=== block 1 ===
Block 1, clock wires, drivers and flops:
(2 px per um)
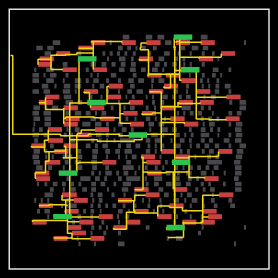

**config.mk**
```make
export PLATFORM = sky130hd
export DESIGN_NAME = spi_rom_responder
export DESIGN_NICKNAME = d
export VERILOG_FILES = /design/src/rtl/spi_rom_responder.sv
export SDC_FILE = /design/constraint.sdc
export NUM_CORES = 1
export LEC_CHECK = 0
export CAP_MARGIN = 20
export CELL_PAD_IN_SITES_DETAIL_PLACEMENT = 2
export CELL_PAD_IN_SITES_GLOBAL_PLACEMENT = 2
export CORE_MARGIN = 10
export CORE_UTILIZATION = 33
export CTS_CLUSTER_DIAMETER = 50
export DETAILED_ROUTE_END_ITERATION = 8
export PLACE_DENSITY = 0.83
export SYNTH_ARGS = -nofsm -noshare
export SYNTH_HDL_FRONTEND = slang
export SYNTH_SLANG_ARGS = --single-unit
```
**constraint.sdc**
```tcl
create_clock -name clk -period 2.3 [get_ports clk]
set_input_delay 0.69 -clock clk [delete_from_list [all_inputs] [get_ports clk]]
set_output_delay 0.69 -clock clk [all_outputs]
set_load 0.01 [all_outputs]
```
**src/rtl/spi_rom_responder.sv**
```systemverilog
// spi_rom_responder: SPI mode-0 serial ROM read responder (0x03 single-bit read, continuous).
// Define QUAD_READ_EN to add 0x6B quad-output read; the pad output bus is named dout since do is reserved.
module spi_rom_responder (
  input  logic        clk,
  input  logic        rst,
  input  logic        cs_n,
  input  logic        sclk,
  input  logic [3:0]  di,
  output logic [3:0]  dout,
  output logic [3:0]  oeb,
  output logic [23:0] mem_addr,
  output logic        mem_rd,
  input  logic [7:0]  mem_rdata,
  output logic        active
);

  localparam logic [7:0] READ_CMD = 8'h03;
`ifdef QUAD_READ_EN
  localparam logic [7:0] QUAD_CMD = 8'h6B;
  typedef enum logic [2:0] {IDLE, CMD, ADDR, DUMMY, DATA, IGNORE} state_t;
`else
  typedef enum logic [2:0] {IDLE, CMD, ADDR, DATA, IGNORE} state_t;
`endif

  state_t state, next_state;

  logic [1:0]  cs_sync;
  logic [1:0]  sclk_sync;
  logic [3:0]  di_meta;
  logic [3:0]  di_sync;
  logic        cs_prev;
  logic        sclk_prev;
  logic        cs_s;
  logic        sclk_s;
  logic        io0;
  logic        sclk_rise;
  logic        sclk_fall;
  logic        cs_fall;
  logic        unused_io;

  logic [1:0]  prime_cnt;
  logic        primed;
  logic        armed;
  logic        start;
  logic        live;

  logic [4:0]  bit_cnt;
  logic [4:0]  last_slot;
  logic [6:0]  cmd_sr;
  logic [22:0] addr_sr;
  logic [7:0]  cmd_shift;
  logic [23:0] addr_shift;
  logic        cmd_bit;
  logic        cmd_done;
  logic        addr_bit;
  logic        addr_done;
  logic        data_step;
  logic        byte_done;
  logic        field_end;
  logic        field_step;
`ifdef QUAD_READ_EN
  logic        quad_mode;
  logic        dummy_bit;
  logic        dummy_done;
`endif

  logic [7:0]  data_sr;
  logic [3:0]  do_reg;
  logic        load_pend;

  always_ff @(posedge clk) begin
    if (rst) begin
      cs_sync   <= 2'b11;
      sclk_sync <= 2'b00;
      di_meta   <= 4'h0;
      di_sync   <= 4'h0;
      cs_prev   <= 1'b1;
      sclk_prev <= 1'b0;
    end else begin
      cs_sync   <= {cs_sync[0], cs_n};
      sclk_sync <= {sclk_sync[0], sclk};
      di_meta   <= di;
      di_sync   <= di_meta;
      cs_prev   <= cs_sync[1];
      sclk_prev <= sclk_sync[1];
    end
  end

  assign cs_s      = cs_sync[1];
  assign sclk_s    = sclk_sync[1];
  assign io0       = di_sync[0];
  assign sclk_rise = sclk_s & ~sclk_prev;
  assign sclk_fall = ~sclk_s & sclk_prev;
  assign cs_fall   = cs_prev & ~cs_s;
  assign active    = ~cs_s;
  // io1..io3 are output-only in every supported command
  assign unused_io = ^di_sync[3:1];

  // A transaction may only start after cs_n has genuinely been seen high since reset,
  // so a select held low across rst cannot be mistaken for a fresh falling edge.
  always_ff @(posedge clk) begin
    if (rst) begin
      prime_cnt <= 2'd0;
      armed     <= 1'b0;
    end else begin
      if (!primed)
        prime_cnt <= prime_cnt + 2'd1;
      if (primed && cs_s)
        armed <= 1'b1;
    end
  end

  assign primed     = (prime_cnt == 2'd2);
  assign live       = ~cs_s;
  assign start      = (state == IDLE) && armed && cs_fall;
  assign cmd_shift  = {cmd_sr, io0};
  assign addr_shift = {addr_sr, io0};
  assign cmd_bit    = live && sclk_rise && (state == CMD);
  assign cmd_done   = cmd_bit && (bit_cnt == 5'd7);
  assign addr_bit   = live && sclk_rise && (state == ADDR);
  assign addr_done  = addr_bit && (bit_cnt == 5'd23);
  assign data_step  = live && sclk_fall && (state == DATA);
  assign byte_done  = data_step && (bit_cnt == last_slot);

`ifdef QUAD_READ_EN
  assign dummy_bit  = live && sclk_rise && (state == DUMMY);
  assign dummy_done = dummy_bit && (bit_cnt == 5'd7);
  assign last_slot  = quad_mode ? 5'd1 : 5'd7;
  assign field_end  = start | cmd_done | addr_done | dummy_done | byte_done;
  assign field_step = cmd_bit | addr_bit | dummy_bit | data_step;
`else
  assign last_slot  = 5'd7;
  assign field_end  = start | cmd_done | addr_done | byte_done;
  assign field_step = cmd_bit | addr_bit | data_step;
`endif

  always_ff @(posedge clk) begin
    if (rst)
      state <= IDLE;
    else
      state <= next_state;
  end

  always_comb begin
    next_state = state;
    oeb        = 4'hF;
    if (cs_s) begin
      next_state = IDLE;
    end else begin
      case (state)
        IDLE: if (start) next_state = CMD;
        CMD: begin
          if (cmd_done) begin
            if (cmd_shift == READ_CMD)
              next_state = ADDR;
`ifdef QUAD_READ_EN
            else if (cmd_shift == QUAD_CMD)
              next_state = ADDR;
`endif
            else
              next_state = IGNORE;
          end
        end
        ADDR: begin
          if (addr_done) begin
`ifdef QUAD_READ_EN
            next_state = quad_mode ? DUMMY : DATA;
`else
            next_state = DATA;
`endif
          end
        end
`ifdef QUAD_READ_EN
        DUMMY: if (dummy_done) next_state = DATA;
`endif
        default: next_state = state;
      endcase
    end
    if (state == DATA) begin
`ifdef QUAD_READ_EN
      oeb = quad_mode ? 4'h0 : 4'b1101;
`else
      oeb = 4'b1101;
`endif
    end
  end

  // One counter serves every field; it restarts at each field boundary.
  always_ff @(posedge clk) begin
    if (rst)
      bit_cnt <= 5'd0;
    else if (field_end)
      bit_cnt <= 5'd0;
    else if (field_step)
      bit_cnt <= bit_cnt + 5'd1;
  end

  always_ff @(posedge clk) begin
    if (rst) begin
      cmd_sr  <= 7'd0;
      addr_sr <= 23'd0;
    end else if (start) begin
      cmd_sr  <= 7'd0;
      addr_sr <= 23'd0;
    end else begin
      if (cmd_bit)
        cmd_sr <= cmd_shift[6:0];
      if (addr_bit)
        addr_sr <= addr_shift[22:0];
    end
  end

`ifdef QUAD_READ_EN
  always_ff @(posedge clk) begin
    if (rst)
      quad_mode <= 1'b0;
    else if (start)
      quad_mode <= 1'b0;
    else if (cmd_done)
      quad_mode <= (cmd_shift == QUAD_CMD);
  end
`endif

  // The first fetch fires on the last address bit, later ones as each byte finishes,
  // leaving two clk of slack before the next SCLK fall needs the new byte.
  always_ff @(posedge clk) begin
    if (rst) begin
      mem_addr  <= 24'h0;
      mem_rd    <= 1'b0;
      load_pend <= 1'b0;
    end else begin
      mem_rd    <= addr_done | byte_done;
      load_pend <= mem_rd;
      if (addr_done)
        mem_addr <= addr_shift;
      else if (byte_done)
        mem_addr <= mem_addr + 24'd1;
    end
  end

  always_ff @(posedge clk) begin
    if (rst) begin
      data_sr <= 8'h0;
      do_reg  <= 4'h0;
    end else begin
      if (start) begin
        do_reg <= 4'h0;
      end else if (data_step) begin
`ifdef QUAD_READ_EN
        if (quad_mode) begin
          do_reg  <= data_sr[7:4];
          data_sr <= {data_sr[3:0], 4'h0};
        end else begin
          do_reg  <= {2'b00, data_sr[7], 1'b0};
          data_sr <= {data_sr[6:0], 1'b0};
        end
`else
        do_reg  <= {2'b00, data_sr[7], 1'b0};
        data_sr <= {data_sr[6:0], 1'b0};
`endif
      end
      if (load_pend)
        data_sr <= mem_rdata;
    end
  end

  assign dout = do_reg & ~oeb;

endmodule

```
=== block 2 ===
--- src/rtl/apb_cfg_master.sv ---
// APB initiator that writes and reads back vending item-table entries for a host.
// Optional feature: define APB_VERIFY_EN to read back each successful write and compare the data.
module apb_cfg_master #(
    parameter int MAX_ITEMS = 1024,
    parameter int TIMEOUT   = 255,
    parameter int BASE_ADDR = 4,
    parameter int IDX_W     = 10
) (
    input  logic             pclk,
    input  logic             prst,
    input  logic             cmd_valid,
    output logic             cmd_ready,
    input  logic             cmd_write,
    input  logic [IDX_W-1:0] cmd_index,
    input  logic [31:0]      cmd_wdata,
    output logic             rsp_valid,
    input  logic             rsp_ready,
    output logic [31:0]      rsp_rdata,
    output logic [1:0]       rsp_err,
    output logic             cfg_mode,
    output logic             psel,
    output logic             penable,
    output logic             pwrite,
    output logic [14:0]      paddr,
    output logic [31:0]      pwdata,
    input  logic [31:0]      prdata,
    input  logic             pready
);
    localparam int CW = $clog2(TIMEOUT + 1);

    typedef enum logic [2:0] {IDLE, SETUP, ACCESS, VSETUP, VACCESS, RESP} state_t;

    state_t        state, next;
    logic [CW-1:0] cnt;
    logic          wr_q;
    logic [14:0]   addr_q;
    logic [31:0]   wdata_q;
    logic [31:0]   rdata_q;
    logic [1:0]    err_q;
    logic          bad_idx;
    logic          timed_out;

    assign bad_idx   = 32'(cmd_index) >= 32'(MAX_ITEMS);
    assign timed_out = (cnt == CW'(TIMEOUT - 1));

    always_ff @(posedge pclk) begin
        if (prst) state <= IDLE;
        else      state <= next;
    end

    always_comb begin
        next = state;
        case (state)
            IDLE:    if (cmd_valid) next = bad_idx ? RESP : SETUP;
            SETUP:   next = ACCESS;
            ACCESS: begin
`ifdef APB_VERIFY_EN
                if (pready)         next = wr_q ? VSETUP : RESP;
`else
                if (pready)         next = RESP;
`endif
                else if (timed_out) next = RESP;
            end
            VSETUP:  next = VACCESS;
            VACCESS: if (pready || timed_out) next = RESP;
            RESP:    if (rsp_ready) next = IDLE;
            default: next = IDLE;
        endcase
    end

    // Response fields are cleared at accept so writes and errors report rdata = 0.
    always_ff @(posedge pclk) begin
        if (prst) begin
            cnt     <= '0;
            wr_q    <= 1'b0;
            addr_q  <= '0;
            wdata_q <= '0;
            rdata_q <= '0;
            err_q   <= '0;
        end else begin
            case (state)
                IDLE: if (cmd_valid) begin
                    wr_q    <= cmd_write;
                    addr_q  <= 15'(32'(BASE_ADDR) + 32'({cmd_index, 2'b00}));
                    wdata_q <= cmd_wdata;
                    rdata_q <= '0;
                    err_q   <= bad_idx ? 2'd2 : 2'd0;
                end
                SETUP, VSETUP: cnt <= '0;
                ACCESS: begin
                    cnt <= cnt + 1'b1;
                    if (pready) begin
                        if (!wr_q) rdata_q <= prdata;
                    end else if (timed_out) begin
                        err_q <= 2'd1;
                    end
                end
                VACCESS: begin
                    cnt <= cnt + 1'b1;
                    if (pready) begin
                        rdata_q <= prdata;
                        err_q   <= (prdata != wdata_q) ? 2'd3 : 2'd0;
                    end else if (timed_out) begin
                        rdata_q <= '0;
                        err_q   <= 2'd1;
                    end
                end
                default: ;
            endcase
        end
    end

    assign cmd_ready = (state == IDLE);
    assign rsp_valid = (state == RESP);
    assign psel      = (state == SETUP) || (state == ACCESS) || (state == VSETUP) || (state == VACCESS);
    assign penable   = (state == ACCESS) || (state == VACCESS);
    assign cfg_mode  = psel;
    // Read-back phase of a verified write is an APB read.
    assign pwrite    = wr_q && ((state == SETUP) || (state == ACCESS));
    assign paddr     = addr_q;
    assign pwdata    = wdata_q;
    assign rsp_rdata = rdata_q;
    assign rsp_err   = err_q;
endmodule

--- config.mk ---
export PLATFORM = sky130hd
export DESIGN_NAME = apb_cfg_master
export DESIGN_NICKNAME = d
export VERILOG_FILES = /design/src/rtl/apb_cfg_master.sv
export SDC_FILE = /design/constraint.sdc
export NUM_CORES = 1
export LEC_CHECK = 0
export ABC_AREA = 1
export CAP_MARGIN = 20
export CORE_MARGIN = 5
export CORE_UTILIZATION = 35
export CTS_CLUSTER_DIAMETER = 120
export DETAILED_ROUTE_END_ITERATION = 16
export DONT_BUFFER_PORTS = 1
export HOLD_SLACK_MARGIN = 0.06
export SYNTH_ARGS = -nofsm -noshare
export SYNTH_HDL_FRONTEND = slang
export SYNTH_SLANG_ARGS = --single-unit
--- constraint.sdc ---
create_clock -name pclk -period 1.4 [get_ports pclk]
set_input_delay 0.28 -clock pclk [delete_from_list [all_inputs] [get_ports pclk]]
set_output_delay 0.28 -clock pclk [all_outputs]
set_load 0.05 [all_outputs]
=== block 3 ===
===== config.mk =====
export PLATFORM = sky130hd
export DESIGN_NAME = sigmoid_pipe
export DESIGN_NICKNAME = d
export VERILOG_FILES = /design/src/rtl/sigmoid_pipe.sv
export SDC_FILE = /design/constraint.sdc
export NUM_CORES = 1
export LEC_CHECK = 0
export CAP_MARGIN = 20
export CORE_MARGIN = 2
export CORE_UTILIZATION = 30
export CTS_BUF_LIST = sky130_fd_sc_hd__clkbuf_8 sky130_fd_sc_hd__clkbuf_16
export DETAILED_ROUTE_END_ITERATION = 6
export GPL_TIMING_DRIVEN = 1
export MAX_ROUTING_LAYER = met4
export PLACE_DENSITY = 0.51
export SYNTH_ARGS = -nofsm -noshare
export SYNTH_HDL_FRONTEND = slang
export SYNTH_SLANG_ARGS = --single-unit

===== constraint.sdc =====
create_clock -name clk -period 3.5 [get_ports clk]
set_input_delay 1.05 -clock clk [delete_from_list [all_inputs] [get_ports clk]]
set_output_delay 1.05 -clock clk [all_outputs]
set_load 0.005 [all_outputs]

===== src/rtl/sigmoid_pipe.sv =====
// Three-stage pipelined PLAN sigmoid with a stochastic spike output.
// A single global enable stalls the whole pipe under backpressure; bubbles are kept in place.
module sigmoid_pipe #(
  parameter int IN_W    = 12,
  parameter int IN_FRAC = 4,
  parameter int OUT_W   = 8
) (
  input  logic             clk,
  input  logic             rst,
  input  logic             in_valid,
  output logic             in_ready,
  input  logic [IN_W-1:0]  sum,
  input  logic [OUT_W-1:0] rnd,
  output logic             out_valid,
  input  logic             out_ready,
  output logic [OUT_W-1:0] prob,
  output logic             spike
);
  localparam int STAGES = 3;
  localparam int F      = IN_FRAC + 5;
  localparam int YW     = F + 1;
  localparam int ZW     = IN_W + 8;

  // Segment thresholds in the input's own format; 2.375 is compared as 8*z >= 19.
  localparam logic [ZW-1:0] T_ONE  = ZW'(1)  << IN_FRAC;
  localparam logic [ZW-1:0] T_19   = ZW'(19) << IN_FRAC;
  localparam logic [ZW-1:0] T_FIVE = ZW'(5)  << IN_FRAC;

  localparam logic [YW-1:0] Y_ONE  = YW'(1)  << F;
  localparam logic [YW-1:0] C_HALF = YW'(1)  << (F - 1);
  localparam logic [YW-1:0] C_0625 = YW'(5)  << (F - 3);
  localparam logic [YW-1:0] C_0844 = YW'(27) << (F - 5);

  typedef struct packed {
    logic             sign;
    logic [IN_W-1:0]  z;
    logic [OUT_W-1:0] rnd;
  } s1_t;

  typedef struct packed {
    logic             sign;
    logic [YW-1:0]    y;
    logic [OUT_W-1:0] rnd;
  } s2_t;

  logic [STAGES:1] vld_pipe;
  logic            en;
  s1_t             s1_q, s1_d;
  s2_t             s2_q, s2_d;
  logic [ZW-1:0]   zw;
  logic [YW-1:0]   zy;
  logic [YW-1:0]   yf;
  logic [OUT_W-1:0] q_trunc;
  logic [OUT_W-1:0] prob_d;
  logic             spike_d;

  assign en        = !vld_pipe[STAGES] | out_ready;
  assign in_ready  = en;
  assign out_valid = vld_pipe[STAGES];

  // Stage 1: magnitude; the most negative input maps to 2^(IN_W-1) unsigned.
  always_comb begin
    s1_d.sign = sum[IN_W-1];
    s1_d.z    = sum[IN_W-1] ? (~sum + 1'b1) : sum;
    s1_d.rnd  = rnd;
  end

  // Stage 2: the z/32 term equals raw z once it is read with F fractional bits.
  assign zw = ZW'(s1_q.z);
  assign zy = YW'(s1_q.z);

  always_comb begin
    s2_d.sign = s1_q.sign;
    s2_d.rnd  = s1_q.rnd;
    if (zw >= T_FIVE)
      s2_d.y = Y_ONE;
    else if ((zw << 3) >= T_19)
      s2_d.y = zy + C_0844;
    else if (zw >= T_ONE)
      s2_d.y = (zy << 2) + C_0625;
    else
      s2_d.y = (zy << 3) + C_HALF;
  end

  // Stage 3: fold negatives before truncating so the result is exact.
  assign yf = s2_q.sign ? (Y_ONE - s2_q.y) : s2_q.y;

  generate
    if (F >= OUT_W) begin : g_trunc
      assign q_trunc = OUT_W'(yf[F-1:0] >> (F - OUT_W));
    end else begin : g_pad
      assign q_trunc = OUT_W'(yf[F-1:0]) << (OUT_W - F);
    end
  endgenerate

  assign prob_d  = yf[F] ? '1 : q_trunc;
  assign spike_d = s2_q.rnd < prob_d;

  always_ff @(posedge clk or posedge rst) begin
    if (rst) begin
      vld_pipe <= '0;
      s1_q     <= '0;
      s2_q     <= '0;
      prob     <= '0;
      spike    <= 1'b0;
    end else if (en) begin
      vld_pipe <= {vld_pipe[STAGES-1:1], in_valid};
      s1_q     <= s1_d;
      s2_q     <= s2_d;
      prob     <= prob_d;
      spike    <= spike_d;
    end
  end
endmodule


=== block 4 ===
===== config.mk =====
export PLATFORM = sky130hd
export DESIGN_NAME = frost32_mem_arbiter
export DESIGN_NICKNAME = d
export VERILOG_FILES = /design/src/rtl/frost32_mem_arbiter_pkg.sv /design/src/rtl/frost32_mem_arbiter_watchdog.sv /design/src/rtl/frost32_mem_arbiter.sv
export SDC_FILE = /design/constraint.sdc
export NUM_CORES = 1
export LEC_CHECK = 0
export CAP_MARGIN = 25
export CORE_ASPECT_RATIO = 2
export CORE_MARGIN = 2
export CORE_UTILIZATION = 43
export CTS_BUF_LIST = sky130_fd_sc_hd__clkbuf_4 sky130_fd_sc_hd__clkbuf_8
export DETAILED_ROUTE_END_ITERATION = 12
export PLACE_DENSITY = 0.82
export SYNTH_ARGS = -nofsm -noshare
export SYNTH_HDL_FRONTEND = slang
export SYNTH_SLANG_ARGS = --single-unit

===== constraint.sdc =====
create_clock -name clk -period 2.3 [get_ports clk]
set_input_delay 0.23 -clock clk [delete_from_list [all_inputs] [get_ports clk]]
set_output_delay 0.23 -clock clk [all_outputs]
set_load 0.02 [all_outputs]

===== src/rtl/frost32_mem_arbiter_pkg.sv =====
// Shared types for the frost32 memory-port arbiter: access encodings, FSM states,
// owner tags and the latched request record.
package frost32_mem_arbiter_pkg;

  localparam int unsigned MEM_ARB_ADDR_W = 32;
  localparam int unsigned MEM_ARB_DATA_W = 32;

  typedef enum logic {
    DiatRead  = 1'b0,
    DiatWrite = 1'b1
  } DataInoutAccessType;

  typedef enum logic [1:0] {
    Dias32  = 2'b00,
    Dias16  = 2'b01,
    Dias8   = 2'b10,
    DiasBad = 2'b11
  } DataInoutAccessSize;

  typedef enum logic [1:0] {
    StArbIdle  = 2'b00,
    StArbFetch = 2'b01,
    StArbData  = 2'b10,
    StArbResp  = 2'b11
  } MemArbState;

  typedef enum logic {
    MaoFetch = 1'b0,
    MaoData  = 1'b1
  } MemArbOwner;

  typedef struct packed {
    logic [MEM_ARB_ADDR_W-1:0] addr;
    logic [MEM_ARB_DATA_W-1:0] wdata;
    DataInoutAccessType        access_type;
    DataInoutAccessSize        access_size;
  } MemArbReq;

  // Natural alignment: words on 4-byte, halves on 2-byte boundaries.
  function automatic logic mem_arb_legal(input DataInoutAccessSize size,
                                         input logic [1:0]         addr_lo);
    logic ok;
    case (size)
      Dias32:  ok = (addr_lo == 2'b00);
      Dias16:  ok = (addr_lo[0] == 1'b0);
      Dias8:   ok = 1'b1;
      default: ok = 1'b0;
    endcase
    return ok;
  endfunction

endpackage


===== src/rtl/frost32_mem_arbiter_watchdog.sv =====
// Wait-cycle watchdog for the arbiter: counts consecutive busy cycles and flags
// the cycle on which the last permitted wait is being spent.
module frost32_mem_arb_watchdog #(
  parameter int unsigned TIMEOUT_CYCLES = 255
) (
  input  logic clk,
  input  logic rst_n,
  input  logic clear,
  input  logic count_en,
  output logic expire
);

  localparam int unsigned CntW = $clog2(TIMEOUT_CYCLES + 1);
  localparam logic [CntW-1:0] LastCnt = CntW'(TIMEOUT_CYCLES - 1);

  logic [CntW-1:0] cnt_q, cnt_d;

  always_comb begin
    cnt_d = cnt_q;
    if (clear) begin
      cnt_d = '0;
    end else if (count_en) begin
      cnt_d = cnt_q + CntW'(1);
    end
  end

  always_ff @(posedge clk or negedge rst_n) begin
    if (!rst_n) begin
      cnt_q <= '0;
    end else begin
      cnt_q <= cnt_d;
    end
  end

  assign expire = (cnt_q == LastCnt);

endmodule


===== src/rtl/frost32_mem_arbiter.sv =====
// Arbitrates the single external memory port between instruction fetch and data
// load/store. Define FROST32_MEM_ARB_ROUND_ROBIN_EN for round-robin grant on ties.
module frost32_mem_arbiter
  import frost32_mem_arbiter_pkg::*;
#(
  parameter int unsigned TIMEOUT_CYCLES = 255,
  parameter int unsigned ADDR_WIDTH     = 32,
  parameter int unsigned DATA_WIDTH     = 32
) (
  input  logic                  clk,
  input  logic                  rst_n,
  input  logic                  fetch_req,
  input  logic [ADDR_WIDTH-1:0] fetch_addr,
  output logic                  fetch_done,
  output logic                  fetch_err,
  output logic [DATA_WIDTH-1:0] fetch_rdata,
  input  logic                  data_req,
  input  logic [ADDR_WIDTH-1:0] data_addr,
  input  logic [DATA_WIDTH-1:0] data_wdata,
  input  logic                  data_access_type,
  input  logic [1:0]            data_access_size,
  output logic                  data_done,
  output logic                  data_err,
  output logic [DATA_WIDTH-1:0] data_rdata,
  output logic                  mem_req,
  output logic [ADDR_WIDTH-1:0] mem_addr,
  output logic [DATA_WIDTH-1:0] mem_wdata,
  output logic                  mem_access_type,
  output logic [1:0]            mem_access_size,
  input  logic [DATA_WIDTH-1:0] mem_rdata,
  input  logic                  mem_wait,
  output logic                  timeout_flag
);

  MemArbState            state_q;
  MemArbReq              req_q;
  logic                  mem_req_q;
  logic                  fetch_done_q, fetch_err_q;
  logic                  data_done_q, data_err_q;
  logic [DATA_WIDTH-1:0] fetch_rdata_q, data_rdata_q;
  logic                  timeout_q;

  MemArbReq fetch_pkt, data_pkt, win_pkt_d;
  logic     any_req, grant_data_d, legal_d;
  logic     in_xfer, wd_clear, wd_count_en, wd_expire;

  assign any_req = fetch_req | data_req;

`ifdef FROST32_MEM_ARB_ROUND_ROBIN_EN
  MemArbOwner last_owner_q;

  // On a tie the requester that did not own the port last time wins.
  always_comb begin
    grant_data_d = data_req;
    if (fetch_req && data_req) begin
      grant_data_d = (last_owner_q == MaoFetch);
    end
  end

  always_ff @(posedge clk or negedge rst_n) begin
    if (!rst_n) begin
      last_owner_q <= MaoFetch;
    end else if (state_q == StArbIdle && any_req) begin
      last_owner_q <= grant_data_d ? MaoData : MaoFetch;
    end
  end
`else
  always_comb begin
    grant_data_d = data_req;
  end
`endif

  always_comb begin
    fetch_pkt = '{addr: fetch_addr, wdata: '0, access_type: DiatRead,
                  access_size: Dias32};
    data_pkt  = '{addr: data_addr, wdata: data_wdata,
                  access_type: DataInoutAccessType'(data_access_type),
                  access_size: DataInoutAccessSize'(data_access_size)};
    win_pkt_d = grant_data_d ? data_pkt : fetch_pkt;
    legal_d   = mem_arb_legal(win_pkt_d.access_size, win_pkt_d.addr[1:0]);
  end

  assign in_xfer     = (state_q == StArbFetch) || (state_q == StArbData);
  assign wd_count_en = in_xfer && mem_wait;
  assign wd_clear    = !in_xfer || !mem_wait || wd_expire;

  frost32_mem_arb_watchdog #(
    .TIMEOUT_CYCLES(TIMEOUT_CYCLES)
  ) u_watchdog (
    .clk      (clk),
    .rst_n    (rst_n),
    .clear    (wd_clear),
    .count_en (wd_count_en),
    .expire   (wd_expire)
  );

  always_ff @(posedge clk or negedge rst_n) begin
    if (!rst_n) begin
      state_q       <= StArbIdle;
      req_q         <= '0;
      mem_req_q     <= 1'b0;
      fetch_done_q  <= 1'b0;
      fetch_err_q   <= 1'b0;
      fetch_rdata_q <= '0;
      data_done_q   <= 1'b0;
      data_err_q    <= 1'b0;
      data_rdata_q  <= '0;
      timeout_q     <= 1'b0;
    end else begin
      fetch_done_q <= 1'b0;
      data_done_q  <= 1'b0;
      unique case (state_q)
        StArbIdle: begin
          if (any_req) begin
            req_q <= win_pkt_d;
            if (!legal_d) begin
              // Illegal access never reaches memory; report it right away.
              state_q <= StArbResp;
              if (grant_data_d) begin
                data_done_q  <= 1'b1;
                data_err_q   <= 1'b1;
                data_rdata_q <= '0;
              end else begin
                fetch_done_q  <= 1'b1;
                fetch_err_q   <= 1'b1;
                fetch_rdata_q <= '0;
              end
            end else begin
              mem_req_q <= 1'b1;
              state_q   <= grant_data_d ? StArbData : StArbFetch;
            end
          end
        end
        StArbFetch, StArbData: begin
          // mem_wait still high here means the watchdog has run out.
          if (!mem_wait || wd_expire) begin
            mem_req_q <= 1'b0;
            state_q   <= StArbResp;
            if (mem_wait) begin
              timeout_q <= 1'b1;
            end
            if (state_q == StArbData) begin
              data_done_q  <= 1'b1;
              data_err_q   <= mem_wait;
              data_rdata_q <= (mem_wait || req_q.access_type == DiatWrite)
                              ? '0 : mem_rdata;
            end else begin
              fetch_done_q  <= 1'b1;
              fetch_err_q   <= mem_wait;
              fetch_rdata_q <= mem_wait ? '0 : mem_rdata;
            end
          end
        end
        StArbResp: begin
          state_q <= StArbIdle;
        end
        default: begin
          state_q <= StArbIdle;
        end
      endcase
    end
  end

  assign fetch_done      = fetch_done_q;
  assign fetch_err       = fetch_err_q;
  assign fetch_rdata     = fetch_rdata_q;
  assign data_done       = data_done_q;
  assign data_err        = data_err_q;
  assign data_rdata      = data_rdata_q;
  assign mem_req         = mem_req_q;
  assign mem_addr        = req_q.addr;
  assign mem_wdata       = req_q.wdata;
  assign mem_access_type = req_q.access_type;
  assign mem_access_size = req_q.access_size;
  assign timeout_flag    = timeout_q;

endmodule


Block 1, signal wires by layer:
(3 px per um)
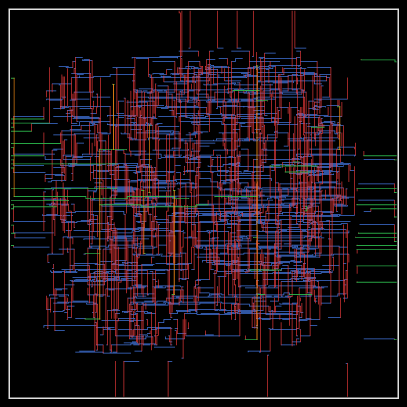
| colour | layer | wire length |
|---|---|---|
| orange | metal 4 | 301 um |
| red | metal 2 | 6580 um |
| blue | metal 1 | 5870 um |
| green | metal 3 | 513 um |
per-cell routed wire length: 19.5 um
Final Routed Wirelength: 13300 um

Block 1, routing congestion map:
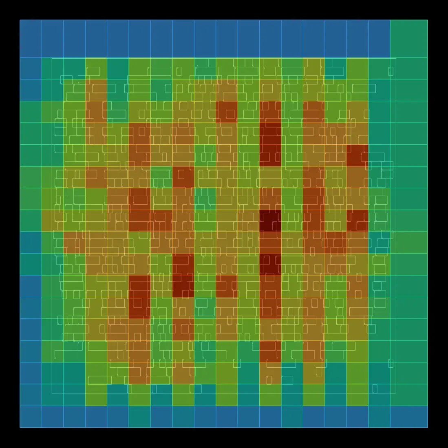
busiest metal layer after global routing: met2
final core occ: 0.430
met1 Usage GRT: 0.191

## Picture notes: 'clock wires, drivers and flops' of block 1
[green] clock drivers | count: 9
[yellow] clock wires | length: 1260 um
[red] flip-flops | count: 84
flops lie: all over the die
worst setup skew after layout: 0.00909 ns
Insertion Delay late pin: 0.35 ns

==> results.txt, block 1 <==
Figures from the implementation reports.

- The flow ran to the end, and the final reports show no timing, DRC or antenna violations.
- The number of antenna violations at the first check in global routing reads 0.
- The detailed route wirelength on metal3 reads 512 um.
- The count of sequential standard cells reads 84.
- The number of inverters outside the clock class in the layout is 8.
- The area share of the largest cell type after synthesis reads 0.428.
- The path type of the worst min-delay path reads flip-flop to flip-flop.
- The register share after synthesis reads 0.428.
- The fraction of standard cell area in multi-input logic reads 0.423.
- The design area reads 4970 sq um.
- The cell type that accounts for the most area after synthesis is sky130_fd_sc_hd__dfxtp_1.
- The area taken by multi-input combinational cells is reported as approximately 2100 sq um.
- The final critical delay including setup and external delays is 2.21 ns.
- For the pin with the worst max-slew slack, the measured transition is 0.675 ns.
- After legalization and detailed placement, the total HPWL measured 9170 um.
- At the floorplan stage, the core utilization is reported as 0.340.
- The fraction of layout instances using a drive strength above 1 reads 0.157.
- The launch point of the worst reg-to-reg path is state[2]$_SDFFE_PP0P_.
- The main area contributors are sky130_fd_sc_hd__dfxtp_1 43%, sky130_fd_sc_hd__a21oi_1 7.8%, sky130_fd_sc_hd__nand2_1 6.8%, sky130_fd_sc_hd__nor2_1 3.2%, sky130_fd_sc_hd__nand3_1 2.3%.
- The post-route setup TNS is 0 ns.
- The worst vdd rail ir drop is 0.000540 V.
- The total via count in the routed design is 3810.
- After detailed routing, the wire length on met1 is a little under 6000 um.
-- block 1: worst max-delay path, cell delays in order, from the launching register on --
cell	delay, ns
sky130_fd_sc_hd__dfxtp_2	0.35
sky130_fd_sc_hd__nand3b_1	0.24
sky130_fd_sc_hd__buf_4	0.18
sky130_fd_sc_hd__buf_4	0.14
sky130_fd_sc_hd__buf_4	0.15
sky130_fd_sc_hd__or4_4	0.58
sky130_fd_sc_hd__nor4_4	0.29
sky130_fd_sc_hd__a21oi_1	0.07
sky130_fd_sc_hd__a21oi_1	0.14
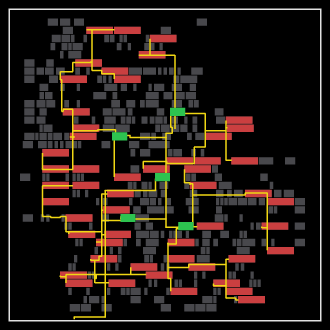
Block 3: clock wires, drivers and flops
(3 px per um)
[yellow] clock wires | length: 685 um
[red] flip-flops | count: 52
[green] clock drivers | count: 5
routed clock nets: 6
clock network power: 359 uW
worst setup skew after layout: 0.00610 ns
Insertion Delay late pin: 0.30 ns
clock group share of total power: 0.165

==> results.txt, block 3 <==
Figures from the implementation reports.

- The flow ran to the end, and the final reports show no timing, DRC or antenna violations.
- The overall track demand over capacity in global routing is 0.130.
- The TritonCTS clock tree is built.
- The timing endpoint of the critical path is in_ready.
- The summed instance area of the synthesized netlist is between 2000 and 3000 sq um.
- Of the total synthesized cell area, the portion taken by AND, OR, NAND and NOR gates is 0.205.
- The number of failing setup endpoints in the final timing report is 0.
- The DRC violation total after the first TritonRoute iteration is approximately 120.
- Max-cap violations in this run came to 0.
- The die extent in y reads 103 um.
- The number of buffers outside the clock class in the layout is 38.
- For reference, the critical path cell chain is clkdlybuf4s50_1, nor2b_4, inv_1, clkdlybuf4s50_1.
- The post-route fraction of the period consumed by the critical path reads 0.936.
- The post-CTS clock slew at the launch and capture registers of the worst setup and hold paths reads 0.10 ns.
- The buffer type at the clock tree root is sky130_fd_sc_hd__clkbuf_8.
- The final core utilization reads 0.364.
-- block 3: metal layers --
metal	up-vias	part of all wire	GRT usage
met3	8	0.028	0.0202
met1	1061	0.51	0.176
li1	1188	-	-
met2	36	0.44	0.199
met5	-	0	-
met4	0	0.020	0.0425
-- block 3: state kept, by name, summed over array words and instances (netlist names) --
name and count:
prob 8, s1_q 21, vld_pipe 3, spike 1, s2_q 19
-- block 3: power breakdown --
part	leakage [uW]	switching (uW)	internal [uW]	total (uW)
combinational	0.000868	480	426	906
sequential	0.000625	147	765	912
clock	0.0000473	201	158	359
Block 2, close-up of the layout:
Region (82, 21) to (102, 41) um. Cells in grey, sequential cells in the stronger grey; small squares are vias.
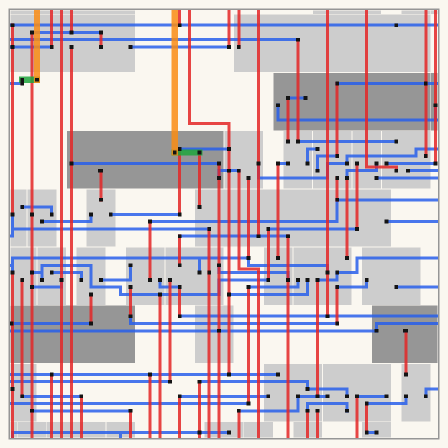
| colour | layer |
|---|---|
| green | metal 3 |
| red | metal 2 |
| blue | metal 1 |
| orange | metal 4 |
netlist names of flops here include: rsp_rdata (3)
cells with their middle in the window: 24
most frequent: nand2_1 (4), nor2_1 (4)
sequential cells in the window: 3

==> results.txt, block 2 <==
Figures from the implementation reports.

- The flow ran to the end, but the final reports show violations.
- The checks that failed: setup timing.
- The maximum number of pins on one net before global-route repair is approximately 52.
- The final report lists the setup-violating endpoint count as 91.
- Once the clock tree was built, the resizer swapped around 69 gates to a different size.
- Non-clock buffers in the final layout number 121.
- The overall track demand over capacity in global routing is 0.191.
- On met2, the global router reports a usage of 0.311.
- The final timing report gives a worst setup slack of -0.284 ns.
- The post-placement setup slack is -0.0735 ns.
- The top cell types in the final layout, fill and taps aside, are 119 x sky130_fd_sc_hd__nand2_1, 81 x sky130_fd_sc_hd__inv_1, 80 x sky130_fd_sc_hd__buf_4.
- Per the detail_route report, vias per standard cell equal between 5 and 6.
- The remaining antenna violation count after routing reads 0.
- The overall power after layout is 16800 uW.
- The top logic cell by instance count in the layout reads sky130_fd_sc_hd__nand2_1.
- The placement stage leaves a total instance area of ~5300 sq um.
- The worst register-to-register path has a depth of 10.
- The share of the core filled by cells before placement reads 0.355.
- The number of global-route vias before repair is between 4000 and 5000.
- For reference, the top cells by area after synthesis are sky130_fd_sc_hd__dfxtp_1 40%, sky130_fd_sc_hd__nand2_1 11%, sky130_fd_sc_hd__a21oi_1 9.3%, sky130_fd_sc_hd__inv_1 7.2%, sky130_fd_sc_hd__o211ai_1 5.7%.
- The register share after synthesis is 0.400.
- The critical path capture point type is an output port.
- The total via count in the routed design reads 4619.
- According to the cell report, the number of logic gates is 422.
- For reference, the critical path cell chain is nor2_4, buf_12, nand2_8, nand2_8, inv_8, nand2_8, buf_12.
## block 2: power by group through the flow
stage	Clock, uW	Sequential (uW)	Combinational [uW]
after floorplan	0	6090	3890
after global placement	0	4680	7190
after detailed placement	0	4690	7290
after CTS	2550	4660	7970
after global routing	2670	4770	10300
final	2490	4680	9670
## block 2: sequential cells by signal (all words and copies together) (netlist names)
register   flops
cnt            8
pwdata        32
wr_q           1
rsp_rdata     32
state          3
paddr         11
rsp_err        2
Block 4, routing congestion map:
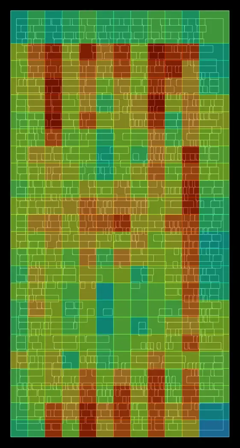
per-cell routed wire length: 16.6 um
met1 Usage GRT: 0.254
Global Route Usage Sum: 0.235

==> results.txt, block 4 <==
Figures from the implementation reports.

- Setup repair after global routing left no endpoint under its margin.
- The worst hold slack is 0.258 ns.
- The number of iterations in the first detailed-routing pass is 5.
- The placement report lists the number of port buffers as 272.
- The worst setup path is captured at a flip-flop.
- The worst slew margin relative to its limit is 0.681.
- Per the post-run analysis, buffers plus inverters along the critical path come to 2.
- The slew of the pin with the lowest slew margin reads 0.477 ns.
- The number of register bits inferred by synthesis is 147.
- The library cell with the largest summed area after synthesis reads sky130_fd_sc_hd__dfrtp_1.
- The clock sink count reads 147.
- For this run the detailed placement stage logged an HPWL of 13200 um.
- The number of synthesized flops with an enable pin reads 0.
- The capture point of the critical path was reported as fetch_rdata[4]$_DFFE_PN0P_.
- The design area is 9460 sq um.
- The global-route met2 utilization reads 0.426.
- After the last flow step, the layout net total stands at roughly 990.
- The post-cts sizing count reads 0.
- The flow ran to the end, and the final reports show no timing, DRC or antenna violations.
- The routed layout has between 5000 and 6000 vias.
- Buffers inserted to repair hold after CTS numbered 1.
- Of the total synthesized cell area, the portion taken by XOR and XNOR cells is 0.00868.
- The register share after synthesis is 0.607.
-- block 4: layout make-up --
cell class | instances | area (sq um) | share of cell area
multi-input cells | 393 | 2230 | 0.235
clock inverters | 14 | 173 | 0.0183
inverters | 7 | 26.3 | 0.00278
diodes | 1 | 2.50 | 0.000265
well taps | 189 | 236 | 0.0250
clock buffers | 18 | 241 | 0.0255
flip-flops and latches | 147 | 3680 | 0.389
repair buffers | 284 | 2870 | 0.304
-- block 4: power by group --
group / switching, uW / internal (uW) / leakage, uW
Combinational: 3620 / 2790 / 0.00201
Sequential: 584 / 3590 / 0.00192
Clock: 1050 / 1020 / 0.000205

=== block 5 ===
--- src/rtl/fetch_sequencer.sv ---
// ---------------------------------------------------------------------------
// FetchSequencer
//
// Purpose:
//   Micro-step sequencer for a small 8-bit fetch/execute machine. It owns the
//   micro-step counter, the 4-bit program counter and the 8-bit instruction
//   register. It also muxes PC or the IR operand onto the shared data bus.
//   The machine can free-run, be halted by the microcode controller and be
//   resumed. In builds with the optional feature it can also be single-stepped.
//
// Configuration:
//   SINGLE_STEP_EN  - when defined, a rising edge on Step while IDLE advances
//                     exactly one micro-step. When undefined, Step is ignored
//                     and no edge detector exists.
//
// Parameters:
//   STEP_LAST       - last micro-step index; Micro_Count wraps to 0 after it.
//
// Ports:
//   CLK                  in   sole clock, rising edge
//   Reset_N              in   asynchronous active-low reset
//   Run                  in   level, 1 = free-run micro-steps
//   Step                 in   single-step request (rising edge used)
//   Resume               in   level, leave HALTED
//   Halt_Signal          in   halt request from the microcode controller
//   Jump_Signal          in   load PC from IR operand
//   Program_Count_Enable in   increment PC
//   Program_Count_Out    in   drive PC onto the bus
//   Instruction_Reg_In   in   latch Data_Bus_In into IR
//   Instruction_Reg_Out  in   drive IR operand onto the bus
//   Data_Bus_In[7:0]     in   shared data bus value
//   Micro_Count[2:0]     out  current micro-step (registered)
//   Instruction_OpCode   out  IR[7:4]
//   Instruction_Operand  out  IR[3:0]
//   Program_Counter[3:0] out  current PC
//   Bus_Out[7:0]         out  zero-extended PC or operand, else 8'h00
//   Bus_Out_Valid        out  1 when Bus_Out carries a value
//   Halted               out  1 in HALTED state (registered)
// ---------------------------------------------------------------------------
module fetch_sequencer #(
  parameter logic [2:0] STEP_LAST = 3'd4
) (
  input  logic       CLK,
  input  logic       Reset_N,
  input  logic       Run,
  input  logic       Step,
  input  logic       Resume,
  input  logic       Halt_Signal,
  input  logic       Jump_Signal,
  input  logic       Program_Count_Enable,
  input  logic       Program_Count_Out,
  input  logic       Instruction_Reg_In,
  input  logic       Instruction_Reg_Out,
  input  logic [7:0] Data_Bus_In,
  output logic [2:0] Micro_Count,
  output logic [3:0] Instruction_OpCode,
  output logic [3:0] Instruction_Operand,
  output logic [3:0] Program_Counter,
  output logic [7:0] Bus_Out,
  output logic       Bus_Out_Valid,
  output logic       Halted
);

  typedef enum logic [1:0] {
    ST_IDLE   = 2'd0,
    ST_RUN    = 2'd1,
    ST_HALTED = 2'd2
  } state_t;

  state_t     r_state;
  state_t     w_nextState;

  logic [2:0] r_microCount;
  logic [3:0] r_pc;
  logic [7:0] r_ir;
  logic       r_halted;

  logic       w_advance;
  logic       w_clearCount;
  logic       w_stepEdge;
  logic [2:0] w_microNext;

  // Single-step edge detector. It exists only when the feature is built in.
  // It samples Step in every state. A Step held high through HALTED or RUN
  // therefore does not fire later when the machine returns to IDLE.
`ifdef SINGLE_STEP_EN
  logic r_stepPrev;

  always_ff @(posedge CLK or negedge Reset_N) begin
    if (!Reset_N) begin
      r_stepPrev <= 1'b0;
    end else begin
      r_stepPrev <= Step;
    end
  end

  assign w_stepEdge = Step & ~r_stepPrev;
`else
  logic w_unusedStep;

  assign w_unusedStep = Step;
  assign w_stepEdge   = 1'b0;
`endif

  // State register.
  always_ff @(posedge CLK or negedge Reset_N) begin
    if (!Reset_N) begin
      r_state <= ST_IDLE;
    end else begin
      r_state <= w_nextState;
    end
  end

  // Next-state logic. Halt_Signal outranks Run in both IDLE and RUN.
  // Any illegal encoding falls back to IDLE.
  always_comb begin
    w_nextState = ST_IDLE;
    case (r_state)
      ST_IDLE: begin
        if (Halt_Signal)
          w_nextState = ST_HALTED;
        else if (Run)
          w_nextState = ST_RUN;
        else
          w_nextState = ST_IDLE;
      end
      ST_RUN: begin
        if (Halt_Signal)
          w_nextState = ST_HALTED;
        else if (!Run)
          w_nextState = ST_IDLE;
        else
          w_nextState = ST_RUN;
      end
      ST_HALTED: begin
        if (Resume)
          w_nextState = ST_IDLE;
        else
          w_nextState = ST_HALTED;
      end
      default: w_nextState = ST_IDLE;
    endcase
  end

  // Output/control decode.
  // The IDLE->RUN transition cycle does not advance. Counting starts on the
  // first cycle actually spent in RUN, so the first visible step is 0.
  // When Run drops in RUN, the count is held for that cycle as well.
  always_comb begin
    w_advance    = 1'b0;
    w_clearCount = 1'b0;
    case (r_state)
      ST_IDLE: begin
        if (!Halt_Signal)
          w_advance = w_stepEdge;
      end
      ST_RUN: begin
        if (!Halt_Signal && Run)
          w_advance = 1'b1;
      end
      ST_HALTED: begin
        if (Resume)
          w_clearCount = 1'b1;
      end
      default: w_clearCount = 1'b1;
    endcase
  end

  assign w_microNext = (r_microCount == STEP_LAST) ? 3'd0 : (r_microCount + 3'd1);

  // Micro-step counter. It moves only on an accepted advance and is cleared
  // when leaving HALTED.
  always_ff @(posedge CLK or negedge Reset_N) begin
    if (!Reset_N) begin
      r_microCount <= 3'd0;
    end else if (w_clearCount) begin
      r_microCount <= 3'd0;
    end else if (w_advance) begin
      r_microCount <= w_microNext;
    end
  end

  // Program counter and instruction register share the advance qualifier.
  // Any control strobe seen outside an advancing cycle is dropped.
  // A jump uses the operand currently held in IR, not one being latched
  // in the same cycle.
  always_ff @(posedge CLK or negedge Reset_N) begin
    if (!Reset_N) begin
      r_pc <= 4'h0;
      r_ir <= 8'h00;
    end else if (w_advance) begin
      if (Jump_Signal)
        r_pc <= r_ir[3:0];
      else if (Program_Count_Enable)
        r_pc <= r_pc + 4'h1;
      if (Instruction_Reg_In)
        r_ir <= Data_Bus_In;
    end
  end

  // Halted is a flop, so the output has no decode glitches.
  always_ff @(posedge CLK or negedge Reset_N) begin
    if (!Reset_N) begin
      r_halted <= 1'b0;
    end else begin
      r_halted <= (w_nextState == ST_HALTED);
    end
  end

  // Bus driver. PC wins when both sources are requested.
  always_comb begin
    Bus_Out = 8'h00;
    if (Program_Count_Out)
      Bus_Out = {4'b0000, r_pc};
    else if (Instruction_Reg_Out)
      Bus_Out = {4'b0000, r_ir[3:0]};
  end

  assign Bus_Out_Valid       = Program_Count_Out | Instruction_Reg_Out;
  assign Micro_Count         = r_microCount;
  assign Program_Counter     = r_pc;
  assign Instruction_OpCode  = r_ir[7:4];
  assign Instruction_Operand = r_ir[3:0];
  assign Halted              = r_halted;

endmodule

--- config.mk ---
export PLATFORM = sky130hd
export DESIGN_NAME = fetch_sequencer
export DESIGN_NICKNAME = d
export VERILOG_FILES = /design/src/rtl/fetch_sequencer.sv
export SDC_FILE = /design/constraint.sdc
export NUM_CORES = 1
export LEC_CHECK = 0
export CAP_MARGIN = 20
export CORE_MARGIN = 1.5
export CORE_UTILIZATION = 40
export CTS_CLUSTER_DIAMETER = 120
export CTS_CLUSTER_SIZE = 16
export DETAILED_ROUTE_END_ITERATION = 7
export PLACE_DENSITY = 0.78
export SKIP_LAST_GASP = 1
export SLEW_MARGIN = 25
export SYNTH_ARGS = -nofsm -noshare
export SYNTH_HDL_FRONTEND = slang
export SYNTH_SLANG_ARGS = --single-unit
--- constraint.sdc ---
create_clock -name CLK -period 1.61 [get_ports CLK]
set_input_delay 0.2415 -clock CLK [delete_from_list [all_inputs] [get_ports CLK]]
set_output_delay 0.2415 -clock CLK [all_outputs]
set_load 0.1 [all_outputs]
=== block 6 ===
==> config.mk <==
export PLATFORM = sky130hd
export DESIGN_NAME = bbox_pixel_scanner_flat
export DESIGN_NICKNAME = d
export VERILOG_FILES = /design/src/rtl/bbox_pixel_scanner_if.sv /design/src/rtl/bbox_pixel_scanner.sv /design/src/flat_wrapper.sv
export SDC_FILE = /design/constraint.sdc
export NUM_CORES = 1
export LEC_CHECK = 0
export CAP_MARGIN = 20
export CORE_MARGIN = 3
export CORE_UTILIZATION = 50
export CTS_CLUSTER_DIAMETER = 120
export DETAILED_ROUTE_END_ITERATION = 12
export GPL_TIMING_DRIVEN = 0
export PLACE_DENSITY = 0.88
export SYNTH_ARGS = -nofsm -noshare
export SYNTH_HDL_FRONTEND = slang
export SYNTH_SLANG_ARGS = --single-unit
==> constraint.sdc <==
create_clock -name clk -period 3.4 [get_ports clk]
set_input_delay 0.68 -clock clk [delete_from_list [all_inputs] [get_ports clk]]
set_output_delay 0.68 -clock clk [all_outputs]
set_load 0.05 [all_outputs]
==> src/rtl/bbox_pixel_scanner_if.sv <==
// Handshake bundle between the bounding-box stage, the pixel scanner and the
// per-pixel inside-test stage.
interface bbox_pixel_scanner_if;
  logic        box_valid;
  logic        box_ready;
  logic [15:0] xmin;
  logic [15:0] xmax;
  logic [15:0] ymin;
  logic [15:0] ymax;
  logic        pix_valid;
  logic        pix_ready;
  logic [15:0] pix_x;
  logic [15:0] pix_y;
  logic        pix_last;
  logic        done;
  logic        busy;

  modport master (
    output box_valid, xmin, xmax, ymin, ymax, pix_ready,
    input  box_ready, pix_valid, pix_x, pix_y, pix_last, done, busy
  );

  modport slave (
    input  box_valid, xmin, xmax, ymin, ymax, pix_ready,
    output box_ready, pix_valid, pix_x, pix_y, pix_last, done, busy
  );
endinterface

==> src/rtl/bbox_pixel_scanner.sv <==
// Clips one Q10.6 bounding box to the screen and streams its pixel coordinates
// row-major, one per cycle, over a valid/ready handshake.
module bbox_pixel_scanner #(
  parameter int SCREEN_W = 640,
  parameter int SCREEN_H = 480
) (
  input logic                  clk,
  input logic                  rst_n,
  bbox_pixel_scanner_if.slave  bus
);

  typedef enum logic [1:0] {IDLE, CLIP, SCAN, FIN} state_t;

  localparam logic [15:0] X_LIM     = 16'((SCREEN_W - 1) * 64);
  localparam logic [15:0] Y_LIM     = 16'((SCREEN_H - 1) * 64);
  localparam logic [15:0] INT_MASK  = 16'hFFC0;
  localparam logic [15:0] STEP      = 16'd64;

  state_t      state;
  state_t      state_next;
  logic [15:0] xmin_r;
  logic [15:0] xmax_r;
  logic [15:0] ymin_r;
  logic [15:0] ymax_r;
  logic [15:0] x_r;
  logic [15:0] y_r;
  logic [15:0] xmax_c;
  logic [15:0] ymax_c;
  logic        accept;
  logic        empty;
  logic        pix_fire;
  logic        at_row_end;
  logic        at_box_end;

  // Clipping only ever lowers the max corner; a min corner past it means the
  // box is empty or entirely off-screen.
  assign xmax_c     = (xmax_r > X_LIM) ? X_LIM : xmax_r;
  assign ymax_c     = (ymax_r > Y_LIM) ? Y_LIM : ymax_r;
  assign empty      = (xmin_r > xmax_c) || (ymin_r > ymax_c);

  assign accept     = (state == IDLE) && bus.box_valid;
  assign pix_fire   = (state == SCAN) && bus.pix_ready;
  assign at_row_end = (x_r == xmax_r);
  assign at_box_end = at_row_end && (y_r == ymax_r);

  assign bus.box_ready = (state == IDLE);
  assign bus.pix_valid = (state == SCAN);
  assign bus.pix_x     = x_r;
  assign bus.pix_y     = y_r;
  assign bus.pix_last  = (state == SCAN) && at_box_end;
  assign bus.done      = (state == FIN);
  assign bus.busy      = (state != IDLE);

  always_ff @(posedge clk or negedge rst_n) begin
    if (!rst_n) begin
      state <= IDLE;
    end else begin
      state <= state_next;
    end
  end

  always_comb begin
    state_next = state;
    case (state)
      IDLE: if (accept) state_next = CLIP;
      CLIP: state_next = empty ? FIN : SCAN;
      SCAN: if (pix_fire && at_box_end) state_next = FIN;
      FIN:  state_next = IDLE;
      default: state_next = IDLE;
    endcase
  end

  // In CLIP the max corners are overwritten with their clipped values so the
  // scan loop compares against registers rather than the clamp logic.
  always_ff @(posedge clk or negedge rst_n) begin
    if (!rst_n) begin
      xmin_r <= '0;
      xmax_r <= '0;
      ymin_r <= '0;
      ymax_r <= '0;
      x_r    <= '0;
      y_r    <= '0;
    end else begin
      case (state)
        IDLE: begin
          if (accept) begin
            xmin_r <= bus.xmin & INT_MASK;
            xmax_r <= bus.xmax & INT_MASK;
            ymin_r <= bus.ymin & INT_MASK;
            ymax_r <= bus.ymax & INT_MASK;
          end
        end
        CLIP: begin
          xmax_r <= xmax_c;
          ymax_r <= ymax_c;
          x_r    <= xmin_r;
          y_r    <= ymin_r;
        end
        SCAN: begin
          if (pix_fire) begin
            if (!at_row_end) begin
              x_r <= x_r + STEP;
            end else if (!at_box_end) begin
              x_r <= xmin_r;
              y_r <= y_r + STEP;
            end
          end
        end
        default: ;
      endcase
    end
  end

endmodule

==> src/flat_wrapper.sv <==
// flat-port wrapper written by rule: the top's interface ports become plain ports
module bbox_pixel_scanner_flat 
#(
  parameter int SCREEN_W = 640,
  parameter int SCREEN_H = 480
)
  (clk, rst_n, bus_box_valid, bus_xmin, bus_xmax, bus_ymin, bus_ymax, bus_pix_ready, bus_box_ready, bus_pix_valid, bus_pix_x, bus_pix_y, bus_pix_last, bus_done, bus_busy);
  bbox_pixel_scanner_if bus_i ();
  input logic clk;
  input logic rst_n;
  input wire logic [$bits(bus_i.box_valid)-1:0] bus_box_valid;
  input wire logic [$bits(bus_i.xmin)-1:0] bus_xmin;
  input wire logic [$bits(bus_i.xmax)-1:0] bus_xmax;
  input wire logic [$bits(bus_i.ymin)-1:0] bus_ymin;
  input wire logic [$bits(bus_i.ymax)-1:0] bus_ymax;
  input wire logic [$bits(bus_i.pix_ready)-1:0] bus_pix_ready;
  output wire logic [$bits(bus_i.box_ready)-1:0] bus_box_ready;
  output wire logic [$bits(bus_i.pix_valid)-1:0] bus_pix_valid;
  output wire logic [$bits(bus_i.pix_x)-1:0] bus_pix_x;
  output wire logic [$bits(bus_i.pix_y)-1:0] bus_pix_y;
  output wire logic [$bits(bus_i.pix_last)-1:0] bus_pix_last;
  output wire logic [$bits(bus_i.done)-1:0] bus_done;
  output wire logic [$bits(bus_i.busy)-1:0] bus_busy;
  assign bus_i.box_valid = bus_box_valid;
  assign bus_i.xmin = bus_xmin;
  assign bus_i.xmax = bus_xmax;
  assign bus_i.ymin = bus_ymin;
  assign bus_i.ymax = bus_ymax;
  assign bus_i.pix_ready = bus_pix_ready;
  assign bus_box_ready = bus_i.box_ready;
  assign bus_pix_valid = bus_i.pix_valid;
  assign bus_pix_x = bus_i.pix_x;
  assign bus_pix_y = bus_i.pix_y;
  assign bus_pix_last = bus_i.pix_last;
  assign bus_done = bus_i.done;
  assign bus_busy = bus_i.busy;
  bbox_pixel_scanner #(.SCREEN_W(SCREEN_W), .SCREEN_H(SCREEN_H)) u_core (.clk(clk), .rst_n(rst_n), .bus(bus_i));
endmodule
=== block 7 ===
File: config.mk
export PLATFORM = sky130hd
export DESIGN_NAME = reorder_buffer
export DESIGN_NICKNAME = d
export VERILOG_FILES = /design/src/rtl/reorder_buffer_pkg.sv /design/src/rtl/rob_entry_array.sv /design/src/rtl/reorder_buffer.sv
export SDC_FILE = /design/constraint.sdc
export NUM_CORES = 2
export LEC_CHECK = 0
export CAP_MARGIN = 20
export CORE_MARGIN = 2
export CORE_UTILIZATION = 56
export CTS_CLUSTER_DIAMETER = 200
export CTS_CLUSTER_SIZE = 12
export DETAILED_ROUTE_END_ITERATION = 6
export GPL_TIMING_DRIVEN = 0
export MAX_ROUTING_LAYER = met4
export PLACE_DENSITY = 0.77
export SLEW_MARGIN = 25
export SYNTH_ARGS = -nofsm -noshare
export SYNTH_HDL_FRONTEND = slang
export SYNTH_SLANG_ARGS = --single-unit
File: constraint.sdc
create_clock -name clk -period 4.8 [get_ports clk]
set_input_delay 1.2 -clock clk [delete_from_list [all_inputs] [get_ports clk]]
set_output_delay 1.2 -clock clk [all_outputs]
set_load 0.005 [all_outputs]
File: src/rtl/reorder_buffer_pkg.sv
// Shared widths, defaults and entry layout for the reorder buffer.
package reorder_buffer_pkg;

    localparam int unsigned ROB_SIZE_DEFAULT = 16;
    localparam int unsigned ROB_W_DEFAULT    = 4;
    localparam int unsigned DATA_W           = 32;
    localparam int unsigned REG_W            = 5;

    typedef logic [DATA_W-1:0] data_t;
    typedef logic [REG_W-1:0]  reg_idx_t;

    localparam data_t    DATA_ZERO = '0;
    localparam reg_idx_t REG_ZERO  = '0;

    typedef struct packed {
        logic     busy;
        logic     ready;
        reg_idx_t dest_reg;
        data_t    value;
        logic     is_branch;
        logic     pred_taken;
        logic     taken;
        data_t    target;
    } rob_entry_t;

    localparam rob_entry_t ENTRY_ZERO = '0;

    // A branch whose resolved direction disagrees with the prediction.
    function automatic logic entry_mispredicted(input rob_entry_t e);
        return e.is_branch && (e.taken != e.pred_taken);
    endfunction

endpackage

File: src/rtl/rob_entry_array.sv
// Entry storage for the reorder buffer: allocate, CDB completion, retire,
// flush, a head read port and two operand query ports with CDB forwarding.
module rob_entry_array
    import reorder_buffer_pkg::*;
#(
    parameter int unsigned ROB_SIZE = ROB_SIZE_DEFAULT,
    parameter int unsigned ROB_W    = ROB_W_DEFAULT
) (
    input  logic              clk,
    input  logic              rst,
    input  logic              en,
    input  logic              clear,
    input  logic              alloc_en,
    input  logic [ROB_W-1:0]  alloc_tag,
    input  logic [REG_W-1:0]  alloc_dest_reg,
    input  logic              alloc_is_branch,
    input  logic              alloc_pred_taken,
    input  logic              retire_en,
    input  logic [ROB_W-1:0]  retire_tag,
    input  logic              cdb_flag,
    input  logic [ROB_W-1:0]  cdb_tag,
    input  logic [DATA_W-1:0] cdb_value,
    input  logic              cdb_taken,
    input  logic [DATA_W-1:0] cdb_target,
    input  logic [ROB_W-1:0]  head_tag,
    output rob_entry_t        head_entry,
    input  logic [ROB_W-1:0]  query_tag1,
    input  logic [ROB_W-1:0]  query_tag2,
    output logic              query_ready1,
    output logic [DATA_W-1:0] query_value1,
    output logic              query_ready2,
    output logic [DATA_W-1:0] query_value2
);

    rob_entry_t entries [ROB_SIZE];

    // Entry updates; later writes win, so a same-edge allocation into a
    // slot that is retiring (full buffer, tail == head) takes the slot.
    always_ff @(posedge clk or negedge rst) begin
        if (!rst) begin
            for (int i = 0; i < ROB_SIZE; i++) begin
                entries[i] <= ENTRY_ZERO;
            end
        end else if (en) begin
            if (clear) begin
                for (int i = 0; i < ROB_SIZE; i++) begin
                    entries[i].busy  <= 1'b0;
                    entries[i].ready <= 1'b0;
                end
            end else begin
                if (cdb_flag && entries[cdb_tag].busy) begin
                    entries[cdb_tag].ready  <= 1'b1;
                    entries[cdb_tag].value  <= cdb_value;
                    entries[cdb_tag].taken  <= cdb_taken;
                    entries[cdb_tag].target <= cdb_target;
                end
                if (retire_en) begin
                    entries[retire_tag].busy  <= 1'b0;
                    entries[retire_tag].ready <= 1'b0;
                    entries[retire_tag].value <= DATA_ZERO;
                end
                if (alloc_en) begin
                    entries[alloc_tag] <= '{
                        busy:       1'b1,
                        ready:      1'b0,
                        dest_reg:   alloc_dest_reg,
                        value:      DATA_ZERO,
                        is_branch:  alloc_is_branch,
                        pred_taken: alloc_pred_taken,
                        taken:      1'b0,
                        target:     DATA_ZERO
                    };
                end
            end
        end
    end

    assign head_entry = entries[head_tag];

    // Operand lookup; a result on the CDB this cycle overrides stored state.
    always_comb begin
        query_ready1 = entries[query_tag1].ready;
        query_value1 = entries[query_tag1].value;
        query_ready2 = entries[query_tag2].ready;
        query_value2 = entries[query_tag2].value;
        if (cdb_flag && (cdb_tag == query_tag1)) begin
            query_ready1 = 1'b1;
            query_value1 = cdb_value;
        end
        if (cdb_flag && (cdb_tag == query_tag2)) begin
            query_ready2 = 1'b1;
            query_value2 = cdb_value;
        end
    end

endmodule

File: src/rtl/reorder_buffer.sv
// Reorder buffer: allocates in program order, accepts out-of-order results
// from the CDB, retires in order through a registered commit port, and
// raises a one-cycle redirect on a mispredicted branch, flushing everything
// at the end of that cycle.
module reorder_buffer
    import reorder_buffer_pkg::*;
#(
    parameter int unsigned ROB_SIZE = ROB_SIZE_DEFAULT,
    parameter int unsigned ROB_W    = ROB_W_DEFAULT
) (
    input  logic              clk,
    input  logic              rst,
    input  logic              rdy,
    input  logic              in_decoder_flag,
    input  logic [REG_W-1:0]  in_decoder_dest_reg,
    input  logic              in_decoder_is_branch,
    input  logic              in_decoder_pred_taken,
    output logic [ROB_W-1:0]  out_decoder_tag,
    output logic              out_full,
    input  logic [ROB_W-1:0]  in_query_tag1,
    input  logic [ROB_W-1:0]  in_query_tag2,
    output logic              out_query_ready1,
    output logic [DATA_W-1:0] out_query_value1,
    output logic              out_query_ready2,
    output logic [DATA_W-1:0] out_query_value2,
    input  logic              in_cdb_flag,
    input  logic [ROB_W-1:0]  in_cdb_tag,
    input  logic [DATA_W-1:0] in_cdb_value,
    input  logic              in_cdb_taken,
    input  logic [DATA_W-1:0] in_cdb_target,
    output logic [REG_W-1:0]  out_commit_reg,
    output logic [ROB_W-1:0]  out_commit_tag,
    output logic [DATA_W-1:0] out_commit_value,
    output logic              out_xbp,
    output logic [DATA_W-1:0] out_xbp_pc
);

    localparam logic [ROB_W-1:0] PTR_ONE  = ROB_W'(1);
    localparam logic [ROB_W:0]   CNT_ONE  = (ROB_W + 1)'(1);
    localparam logic [ROB_W:0]   CNT_FULL = (ROB_W + 1)'(ROB_SIZE);

    logic [ROB_W-1:0]  head_q;
    logic [ROB_W-1:0]  tail_q;
    logic [ROB_W:0]    count_q;
    logic              flush;
    logic              commit_fire;
    logic              alloc_fire;
    rob_entry_t        head_entry;
    logic [REG_W-1:0]  commit_reg_q;
    logic [ROB_W-1:0]  commit_tag_q;
    logic [DATA_W-1:0] commit_value_q;
    logic              xbp_q;
    logic [DATA_W-1:0] xbp_pc_q;

    assign out_full        = (count_q == CNT_FULL);
    assign out_decoder_tag = tail_q;

    // The redirect cycle itself is the flush cycle: nothing commits,
    // allocates or completes until the buffer has been emptied.
    assign flush       = xbp_q;
    assign commit_fire = !flush && head_entry.busy && head_entry.ready;
    // A full buffer still accepts one allocation when the head retires.
    assign alloc_fire  = !flush && in_decoder_flag && (!out_full || commit_fire);

    rob_entry_array #(
        .ROB_SIZE (ROB_SIZE),
        .ROB_W    (ROB_W)
    ) u_entries (
        .clk              (clk),
        .rst              (rst),
        .en               (rdy),
        .clear            (flush),
        .alloc_en         (alloc_fire),
        .alloc_tag        (tail_q),
        .alloc_dest_reg   (in_decoder_dest_reg),
        .alloc_is_branch  (in_decoder_is_branch),
        .alloc_pred_taken (in_decoder_pred_taken),
        .retire_en        (commit_fire),
        .retire_tag       (head_q),
        .cdb_flag         (in_cdb_flag),
        .cdb_tag          (in_cdb_tag),
        .cdb_value        (in_cdb_value),
        .cdb_taken        (in_cdb_taken),
        .cdb_target       (in_cdb_target),
        .head_tag         (head_q),
        .head_entry       (head_entry),
        .query_tag1       (in_query_tag1),
        .query_tag2       (in_query_tag2),
        .query_ready1     (out_query_ready1),
        .query_value1     (out_query_value1),
        .query_ready2     (out_query_ready2),
        .query_value2     (out_query_value2)
    );

    // Head, tail and occupancy; pointers wrap naturally at ROB_SIZE.
    always_ff @(posedge clk or negedge rst) begin
        if (!rst) begin
            head_q  <= '0;
            tail_q  <= '0;
            count_q <= '0;
        end else if (rdy) begin
            if (flush) begin
                head_q  <= '0;
                tail_q  <= '0;
                count_q <= '0;
            end else begin
                if (commit_fire) begin
                    head_q <= head_q + PTR_ONE;
                end
                if (alloc_fire) begin
                    tail_q <= tail_q + PTR_ONE;
                end
                if (alloc_fire && !commit_fire) begin
                    count_q <= count_q + CNT_ONE;
                end else if (commit_fire && !alloc_fire) begin
                    count_q <= count_q - CNT_ONE;
                end
            end
        end
    end

    // Registered commit port and mispredict redirect.
    always_ff @(posedge clk or negedge rst) begin
        if (!rst) begin
            commit_reg_q   <= REG_ZERO;
            commit_tag_q   <= '0;
            commit_value_q <= DATA_ZERO;
            xbp_q          <= 1'b0;
            xbp_pc_q       <= DATA_ZERO;
        end else if (rdy) begin
            if (commit_fire) begin
                commit_reg_q   <= head_entry.dest_reg;
                commit_tag_q   <= head_q;
                commit_value_q <= head_entry.value;
                xbp_q          <= entry_mispredicted(head_entry);
                if (entry_mispredicted(head_entry)) begin
                    xbp_pc_q <= head_entry.target;
                end
            end else begin
                commit_reg_q <= REG_ZERO;
                xbp_q        <= 1'b0;
            end
        end
    end

    // A stalled cycle shows no commit; the held result appears once rdy returns.
    assign out_commit_reg   = rdy ? commit_reg_q : REG_ZERO;
    assign out_commit_tag   = commit_tag_q;
    assign out_commit_value = commit_value_q;
    assign out_xbp          = rdy && xbp_q;
    assign out_xbp_pc       = xbp_pc_q;

endmodule

=== block 8 ===
[config.mk]
export PLATFORM = sky130hd
export DESIGN_NAME = tdm_demux_rx_flat
export DESIGN_NICKNAME = d
export VERILOG_FILES = /design/src/rtl/tdm_demux_rx_pkg.sv /design/src/rtl/tdm_demux_rx_if.sv /design/src/rtl/tdm_word_reg.sv /design/src/rtl/tdm_demux_rx.sv /design/src/flat_wrapper.sv
export SDC_FILE = /design/constraint.sdc
export NUM_CORES = 1
export LEC_CHECK = 0
export ABC_AREA = 1
export CAP_MARGIN = 20
export CORE_MARGIN = 10
export CORE_UTILIZATION = 25
export CTS_CLUSTER_DIAMETER = 60
export CTS_CLUSTER_SIZE = 12
export DETAILED_ROUTE_END_ITERATION = 8
export GPL_TIMING_DRIVEN = 0
export PLACE_DENSITY_LB_ADDON = 0.12
export SLEW_MARGIN = 20
export SYNTH_ARGS = -nofsm -noshare
export SYNTH_HDL_FRONTEND = slang
export SYNTH_SLANG_ARGS = --single-unit
export TNS_END_PERCENT = 20
[constraint.sdc]
create_clock -name clk -period 1.45 [get_ports clk]
set_input_delay 0.435 -clock clk [delete_from_list [all_inputs] [get_ports clk]]
set_output_delay 0.435 -clock clk [all_outputs]
set_load 0.01 [all_outputs]
[src/rtl/tdm_demux_rx_pkg.sv]
// tdm_demux_rx_pkg
//   Shared constants for the two-channel TDM receiver: FSM state encoding,
//   default word width and channel indices into the overrun vector.
package tdm_demux_rx_pkg;

  typedef enum logic [1:0] {
    IDLE   = 2'd0,
    RECV_A = 2'd1,
    RECV_B = 2'd2
  } state_t;

  localparam int DEFAULT_WIDTH = 4;

  localparam int CH_A = 0;
  localparam int CH_B = 1;

endpackage

[src/rtl/tdm_demux_rx_if.sv]
// tdm_demux_rx_if
//   Bundles the serial input side and both channel output handshakes.
//   Ports (slave = receiver view):
//     din, din_valid, sof       serial bit, qualifier, start of frame (in)
//     sel                       slot being received, 0 = A, 1 = B (out)
//     out_a/valid_a/ack_a       channel A word + handshake
//     out_b/valid_b/ack_b       channel B word + handshake
//     frame_err                 one-cycle pulse on an aborted frame (out)
//     overrun                   sticky overwrite flags {B, A} (out)
interface tdm_demux_rx_if
  import tdm_demux_rx_pkg::*;
#(
  parameter int WIDTH = DEFAULT_WIDTH
);
  logic             din;
  logic             din_valid;
  logic             sof;
  logic             sel;
  logic [WIDTH-1:0] out_a;
  logic             valid_a;
  logic             ack_a;
  logic [WIDTH-1:0] out_b;
  logic             valid_b;
  logic             ack_b;
  logic             frame_err;
  logic [1:0]       overrun;

  modport master (
    output din, din_valid, sof, ack_a, ack_b,
    input  sel, out_a, valid_a, out_b, valid_b, frame_err, overrun
  );

  modport slave (
    input  din, din_valid, sof, ack_a, ack_b,
    output sel, out_a, valid_a, out_b, valid_b, frame_err, overrun
  );
endinterface

[src/rtl/tdm_word_reg.sv]
// tdm_word_reg
//   Per-channel output register with valid/ack handshake and sticky overrun.
//   Ports:
//     clk, reset   clock, async active-high reset
//     i_load       completed word available this cycle
//     i_word       the completed word
//     i_ack        consumer takes o_out (ignored while o_valid is low)
//     o_out        last completed word
//     o_valid      o_out holds an unconsumed word
//     o_overrun    set when a word is overwritten before being acked
module tdm_word_reg #(
  parameter int WIDTH = 4
) (
  input  logic             clk,
  input  logic             reset,
  input  logic             i_load,
  input  logic [WIDTH-1:0] i_word,
  input  logic             i_ack,
  output logic [WIDTH-1:0] o_out,
  output logic             o_valid,
  output logic             o_overrun
);
  logic [WIDTH-1:0] r_out;
  logic             r_valid;
  logic             r_overrun;

  always_ff @(posedge clk or posedge reset) begin
    if (reset) begin
      r_out     <= '0;
      r_valid   <= 1'b0;
      r_overrun <= 1'b0;
    end else if (i_load) begin
      // A new word wins over a same-cycle ack; only an unacked word counts as lost.
      r_out   <= i_word;
      r_valid <= 1'b1;
      if (r_valid && !i_ack) begin
        r_overrun <= 1'b1;
      end
    end else if (i_ack && r_valid) begin
      r_valid <= 1'b0;
    end
  end

  assign o_out     = r_out;
  assign o_valid   = r_valid;
  assign o_overrun = r_overrun;
endmodule

[src/rtl/tdm_demux_rx.sv]
// tdm_demux_rx
//   Receive end of a two-slot TDM serial link. Deserializes LSB-first words,
//   A slot then B slot, and hands each to its channel register.
//   Ports:
//     clk, reset   clock, async active-high reset
//     bus          tdm_demux_rx_if slave modport (serial in, channel outputs)
//
//   state  | meaning
//   IDLE   | waiting for sof; bits without sof are dropped
//   RECV_A | assembling the channel A word
//   RECV_B | assembling the channel B word (sel = 1)
module tdm_demux_rx
  import tdm_demux_rx_pkg::*;
#(
  parameter int WIDTH = DEFAULT_WIDTH
) (
  input  logic          clk,
  input  logic          reset,
  tdm_demux_rx_if.slave bus
);
  localparam int CW = $clog2(WIDTH);

  state_t           r_state, w_state_nxt;
  logic [CW-1:0]    r_cnt, w_cnt_nxt;
  logic [WIDTH-1:0] r_shift, w_shift_nxt;
  logic             r_frame_err;
  logic             w_early_sof;
  logic             w_load_a, w_load_b;
  logic             w_last;
  logic             w_ovr_a, w_ovr_b;

  always_ff @(posedge clk or posedge reset) begin
    if (reset) begin
      r_state     <= IDLE;
      r_cnt       <= '0;
      r_shift     <= '0;
      r_frame_err <= 1'b0;
    end else begin
      r_state     <= w_state_nxt;
      r_cnt       <= w_cnt_nxt;
      r_shift     <= w_shift_nxt;
      r_frame_err <= w_early_sof;
    end
  end

  always_comb begin
    w_state_nxt = r_state;
    w_cnt_nxt   = r_cnt;
    w_shift_nxt = r_shift;
    w_early_sof = 1'b0;
    w_load_a    = 1'b0;
    w_load_b    = 1'b0;
    w_last      = (r_cnt == CW'(WIDTH - 1));
    if (bus.din_valid) begin
      if (bus.sof) begin
        // sof always restarts at A bit0, dropping any partial word.
        w_early_sof    = (r_state != IDLE);
        w_state_nxt    = RECV_A;
        w_cnt_nxt      = CW'(1);
        w_shift_nxt    = '0;
        w_shift_nxt[0] = bus.din;
      end else if (r_state != IDLE) begin
        w_shift_nxt[r_cnt] = bus.din;
        if (w_last) begin
          w_cnt_nxt   = '0;
          w_load_a    = (r_state == RECV_A);
          w_load_b    = (r_state == RECV_B);
          w_state_nxt = (r_state == RECV_A) ? RECV_B : IDLE;
        end else begin
          w_cnt_nxt = r_cnt + 1'b1;
        end
      end
    end
  end

  always_comb begin
    bus.sel       = (r_state == RECV_B);
    bus.frame_err = r_frame_err;
  end

  // The word presented on load already includes the bit sampled this cycle.
  tdm_word_reg #(.WIDTH(WIDTH)) u_word_a (
    .clk       (clk),
    .reset     (reset),
    .i_load    (w_load_a),
    .i_word    (w_shift_nxt),
    .i_ack     (bus.ack_a),
    .o_out     (bus.out_a),
    .o_valid   (bus.valid_a),
    .o_overrun (w_ovr_a)
  );

  tdm_word_reg #(.WIDTH(WIDTH)) u_word_b (
    .clk       (clk),
    .reset     (reset),
    .i_load    (w_load_b),
    .i_word    (w_shift_nxt),
    .i_ack     (bus.ack_b),
    .o_out     (bus.out_b),
    .o_valid   (bus.valid_b),
    .o_overrun (w_ovr_b)
  );

  always_comb begin
    bus.overrun       = 2'b00;
    bus.overrun[CH_A] = w_ovr_a;
    bus.overrun[CH_B] = w_ovr_b;
  end
endmodule

[src/flat_wrapper.sv]
// flat-port wrapper written by rule: the top's interface ports become plain ports
module tdm_demux_rx_flat import tdm_demux_rx_pkg::*;
#(
  parameter int WIDTH = DEFAULT_WIDTH
)
  (clk, reset, bus_din, bus_din_valid, bus_sof, bus_ack_a, bus_ack_b, bus_sel, bus_out_a, bus_valid_a, bus_out_b, bus_valid_b, bus_frame_err, bus_overrun);
  tdm_demux_rx_if #(.WIDTH(WIDTH)) bus_i ();
  input  logic clk;
  input  logic reset;
  input wire logic [$bits(bus_i.din)-1:0] bus_din;
  input wire logic [$bits(bus_i.din_valid)-1:0] bus_din_valid;
  input wire logic [$bits(bus_i.sof)-1:0] bus_sof;
  input wire logic [$bits(bus_i.ack_a)-1:0] bus_ack_a;
  input wire logic [$bits(bus_i.ack_b)-1:0] bus_ack_b;
  output wire logic [$bits(bus_i.sel)-1:0] bus_sel;
  output wire logic [$bits(bus_i.out_a)-1:0] bus_out_a;
  output wire logic [$bits(bus_i.valid_a)-1:0] bus_valid_a;
  output wire logic [$bits(bus_i.out_b)-1:0] bus_out_b;
  output wire logic [$bits(bus_i.valid_b)-1:0] bus_valid_b;
  output wire logic [$bits(bus_i.frame_err)-1:0] bus_frame_err;
  output wire logic [$bits(bus_i.overrun)-1:0] bus_overrun;
  assign bus_i.din = bus_din;
  assign bus_i.din_valid = bus_din_valid;
  assign bus_i.sof = bus_sof;
  assign bus_i.ack_a = bus_ack_a;
  assign bus_i.ack_b = bus_ack_b;
  assign bus_sel = bus_i.sel;
  assign bus_out_a = bus_i.out_a;
  assign bus_valid_a = bus_i.valid_a;
  assign bus_out_b = bus_i.out_b;
  assign bus_valid_b = bus_i.valid_b;
  assign bus_frame_err = bus_i.frame_err;
  assign bus_overrun = bus_i.overrun;
  tdm_demux_rx #(.WIDTH(WIDTH)) u_core (.clk(clk), .reset(reset), .bus(bus_i));
endmodule
Block 5, close-up of the layout:
Region (29, 3) to (49, 23) um. Cells in grey, sequential cells in the stronger grey; small squares are vias.
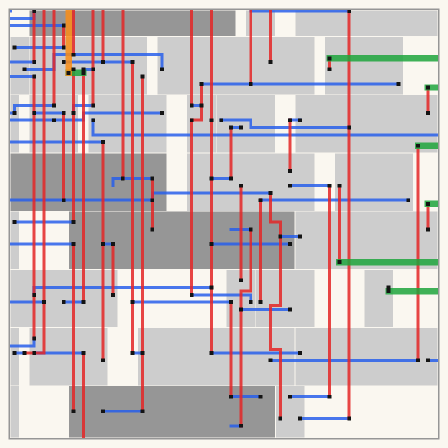
| colour | layer |
|---|---|
| red | metal 2 |
| orange | metal 4 |
| blue | metal 1 |
| green | metal 3 |
netlist names of flops here include: r_ir (2), Program_Counter (1)
sequential cells in the window: 3
most frequent: buf_12 (5), clkdlybuf4s50_1 (4), nand2_1 (3)
cells with their middle in the window: 22

==> results.txt, block 5 <==
Figures from the implementation reports.

- The flow ran to the end, and the final reports show no timing, DRC or antenna violations.
- Per STA, the worst path is made up of clkdlybuf4s50_1, nand2_1, o21ai_4, buf_12.
- The main flop type is sky130_fd_sc_hd__dfrtp_1.
- The library cell with the largest summed area after synthesis reads sky130_fd_sc_hd__dfrtp_1.
- The synthesized-area fraction occupied by and/or/nand/nor cells is 0.168.
- The number of inverters outside the clock class in the layout reads 2.
- The buffer type at the clock tree root reads sky130_fd_sc_hd__clkbuf_4.
- Yosys attributes the largest share of cell area to sky130_fd_sc_hd__dfrtp_1 46%, sky130_fd_sc_hd__mux2_4 14%, sky130_fd_sc_hd__nand2_1 5.0%, sky130_fd_sc_hd__o21ai_0 4.6%, sky130_fd_sc_hd__ha_1 3.9%.
- The power attributed to the clock group reads 283 uW.
- The total cells reported by yosys after synthesis is 90.
- The DRC violation total after the first TritonRoute iteration reads 11.
- The worst-case clock skew reads 0.00206 ns.
- The TritonCTS clock tree reads built.
- The number of antenna cells inserted is 0.
- Per the final report, the share of cell area in non-clock buffers is 0.381.
- The floorplan step set the die height to 52.2 um.
- The overall die width reads 52.2 um.
- The final core utilization reads 0.765.
- The power density normalized to cell area is roughly 1200 nW/um^2.
- In the global route stage, met3 resource usage came out at 0.0400.
- Setup repair after global routing left no endpoint under its margin.
- The leakage power summed over all cells is 0.000731 uW.
## block 5: through the flow
stage	setup WS, ns	hold slack, ns	instances	setup TNS [ns]
after floorplan	-0.0415	-0.0541	93	-0.0415
after global placement	-0.0627	0.495	161	-0.383
after detailed placement	-0.120	0.511	161	-0.928
after CTS	0.0600	0.279	165	0
after global routing	0.0480	0.294	165	0
final	0.0720	0.279	165	0
## block 5: repair_timing
item / in CTS / in global routing
endpoints found under the hold margin: 0 / 0
setup endpoints to repair: 3 / 0
resized: 1 / 0
setup buffers: 0 / 0
Block 8, sequential cells coloured by netlist name:
(6 px per um) Other sequential cells in the stronger grey, the rest of the logic in the fainter grey.
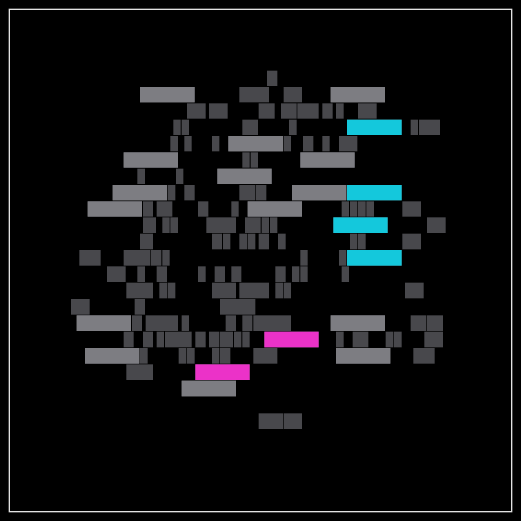
| colour | netlist name | flops |
|---|---|---|
| cyan | u_core.u_word_b.o_out | 4 |
| magenta | u_core.r_state | 2 |
not coloured: 15

==> results.txt, block 8 <==
Figures from the implementation reports.

- The TritonCTS clock tree reads built.
- The core area reads ~4000 sq um.
- The power density normalized to cell area is 1110 nW/um^2.
- The remaining antenna violation count after routing reads 0.
- The share of the core filled by cells before placement is 0.255.
- STA on the placed design reports a worst setup slack of -0.368 ns.
- The area fraction in mux cells reads 0.
- Yosys reported a register bit count of 21.
- Of the total synthesized cell area, the portion taken by AND-OR and OR-AND cells is 0.0621.
- The final weighted congestion of routability-driven global placement reads just over 0.8.
- Per STA, the worst path accumulates the most delay in the family flip-flops.
- Clock network power for this build is 393 uW.
- The flow ran to the end, and the final reports show no timing, DRC or antenna violations.
- In this run, the number of DRC markers left after iteration 0 of detailed routing was around 57.
- The die is approximately 83 um tall.
- The routed via count divided by cell count is 4.24.
- The worst vdd rail ir drop is 0.000342 V.
- The worst pin sits at a relative slew slack of 0.474.
- The dominant non-sequential cell family after synthesis is simple AND/OR/NAND/NOR gates.
- The startpoint identified for the worst hold timing path is u_core.u_word_a.o_out[1]$_DFFE_PP0P_.
- The total cells reported by yosys after synthesis reads 113.
- The clock sink count reads 21.
- The slew of the pin with the lowest slew margin is 0.788 ns.
- Walking the worst path, the cells encountered are nor2_4, buf_6.
- The overall die width is 83.5 um.
- After detailed routing, the met2 layer carries 1070 um of wire.
- The average routed wire per standard cell is roughly 12 um.
- The capture endpoint of the worst hold path is u_core.u_word_a.o_out[1]$_DFFE_PP0P_.
- Entering global routing, the biggest net connects 22 pins.
[block 8: sequential cells by signal, summed over array words and instances (netlist names)]
register and flops:
u_core.u_word_b.o_valid 1, u_core.r_cnt 2, u_core.u_word_b.o_overrun 1, u_core.u_word_a.o_out 4
u_core.u_word_a.o_valid 1, u_core.r_state 2, u_core.u_word_b.o_out 4, u_core.u_word_a.o_overrun 1
u_core.r_shift 4, u_core.bus.frame_err 1
[block 8: kinds of logic (layout without fill, tap and decap cells)]
kind of cell	count (synthesis)	count (layout)
buf+inv	17	43
compound gates	11	11
flops	21	21
fa+ha+maj	5	5
simple gates	59	59
Block 7, routing congestion map:
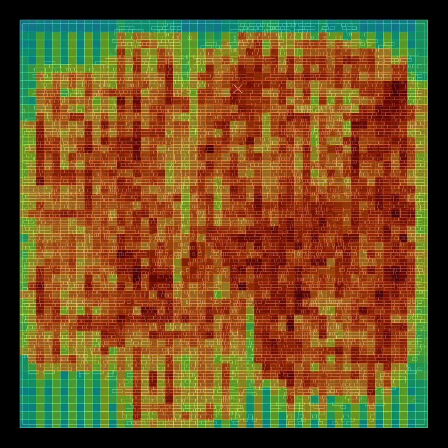
busiest metal layer after global routing: met2
met2 track utilization from global routing: 0.612
final core occ: 0.636

==> results.txt, block 7 <==
Figures from the implementation reports.

- The flow ran to the end, but the final reports show violations.
- The number of stages on the worst setup path is 11.
- The post-CTS clock slew at the launch and capture registers of the worst setup and hold paths reads about 0.07 ns.
- The number of multi-input combinational cells reads around 2900.
- The final reports fail on DRC, setup timing.
- Setup repair after global routing could not meet its margin everywhere.
- The number of failing setup endpoints in the final timing report is 16.
- The overall die width is 348 um.
- The flop-to-flop setup slack reads -0.06 ns.
- The DRC violation count after routing reads 6.
- The number of hold buffers added after CTS was 0.
- The placement report lists the number of port buffers as roughly 190.
- The overall track demand over capacity in global routing is 0.416.
- The post-placement setup slack reads -1.51 ns.
- The tally of max-capacitance violations reads 0.
- The number of antenna cells inserted reads 10.
- The count of buffering cells on the critical path with inverters included is 7.
- The final layout contains routed wiring with a total length of roughly 240000 um.
- Of the total power, the clock network draws 0.269.
- Entering global routing, the biggest net connects between 100 and 150 pins.
- The detailed route wirelength on metal3 is roughly 31000 um.
- The number of different library cells in the post-synthesis netlist is just over 70.
- The average routed wire per standard cell reads 36.5 um.
- In this run the vertical extent of the chip is 348 um.
- The minimum setup slack in the final design is -0.0632 ns.
-- block 7: cells by family (layout without fill, tap and decap cells) --
group | after synthesis | in the layout | share of synthesized area
multiplexers | 915 | 915 | 0.273
AND/OR/NAND/NOR | 726 | 726 | 0.0485
adder cells (fa/ha/maj) | 13 | 13 | 0.00256
flip-flops | 1271 | 1271 | 0.479
buffers and inverters | 563 | 921 | 0.0343
AND-OR/OR-AND | 1267 | 1267 | 0.161
XOR/XNOR | 14 | 14 | 0.00185
other | 0 | 10 | 0
Block 6, close-up of the layout:
Region (64, 15) to (84, 35) um. Cells in grey, sequential cells in the stronger grey; small squares are vias.
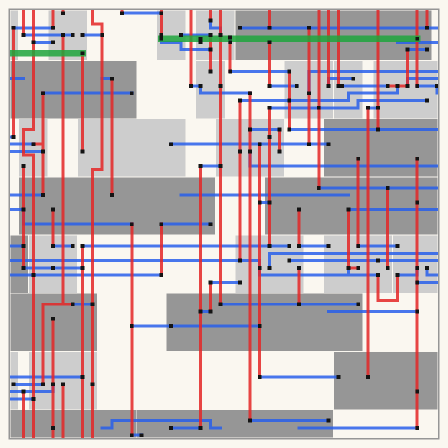
| colour | layer |
|---|---|
| green | metal 3 |
| blue | metal 1 |
| red | metal 2 |
cells with their middle in the window: 22
netlist names of flops here include: u_core.ymax_r (7)
most frequent: dfrtp_1 (7), o22a_1 (6), nand3_1 (2)
sequential cells in the window: 7

==> results.txt, block 6 <==
Figures from the implementation reports.

- The top-level I/O count is 105.
- The slew of the pin with the lowest slew margin reads 0.924 ns.
- Hold repair after CTS inserted 0 buffers.
- The combinational group power is 612 uW.
- The synthesis area per yosys is about 4300 sq um.
- The depth of the worst register-to-register path reads 8.
- The fraction of the mapped netlist area in compound gates is 0.162.
- The slowest stage of the critical path belongs to the cell sky130_fd_sc_hd__dfrtp_1.
- The number of buffers inserted during clock tree synthesis reads 9.
- The number of failing setup endpoints in the final timing report is 0.
- The flow ran to the end, and the final reports show no timing, DRC or antenna violations.
- Switching power as a fraction of the total was reported as 0.330.
- Sequential power for this build is 1020 uW.
- According to the hold report, the worst path is of the primary input to async pin type.
- The area share of the largest cell type after synthesis reads 0.433.
- The clock sink count is between 70 and 80.
- The detailed router reported a total wirelength of around 11000 um.
- The post-cts sizing count is 2.
## block 6: layer usage
metal / share of wire / vias up / track usage / wire length [um]
met5: 0 / - / 0 / 0
met4: 0.024 / 0 / 0.0956 / 272
met3: 0.071 / 28 / 0.0517 / 791
met2: 0.51 / 178 / 0.414 / 5730
met1: 0.39 / 1790 / 0.287 / 4380
li1: - / 1718 / - / -
## block 6: worst max-delay path: cells and delay by family (launching register included)
kind                       cells  cell delay, ns
buffers and inverters          4            1.06
DFF                            1            0.42
and+or+nand+nor                1            0.25
adders and majority gates      1            0.21

==> notes/layouts.md <==
Pictures saved along the way, in no particular order.

Clock wires, drivers and flops.
image #1
(1 px per um)
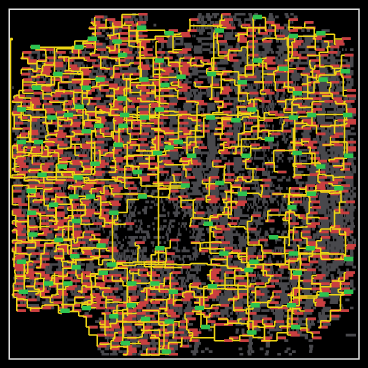
image #2
(3 px per um)
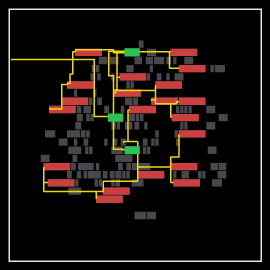
image #3
(3 px per um)
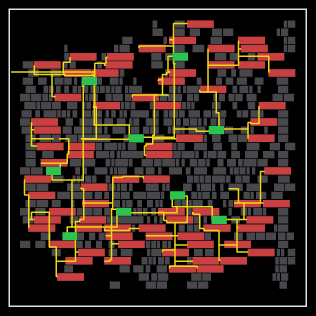
image #4
(6 px per um)
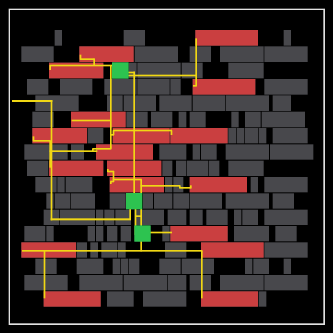
block 6 -> image #3
block 5 -> image #4
block 8 -> image #2
block 7 -> image #1

Key to image #4:
[green] clock drivers | count: 3
[yellow] clock wires | length: 241 um
[red] flip-flops | count: 18
routed clock nets: 4


=== block 9 ===
`src/rtl/weight_az_sched.sv`:
```
`default_nettype none
//==============================================================================
// Module      : weight_az_sched
// Description : Sequencer for the shared Weight_Az datapath. One start pulse
//               runs Weight_Az 2*NUM_SUBFR times. For each subframe it runs
//               once with gamma1 (writing Ap1) and once with gamma2 (writing
//               Ap2). While a batch is in progress the scratch memory is
//               granted to Weight_Az.
// Ports       : clk, reset (async, active high), start     - control in
//               done, busy, err                             - status out
//               A, AP, gammaAddr, job                       - job pointers out
//               wazStart / wazDone                          - datapath handshake
//               wazMuxSel, wazMux1Sel..wazMux3Sel           - memory mux selects
// Revision    : 1.0 - initial release
//==============================================================================
module weight_az_sched #(
    parameter int          NUM_SUBFR   = 2,
    parameter logic [11:0] A_BASE      = 12'd768,
    parameter logic [11:0] A_STRIDE    = 12'd16,
    parameter logic [11:0] AP1_BASE    = 12'd528,
    parameter logic [11:0] AP2_BASE    = 12'd560,
    parameter logic [11:0] GAMMA1_ADDR = 12'd448,
    parameter logic [11:0] GAMMA2_ADDR = 12'd449,
    parameter int          TIMEOUT     = 1023
) (
    input  logic        clk,
    input  logic        reset,
    input  logic        start,
    output logic        done,
    output logic        busy,
    output logic        err,
    output logic [11:0] A,
    output logic [11:0] AP,
    output logic [11:0] gammaAddr,
    output logic        wazStart,
    input  logic        wazDone,
    output logic        wazMuxSel,
    output logic        wazMux1Sel,
    output logic        wazMux2Sel,
    output logic        wazMux3Sel,
    output logic [3:0]  job
);

    localparam logic [3:0] c_LAST_JOB = 4'(2 * NUM_SUBFR - 1);
    localparam int         c_CW       = (TIMEOUT < 2) ? 1 : $clog2(TIMEOUT + 1);
    localparam logic [c_CW-1:0] c_TIMEOUT = c_CW'(TIMEOUT);

    typedef enum logic [2:0] {
        S_IDLE   = 3'd0,
        S_SETUP  = 3'd1,
        S_ISSUE  = 3'd2,
        S_WAIT   = 3'd3,
        S_FINISH = 3'd4
    } state_t;

    state_t          r_state;
    logic [3:0]      r_k;
    logic [c_CW-1:0] r_cnt;
    logic            r_wazDoneQ;
    logic            r_memGrant;

    logic [3:0]      w_nextK;
    logic [11:0]     w_offset;
    logic [11:0]     w_nextA;
    logic [11:0]     w_nextAP;
    logic [11:0]     w_nextGamma;
    logic            w_doneRise;

    // Only a rising edge of wazDone completes a job, so a level still held
    // from the previous job cannot advance the sequence early.
    assign w_doneRise = wazDone & ~r_wazDoneQ;

    // Pointers for the job about to enter SETUP: job 0 when leaving IDLE,
    // otherwise the successor of the current job. Sums wrap at 12 bits.
    assign w_nextK     = (r_state == S_IDLE) ? 4'd0 : r_k + 4'd1;
    assign w_offset    = {9'd0, w_nextK[3:1]} * A_STRIDE;
    assign w_nextA     = A_BASE + w_offset;
    assign w_nextAP    = (w_nextK[0] ? AP2_BASE : AP1_BASE) + w_offset;
    assign w_nextGamma = w_nextK[0] ? GAMMA2_ADDR : GAMMA1_ADDR;

    // All four selects share one grant register so they can never disagree.
    assign wazMuxSel  = r_memGrant;
    assign wazMux1Sel = r_memGrant;
    assign wazMux2Sel = r_memGrant;
    assign wazMux3Sel = r_memGrant;
    assign job        = r_k;

    always_ff @(posedge clk or posedge reset) begin
        if (reset) begin
            r_state    <= S_IDLE;
            r_k        <= 4'd0;
            r_cnt      <= '0;
            r_wazDoneQ <= 1'b0;
            r_memGrant <= 1'b0;
            done       <= 1'b0;
            busy       <= 1'b0;
            err        <= 1'b0;
            wazStart   <= 1'b0;
            A          <= A_BASE;
            AP         <= AP1_BASE;
            gammaAddr  <= GAMMA1_ADDR;
        end else begin
            r_wazDoneQ <= wazDone;
            wazStart   <= 1'b0;
            done       <= 1'b0;

            case (r_state)
                S_IDLE: begin
                    if (start) begin
                        err        <= 1'b0;
                        busy       <= 1'b1;
                        r_k        <= w_nextK;
                        A          <= w_nextA;
                        AP         <= w_nextAP;
                        gammaAddr  <= w_nextGamma;
                        r_memGrant <= 1'b1;
                        r_state    <= S_SETUP;
                    end
                end

                S_SETUP: begin
                    r_state <= S_ISSUE;
                end

                // wazStart is registered here, so it is seen two cycles after
                // the selects switched and never alongside a select change.
                S_ISSUE: begin
                    wazStart <= 1'b1;
                    r_cnt    <= '0;
                    r_state  <= S_WAIT;
                end

                // Completion takes priority over a timeout in the same cycle.
                S_WAIT: begin
                    if (w_doneRise) begin
                        if (r_k == c_LAST_JOB) begin
                            done       <= 1'b1;
                            busy       <= 1'b0;
                            r_memGrant <= 1'b0;
                            r_state    <= S_FINISH;
                        end else begin
                            r_k       <= w_nextK;
                            A         <= w_nextA;
                            AP        <= w_nextAP;
                            gammaAddr <= w_nextGamma;
                            r_state   <= S_SETUP;
                        end
                    end else if (r_cnt == c_TIMEOUT) begin
                        err        <= 1'b1;
                        done       <= 1'b1;
                        busy       <= 1'b0;
                        r_memGrant <= 1'b0;
                        r_state    <= S_FINISH;
                    end else begin
                        r_cnt <= r_cnt + 1'b1;
                    end
                end

                // A start arriving here is dropped; the host re-issues it.
                S_FINISH: begin
                    r_state <= S_IDLE;
                end

                default: begin
                    r_state <= S_IDLE;
                end
            endcase
        end
    end

endmodule
`default_nettype wire
```
`config.mk`:
```
export PLATFORM = sky130hd
export DESIGN_NAME = weight_az_sched
export DESIGN_NICKNAME = d
export VERILOG_FILES = /design/src/rtl/weight_az_sched.sv
export SDC_FILE = /design/constraint.sdc
export NUM_CORES = 1
export LEC_CHECK = 0
export CAP_MARGIN = 25
export CORE_MARGIN = 5
export CORE_UTILIZATION = 42
export DETAILED_ROUTE_END_ITERATION = 10
export GPL_TIMING_DRIVEN = 0
export PLACE_DENSITY = 0.86
export SLEW_MARGIN = 0
export SYNTH_ARGS = -nofsm -noshare
export SYNTH_HDL_FRONTEND = slang
export SYNTH_SLANG_ARGS = --single-unit
```
`constraint.sdc`:
```
create_clock -name clk -period 1.8 [get_ports clk]
set_input_delay 0.54 -clock clk [delete_from_list [all_inputs] [get_ports clk]]
set_output_delay 0.54 -clock clk [all_outputs]
set_load 0.005 [all_outputs]
```
=== block 10 ===
## src/rtl/multimode_ff_bank.sv

```systemverilog
// multimode_ff_bank: WIDTH independent flip-flop cells sharing one clock, one
// synchronous reset and a run-time mode select (SR / JK / D / T).
// Detects the SR illegal input combination per bit and keeps a sticky flag.
//
// Optional feature macro: FF_BANK_ILLCNT_EN adds an 8-bit saturating count of
// enabled SR cycles that had at least one illegal bit.
//
// Ports:
//   CLK      in   rising-edge clock
//   RST      in   synchronous reset, active-high
//   EN       in   cell update enable (0 = all cells hold)
//   MODE     in   2-bit cell function: 00 SR, 01 JK, 10 D, 11 T
//   A        in   WIDTH  S / J / D / T input per bit
//   B        in   WIDTH  R / K input per bit (ignored in D and T)
//   CLR_ERR  in   clears the sticky ILLEGAL flag
//   Q        out  WIDTH  cell state
//   Qbar     out  WIDTH  ~Q, combinational from the state register
//   ILLEGAL  out  sticky illegal-input flag
//   ILL_MASK out  WIDTH  bits that were illegal on the last enabled SR cycle
//   ILL_CNT  out  8      illegal-cycle count (only with FF_BANK_ILLCNT_EN)
module multimode_ff_bank #(
  parameter int unsigned     WIDTH     = 8,
  parameter int unsigned     SR_POLICY = 0,
  parameter logic [WIDTH-1:0] RESET_VAL = '0
) (
  input  logic             CLK,
  input  logic             RST,
  input  logic             EN,
  input  logic [1:0]       MODE,
  input  logic [WIDTH-1:0] A,
  input  logic [WIDTH-1:0] B,
  input  logic             CLR_ERR,
  output logic [WIDTH-1:0] Q,
  output logic [WIDTH-1:0] Qbar,
  output logic             ILLEGAL,
  output logic [WIDTH-1:0] ILL_MASK
`ifdef FF_BANK_ILLCNT_EN
  ,
  output logic [7:0]       ILL_CNT
`endif
);

  localparam int unsigned CNT_W = 8;
  localparam logic [CNT_W-1:0] CNT_MAX = '1;

  typedef enum logic [1:0] {
    MODE_SR = 2'b00,
    MODE_JK = 2'b01,
    MODE_D  = 2'b10,
    MODE_T  = 2'b11
  } mode_e;

  logic [WIDTH-1:0] q_q, q_d;
  logic [WIDTH-1:0] mask_q, mask_d;
  logic             illegal_q, illegal_d;
  logic [WIDTH-1:0] sr_base;
  logic [WIDTH-1:0] both;
  logic             ill_any;

  // SR without the illegal case: bits with A=B=1 keep their old value here,
  // so the policy only has to adjust those bits.
  assign both    = A & B;
  assign sr_base = (q_q | (A & ~B)) & ~(~A & B);

  // Illegal detection only counts on enabled SR cycles.
  assign mask_d  = (EN && (mode_e'(MODE) == MODE_SR)) ? both : '0;
  assign ill_any = |mask_d;

  // Cell next-state for the selected mode.
  always_comb begin
    q_d = q_q;
    if (EN) begin
      unique case (mode_e'(MODE))
        MODE_SR: begin
          case (SR_POLICY)
            1:       q_d = sr_base | both;
            2:       q_d = sr_base & ~both;
            3:       q_d = sr_base ^ both;
            default: q_d = sr_base;
          endcase
        end
        MODE_JK: q_d = (q_q & ~B) | (~q_q & A);
        MODE_D:  q_d = A;
        MODE_T:  q_d = q_q ^ A;
        default: q_d = q_q;
      endcase
    end
  end

  // A new illegal event wins over a same-cycle clear.
  always_comb begin
    illegal_d = illegal_q;
    if (ill_any) begin
      illegal_d = 1'b1;
    end else if (CLR_ERR) begin
      illegal_d = 1'b0;
    end
  end

  // State registers.
  always_ff @(posedge CLK) begin
    if (RST) begin
      q_q       <= RESET_VAL;
      mask_q    <= '0;
      illegal_q <= 1'b0;
    end else begin
      q_q       <= q_d;
      mask_q    <= mask_d;
      illegal_q <= illegal_d;
    end
  end

  assign Q        = q_q;
  assign Qbar     = ~q_q;
  assign ILLEGAL  = illegal_q;
  assign ILL_MASK = mask_q;

`ifdef FF_BANK_ILLCNT_EN
  logic [CNT_W-1:0] cnt_q, cnt_d;

  // One count per illegal cycle, saturating; clear restarts at 1 if the
  // clearing cycle is itself illegal.
  always_comb begin
    cnt_d = cnt_q;
    if (CLR_ERR) begin
      cnt_d = ill_any ? CNT_W'(1) : '0;
    end else if (ill_any && (cnt_q != CNT_MAX)) begin
      cnt_d = cnt_q + CNT_W'(1);
    end
  end

  always_ff @(posedge CLK) begin
    if (RST) begin
      cnt_q <= '0;
    end else begin
      cnt_q <= cnt_d;
    end
  end

  assign ILL_CNT = cnt_q;
`endif

endmodule

```

## config.mk

```make
export PLATFORM = sky130hd
export DESIGN_NAME = multimode_ff_bank
export DESIGN_NICKNAME = d
export VERILOG_FILES = /design/src/rtl/multimode_ff_bank.sv
export SDC_FILE = /design/constraint.sdc
export NUM_CORES = 1
export LEC_CHECK = 0
export CORE_MARGIN = 2
export CORE_UTILIZATION = 41
export CTS_CLUSTER_SIZE = 30
export DETAILED_ROUTE_END_ITERATION = 10
export PLACE_DENSITY = 0.86
export SYNTH_ARGS = -nofsm -noshare
export SYNTH_HDL_FRONTEND = slang
export SYNTH_SLANG_ARGS = --single-unit
```

## constraint.sdc

```tcl
create_clock -name CLK -period 1.2 [get_ports CLK]
set_clock_uncertainty 0.1 [all_clocks]
set_input_delay 0.18 -clock CLK [delete_from_list [all_inputs] [get_ports CLK]]
set_output_delay 0.18 -clock CLK [all_outputs]
set_load 0.03 [all_outputs]
```


==> notes/layouts.md <==
Pictures saved along the way, in no particular order.

Close-up of the layout.
shot_01.png
Region (31, 4) to (51, 24) um. Cells in grey, sequential cells in the stronger grey; small squares are vias.
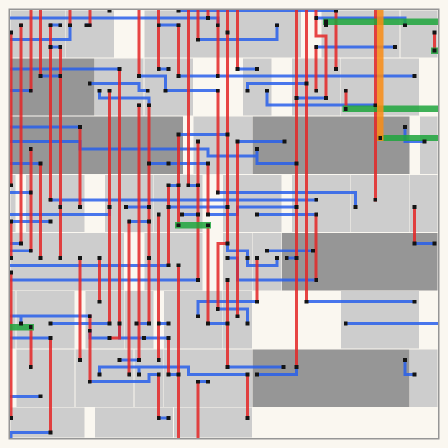
shot_02.png
Region (45, 8) to (65, 28) um. Cells in grey, sequential cells in the stronger grey; small squares are vias.
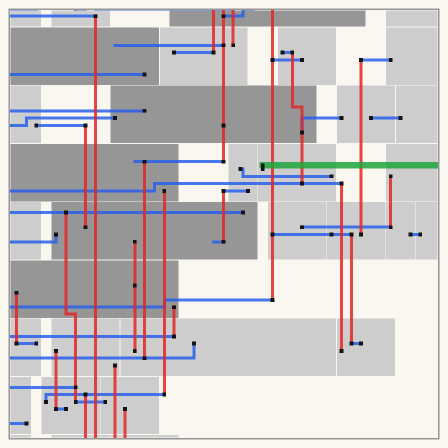
block 9: shot_02.png
block 10: shot_01.png

Block 9, sequential cells coloured by netlist name:
(6 px per um) Other sequential cells in the stronger grey, the rest of the logic in the fainter grey.
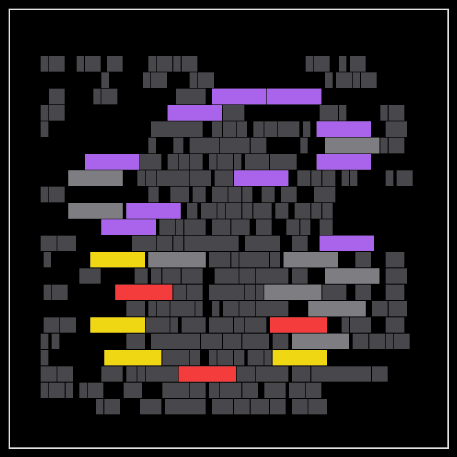
| colour | netlist name | flops |
|---|---|---|
| red | job | 3 |
| purple | r_cnt | 10 |
| yellow | AP | 4 |
not coloured: 9

Block 9, routing congestion map:
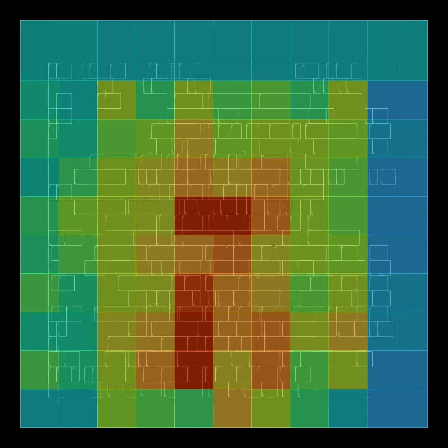
met2 track utilization from global routing: 0.226
busiest metal layer after global routing: met2
GRT met3 Usage: 0.0248

==> results.txt, block 9 <==
Figures from the implementation reports.

- The half-perimeter wire length of the detailed placement result is 2610 um.
- The well tap count is 48.
- In this run the maximum-capacitance check reported violations numbering 0.
- The most frequent cell after synthesis reads sky130_fd_sc_hd__buf_4.
- The register share after synthesis reads 0.392.
- The leakage power summed over all cells reads 0.00117 uW.
- The relative area change from synthesis to final layout reads 41.3%.
- The remaining antenna violation count after routing reads 0.
- Overall routing resource usage recorded by global route was 0.146.
- Per the finish-stage timing summary, setup violations number 3.
- The TritonCTS clock tree reads built.
- The checks that failed: setup timing.
- The flow ran to the end, but the final reports show violations.
- The detailed router reports a met3 wire length of between 300 and 400 um.
- The area recorded from the Yosys report for this design is 1660 sq um.
- The minimum setup slack in the final design reads -0.0271 ns.
- The DRC violation total after the first TritonRoute iteration is about 110.
- The number of global-route vias before repair is 1235.
- The total cells reported by yosys after synthesis is ~170.
- The first-pass GRT wire length is 6040 um.
- The required time of the critical path is 1.97 ns.
- According to the floorplan report, the placeable core area is 3740 sq um.
- By area the synthesized netlist is led by sky130_fd_sc_hd__dfrtp_1 38%, sky130_fd_sc_hd__buf_4 17%, sky130_fd_sc_hd__mux2_4 3.6%, sky130_fd_sc_hd__o21ai_0 2.4%, sky130_fd_sc_hd__ha_1 2.3%.
[block 9: cell families after synthesis]
logic type / share of synthesized area
compound gates: 0.131
xor+xnor: 0.0158
fa+ha+maj: 0.0346
buf+inv: 0.193
flops: 0.392
mux: 0.0550
other cells: 0.00452
simple gates: 0.174
[block 9: sequential cells by signal, indices dropped and copies added (netlist names)]
name        count
wazMux1Sel      1
r_state         3
job             3
r_wazDoneQ      1
wazStart        1
done            1
A               1
AP              4
err             1
r_cnt          10
Block 10, routing congestion map:
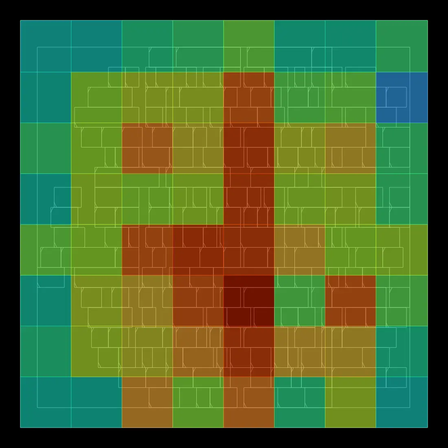
per-cell routed wire length: 13.5 um
met1 Usage GRT: 0.232
met2 track utilization from global routing: 0.328

==> results.txt, block 10 <==
Figures from the implementation reports.

- By area the synthesized netlist is led by sky130_fd_sc_hd__dfxtp_1 32%, sky130_fd_sc_hd__a41oi_2 11%, sky130_fd_sc_hd__nand2b_1 8.1%, sky130_fd_sc_hd__and3b_1 6.5%, sky130_fd_sc_hd__o21bai_1 5.6%.
- The first global-routing pass estimated 4830 um of wire.
- The library cell with the largest summed area after synthesis reads sky130_fd_sc_hd__dfxtp_1.
- The layout summary lists the proportion of cells stronger than drive strength 1 as 0.386.
- The power of the sequential group is 625 uW.
- The TritonCTS clock tree reads built.
- The number of cells on the worst hold path is 4.
- The overall power after layout reads 1530 uW.
- The power density normalized to cell area reads 855 nW/um^2.
- The type of origin of the critical path is a primary input.
- The design area is approximately 1800 sq um.
- The report shows a maximum critical-path fanout of 5.
- The post-route setup TNS is 0 ns.
- The hold path startpoint reads MODE[0].
- The mean post-synth cell area is roughly 8.4 sq um.
- The count of sequential standard cells reads 17.
- Measured along the x axis, the die boundary spans 55.3 um.
- STA shows the worst min-delay path finishing at Q[3]$_SDFFE_PP0P_.
- The maximum number of pins on one net before global-route repair is 19.
- Buffers inserted during clock tree synthesis total 3.
- The number of global-route vias before repair is 1118.
- The initialized floorplan defines 18 standard-cell rows.
- The timing report gives the worst reg2reg path a setup slack of around 0.15 ns.
- The destination of the worst register-to-register timing path reads Q[3]$_SDFFE_PP0P_.
- The multi-input gate area in the final layout reads 686 sq um.
- The run finished with clean final reports.
## block 10: flip-flops by register name (all words and copies together), names as in the netlist
register  cells
ILL_MASK      8
Q             8
ILLEGAL       1
## block 10: routing by layer
layer,vias up,part of all wire,track usage
met5,-,0,0
met4,0,0.014,0.0906
met3,5,0.046,0.0539
met2,35,0.50,0.328
met1,536,0.44,0.232
li1,585,-,-
## block 10: cells by family after synthesis
group / after synthesis / share of synthesized area
flip-flops: 17 / 0.315
buffers and inverters: 14 / 0.0649
AND-OR/OR-AND: 36 / 0.282
AND/OR/NAND/NOR: 61 / 0.338

=== block 11 ===
Block 11, clock wires, drivers and flops:
(1 px per um)
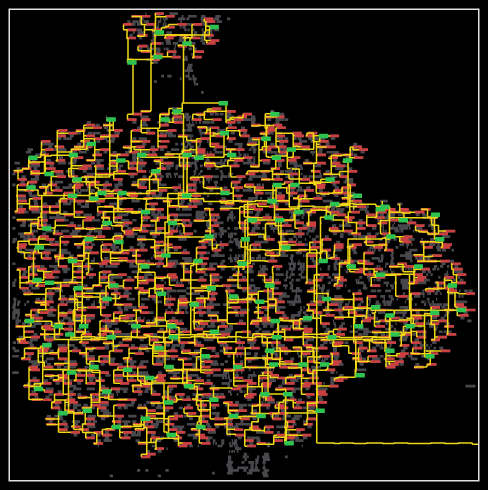
Block 11, signal wires on met4:
(1 px per um)
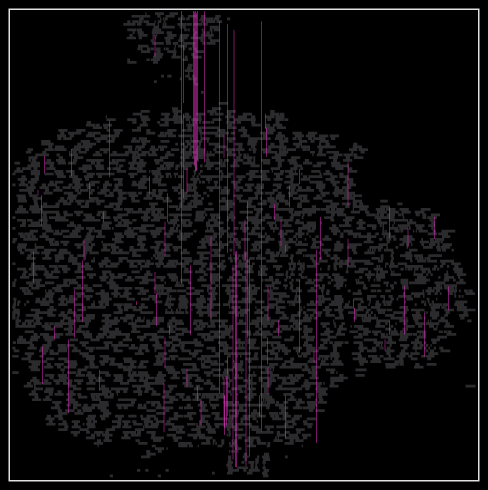
Block 11, routing congestion map:
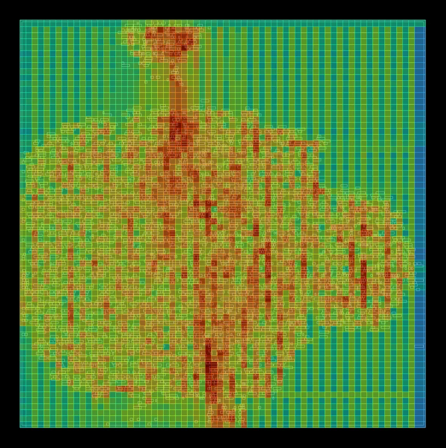
[src/rtl/branch_predictor_if.sv]
// Fetch-lookup and execute-update bundle between the core pipeline and the branch predictor.
interface branch_predictor_if #(
  parameter int unsigned IDX_W = 6
);
  logic [31:0]      if_pc;
  logic             pred_taken;
  logic [31:0]      pred_target;
  logic [IDX_W-1:0] pred_bht_idx;

  logic             upd_valid;
  logic [31:0]      upd_pc;
  logic             upd_is_b_type;
  logic             upd_taken;
  logic [31:0]      upd_target;
  logic             upd_pred_taken;
  logic [31:0]      upd_pred_target;
  logic [IDX_W-1:0] upd_bht_idx;

  logic             mispredict;
  logic [31:0]      redirect_pc;
  logic [31:0]      mispredict_count;

  modport master (
    output if_pc, upd_valid, upd_pc, upd_is_b_type, upd_taken, upd_target,
           upd_pred_taken, upd_pred_target, upd_bht_idx,
    input  pred_taken, pred_target, pred_bht_idx, mispredict, redirect_pc, mispredict_count
  );

  modport slave (
    input  if_pc, upd_valid, upd_pc, upd_is_b_type, upd_taken, upd_target,
           upd_pred_taken, upd_pred_target, upd_bht_idx,
    output pred_taken, pred_target, pred_bht_idx, mispredict, redirect_pc, mispredict_count
  );
endinterface

[src/rtl/branch_predictor.sv]
// 2-bit saturating BHT + direct-mapped BTB branch predictor with mispredict detection.
// Optional gshare indexing of the lookup path is enabled by defining BP_GSHARE_EN.
module branch_predictor #(
  parameter int unsigned BHT_ENTRIES = 64,
  parameter int unsigned BTB_ENTRIES = 16,
  parameter int unsigned GHR_BITS    = 6
) (
  input  logic               clk,
  input  logic               rst_n,
  branch_predictor_if.slave  bp
);
  localparam int unsigned IDX_W = $clog2(BHT_ENTRIES);
  localparam int unsigned BTB_W = $clog2(BTB_ENTRIES);
  localparam int unsigned TAG_W = 30 - BTB_W;

  if (GHR_BITS > IDX_W) begin : g_bad_ghr
    $error("GHR_BITS must not exceed log2(BHT_ENTRIES)");
  end

  logic [1:0]             bht_q     [BHT_ENTRIES];
  logic [BTB_ENTRIES-1:0] btb_vld_q;
  logic [TAG_W-1:0]       btb_tag_q [BTB_ENTRIES];
  logic [31:0]            btb_tgt_q [BTB_ENTRIES];
  logic [31:0]            count_q;

  logic [BTB_W-1:0] lkp_btb_i;
  logic [IDX_W-1:0] lkp_idx;
  logic             lkp_hit;
  logic             lkp_taken;
  logic [BTB_W-1:0] upd_btb_i;
  logic             br_mis;
  logic             mis;

`ifdef BP_GSHARE_EN
  logic [GHR_BITS-1:0] ghr_q;

  // History shifts on every resolved conditional branch.
  always_ff @(posedge clk or negedge rst_n) begin
    if (!rst_n) begin
      ghr_q <= '0;
    end else if (bp.upd_valid && bp.upd_is_b_type) begin
      ghr_q <= {ghr_q[GHR_BITS-2:0], bp.upd_taken};
    end
  end

  assign lkp_idx = bp.if_pc[IDX_W+1:2] ^ IDX_W'(ghr_q);
`else
  assign lkp_idx = bp.if_pc[IDX_W+1:2];
`endif

  // Fetch-side lookup: reads pre-update state, no bypass from the update port.
  always_comb begin
    lkp_btb_i = bp.if_pc[BTB_W+1:2];
    lkp_hit   = btb_vld_q[lkp_btb_i] && (btb_tag_q[lkp_btb_i] == bp.if_pc[31:BTB_W+2]);
    lkp_taken = lkp_hit && bht_q[lkp_idx][1];
    bp.pred_taken   = lkp_taken;
    bp.pred_bht_idx = lkp_idx;
    bp.pred_target  = lkp_taken ? btb_tgt_q[lkp_btb_i] : 32'(bp.if_pc + 32'd4);
  end

  // Execute-side resolution: a non-branch is only wrong if fetch redirected on it.
  always_comb begin
    upd_btb_i = bp.upd_pc[BTB_W+1:2];
    br_mis    = (bp.upd_taken != bp.upd_pred_taken) ||
                (bp.upd_taken && bp.upd_pred_taken && (bp.upd_target != bp.upd_pred_target));
    mis       = bp.upd_valid && (bp.upd_is_b_type ? br_mis : bp.upd_pred_taken);
    bp.mispredict  = mis;
    bp.redirect_pc = (bp.upd_is_b_type && bp.upd_taken) ? bp.upd_target
                                                        : 32'(bp.upd_pc + 32'd4);
  end

  always_ff @(posedge clk or negedge rst_n) begin
    if (!rst_n) begin
      for (int unsigned i = 0; i < BHT_ENTRIES; i++) bht_q[i] <= 2'b01;
    end else if (bp.upd_valid && bp.upd_is_b_type) begin
      if (bp.upd_taken && (bht_q[bp.upd_bht_idx] != 2'b11)) begin
        bht_q[bp.upd_bht_idx] <= 2'(bht_q[bp.upd_bht_idx] + 2'd1);
      end else if (!bp.upd_taken && (bht_q[bp.upd_bht_idx] != 2'b00)) begin
        bht_q[bp.upd_bht_idx] <= 2'(bht_q[bp.upd_bht_idx] - 2'd1);
      end
    end
  end

  // Taken branches allocate over any occupant; a redirected non-branch drops its stale entry.
  always_ff @(posedge clk or negedge rst_n) begin
    if (!rst_n) begin
      btb_vld_q <= '0;
      for (int unsigned i = 0; i < BTB_ENTRIES; i++) begin
        btb_tag_q[i] <= '0;
        btb_tgt_q[i] <= '0;
      end
    end else if (bp.upd_valid) begin
      if (bp.upd_is_b_type && bp.upd_taken) begin
        btb_vld_q[upd_btb_i] <= 1'b1;
        btb_tag_q[upd_btb_i] <= bp.upd_pc[31:BTB_W+2];
        btb_tgt_q[upd_btb_i] <= bp.upd_target;
      end else if (!bp.upd_is_b_type && bp.upd_pred_taken) begin
        btb_vld_q[upd_btb_i] <= 1'b0;
      end
    end
  end

  always_ff @(posedge clk or negedge rst_n) begin
    if (!rst_n) begin
      count_q <= '0;
    end else if (mis && (count_q != 32'hFFFF_FFFF)) begin
      count_q <= 32'(count_q + 32'd1);
    end
  end

  assign bp.mispredict_count = count_q;

endmodule

[src/flat_wrapper.sv]
// flat-port wrapper written by rule: the top's interface ports become plain ports
module branch_predictor_flat 
#(
  parameter int unsigned BHT_ENTRIES = 64,
  parameter int unsigned BTB_ENTRIES = 16,
  parameter int unsigned GHR_BITS    = 6
)
  (clk, rst_n, bp_if_pc, bp_upd_valid, bp_upd_pc, bp_upd_is_b_type, bp_upd_taken, bp_upd_target, bp_upd_pred_taken, bp_upd_pred_target, bp_upd_bht_idx, bp_pred_taken, bp_pred_target, bp_pred_bht_idx, bp_mispredict, bp_redirect_pc, bp_mispredict_count);
  branch_predictor_if #(.IDX_W(6)) bp_i ();
  input  logic clk;
  input  logic rst_n;
  input wire logic [$bits(bp_i.if_pc)-1:0] bp_if_pc;
  input wire logic [$bits(bp_i.upd_valid)-1:0] bp_upd_valid;
  input wire logic [$bits(bp_i.upd_pc)-1:0] bp_upd_pc;
  input wire logic [$bits(bp_i.upd_is_b_type)-1:0] bp_upd_is_b_type;
  input wire logic [$bits(bp_i.upd_taken)-1:0] bp_upd_taken;
  input wire logic [$bits(bp_i.upd_target)-1:0] bp_upd_target;
  input wire logic [$bits(bp_i.upd_pred_taken)-1:0] bp_upd_pred_taken;
  input wire logic [$bits(bp_i.upd_pred_target)-1:0] bp_upd_pred_target;
  input wire logic [$bits(bp_i.upd_bht_idx)-1:0] bp_upd_bht_idx;
  output wire logic [$bits(bp_i.pred_taken)-1:0] bp_pred_taken;
  output wire logic [$bits(bp_i.pred_target)-1:0] bp_pred_target;
  output wire logic [$bits(bp_i.pred_bht_idx)-1:0] bp_pred_bht_idx;
  output wire logic [$bits(bp_i.mispredict)-1:0] bp_mispredict;
  output wire logic [$bits(bp_i.redirect_pc)-1:0] bp_redirect_pc;
  output wire logic [$bits(bp_i.mispredict_count)-1:0] bp_mispredict_count;
  assign bp_i.if_pc = bp_if_pc;
  assign bp_i.upd_valid = bp_upd_valid;
  assign bp_i.upd_pc = bp_upd_pc;
  assign bp_i.upd_is_b_type = bp_upd_is_b_type;
  assign bp_i.upd_taken = bp_upd_taken;
  assign bp_i.upd_target = bp_upd_target;
  assign bp_i.upd_pred_taken = bp_upd_pred_taken;
  assign bp_i.upd_pred_target = bp_upd_pred_target;
  assign bp_i.upd_bht_idx = bp_upd_bht_idx;
  assign bp_pred_taken = bp_i.pred_taken;
  assign bp_pred_target = bp_i.pred_target;
  assign bp_pred_bht_idx = bp_i.pred_bht_idx;
  assign bp_mispredict = bp_i.mispredict;
  assign bp_redirect_pc = bp_i.redirect_pc;
  assign bp_mispredict_count = bp_i.mispredict_count;
  branch_predictor #(.BHT_ENTRIES(BHT_ENTRIES), .BTB_ENTRIES(BTB_ENTRIES), .GHR_BITS(GHR_BITS)) u_core (.clk(clk), .rst_n(rst_n), .bp(bp_i));
endmodule
[config.mk]
export PLATFORM = sky130hd
export DESIGN_NAME = branch_predictor_flat
export DESIGN_NICKNAME = d
export VERILOG_FILES = /design/src/rtl/branch_predictor_if.sv /design/src/rtl/branch_predictor.sv /design/src/flat_wrapper.sv
export SDC_FILE = /design/constraint.sdc
export NUM_CORES = 2
export LEC_CHECK = 0
export CORE_AREA = 2 2 466 468
export CTS_CLUSTER_SIZE = 25
export DETAILED_ROUTE_END_ITERATION = 7
export DIE_AREA = 0 0 468 470
export DONT_BUFFER_PORTS = 1
export PLACE_DENSITY = 0.44
export SYNTH_ARGS = -nofsm -noshare
export SYNTH_HDL_FRONTEND = slang
export SYNTH_SLANG_ARGS = --single-unit
[constraint.sdc]
create_clock -name clk -period 10.75 [get_ports clk]
set_clock_uncertainty 0.15 [all_clocks]
set_input_delay 2.15 -clock clk [delete_from_list [all_inputs] [get_ports clk]]
set_output_delay 2.15 -clock clk [all_outputs]
set_load 0.02 [all_outputs]
==> results.txt <==
Figures from the implementation reports.

- The worst setup path is launched from a primary input.
- The global-route met2 utilization reads 0.279.
- The number of pins exceeding their max-slew limit in the final report is 134.
- The depth of the worst register-to-register path is 16.
- The post-CTS setup buffer count reads 0.
- The total cells reported by yosys after synthesis reads 3817.
- The fraction of layout instances using a drive strength above 1 is 0.434.
- The leakage power summed over all cells reads 0.0271 uW.
- The count of sequential standard cells reads 1104.
- The power of the sequential group is approximately 5000 uW.
- The routed design could run at a clock period as short as 9.33 ns.
- The buffer type at the clock tree root reads sky130_fd_sc_hd__clkbuf_16.
- The tally of max-capacitance violations is 0.
- The number of failing setup endpoints in the final timing report is 0.
- The flow ran to the end, but the final reports show violations.
- The final reports fail on slew limit.
Notes on 'clock wires, drivers and flops' of block 11 above:
[red] flip-flops | count: 1104
[green] clock drivers | count: 135
[yellow] clock wires | length: 17000 um
routed clock nets: 136

Notes on 'signal wires on met4' of block 11 above:
share of all routed wire: 3.2%
wire length on this layer: 5860 um
longest straight run: 410 um
number of vias in the routed layout: 31770
Final Routed Wirelength: 182000 um

Notes on 'routing congestion map' of block 11 above:
final core occ: 0.281
GRT met3 Usage: 0.0281
Global Route Usage Sum: 0.165
per-cell routed wire length: 27.5 um

## critical path, cell delays in order
cell	delay, ns
sky130_fd_sc_hd__buf_16	0.55
sky130_fd_sc_hd__buf_16	0.66
sky130_fd_sc_hd__mux4_1	0.69
sky130_fd_sc_hd__mux4_2	0.48
sky130_fd_sc_hd__nand2b_1	0.11
sky130_fd_sc_hd__o211ai_1	0.10
sky130_fd_sc_hd__a2111oi_1	0.38
sky130_fd_sc_hd__nand4_1	0.26
sky130_fd_sc_hd__nor4_4	0.41
sky130_fd_sc_hd__buf_4	0.40
sky130_fd_sc_hd__mux2_4	0.38


## Gallery

Signal wires on met4.
picture 1
(4 px per um)
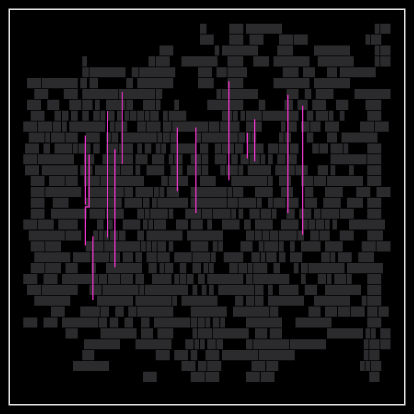
picture 2
(3 px per um)
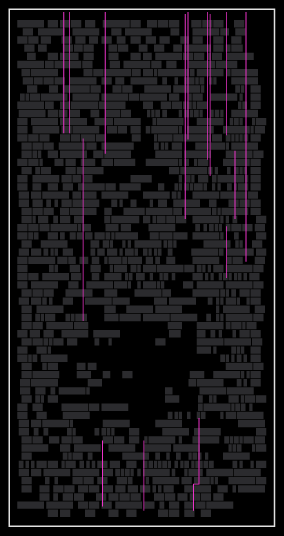
picture 3
(1 px per um)
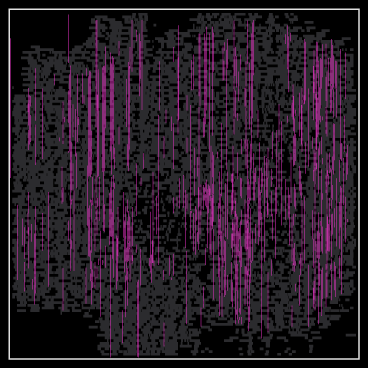
picture 4
(3 px per um)
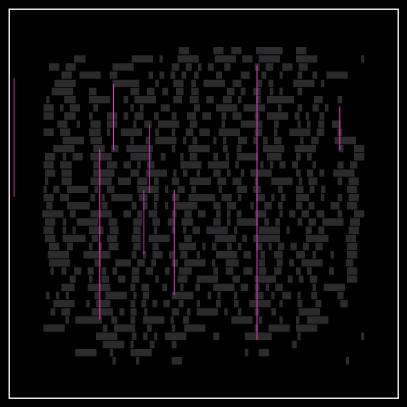
picture 5
(3 px per um)
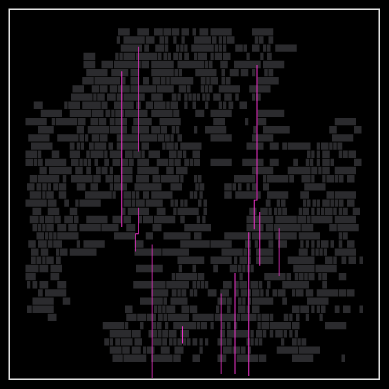
Picture 4 is block 1.
Picture 2 is block 4.
Picture 1 is block 6.
Picture 3 is block 7.
Picture 5 is block 2.
Of these, largest die: picture 3
Of these, smallest die: picture 1

Key to picture 1:
wire length on this layer: 273 um
main direction: vertical
nets with wire on the layer: 11
longest straight run: 32.0 um
share of all routed wire: 2.4%


==> layout pictures side by side <==
Close-up of the layout.
Plate I
Region (56, 33) to (76, 53) um. Cells in grey, sequential cells in the stronger grey; small squares are vias.
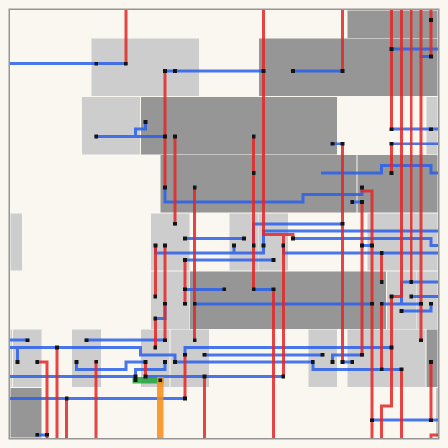
Plate II
Region (341, 108) to (361, 128) um. Cells in grey, sequential cells in the stronger grey; small squares are vias.
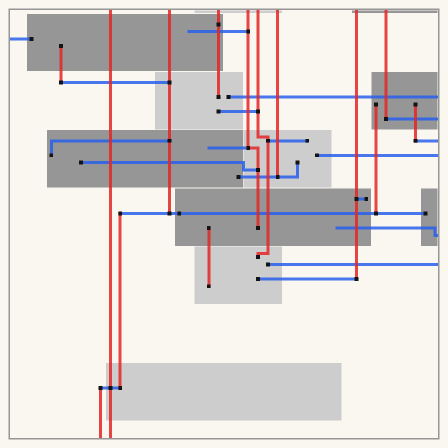
Plate III
Region (87, 22) to (107, 42) um. Cells in grey, sequential cells in the stronger grey; small squares are vias.
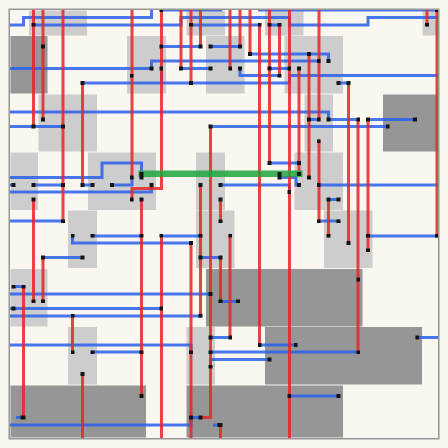
Plate IV
Region (251, 77) to (271, 97) um. Cells in grey, sequential cells in the stronger grey; small squares are vias.
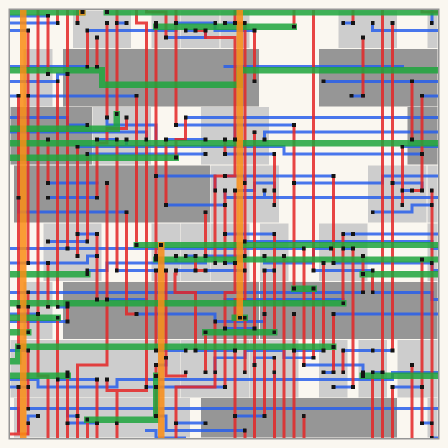
Plate V
Region (53, 11) to (73, 31) um. Cells in grey, sequential cells in the stronger grey; small squares are vias.
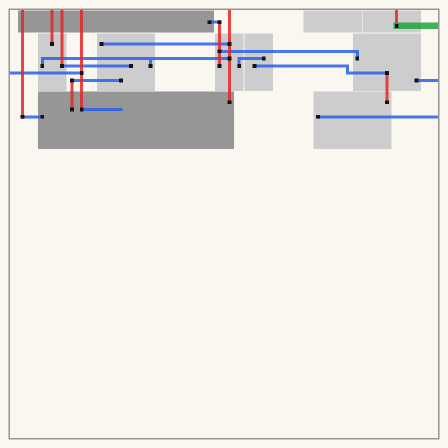
Plate VI
Region (68, 16) to (88, 36) um. Cells in grey, sequential cells in the stronger grey; small squares are vias.
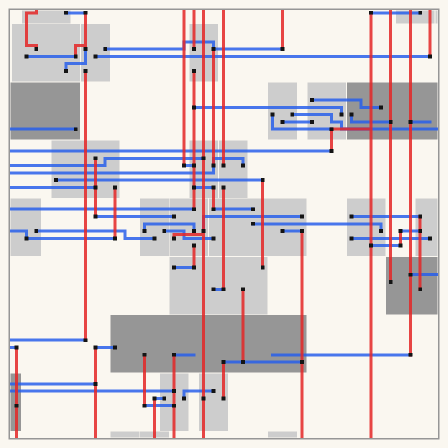
| from | picture |
|---|---|
| block 8 | Plate V |
| block 3 | Plate VI |
| block 1 | Plate III |
| block 11 | Plate II |
| block 4 | Plate I |
| block 7 | Plate IV |

Key to Plate II:
| colour | layer |
|---|---|
| blue | metal 1 |
| red | metal 2 |
cells with their middle in the window: 7
most frequent: mux2_2 (3), dfrtp_1 (3), bufinv_16 (1)
sequential cells in the window: 3
netlist names of flops here include: u_core.bht_q (3)

Power and IR drop assume default switching activity.
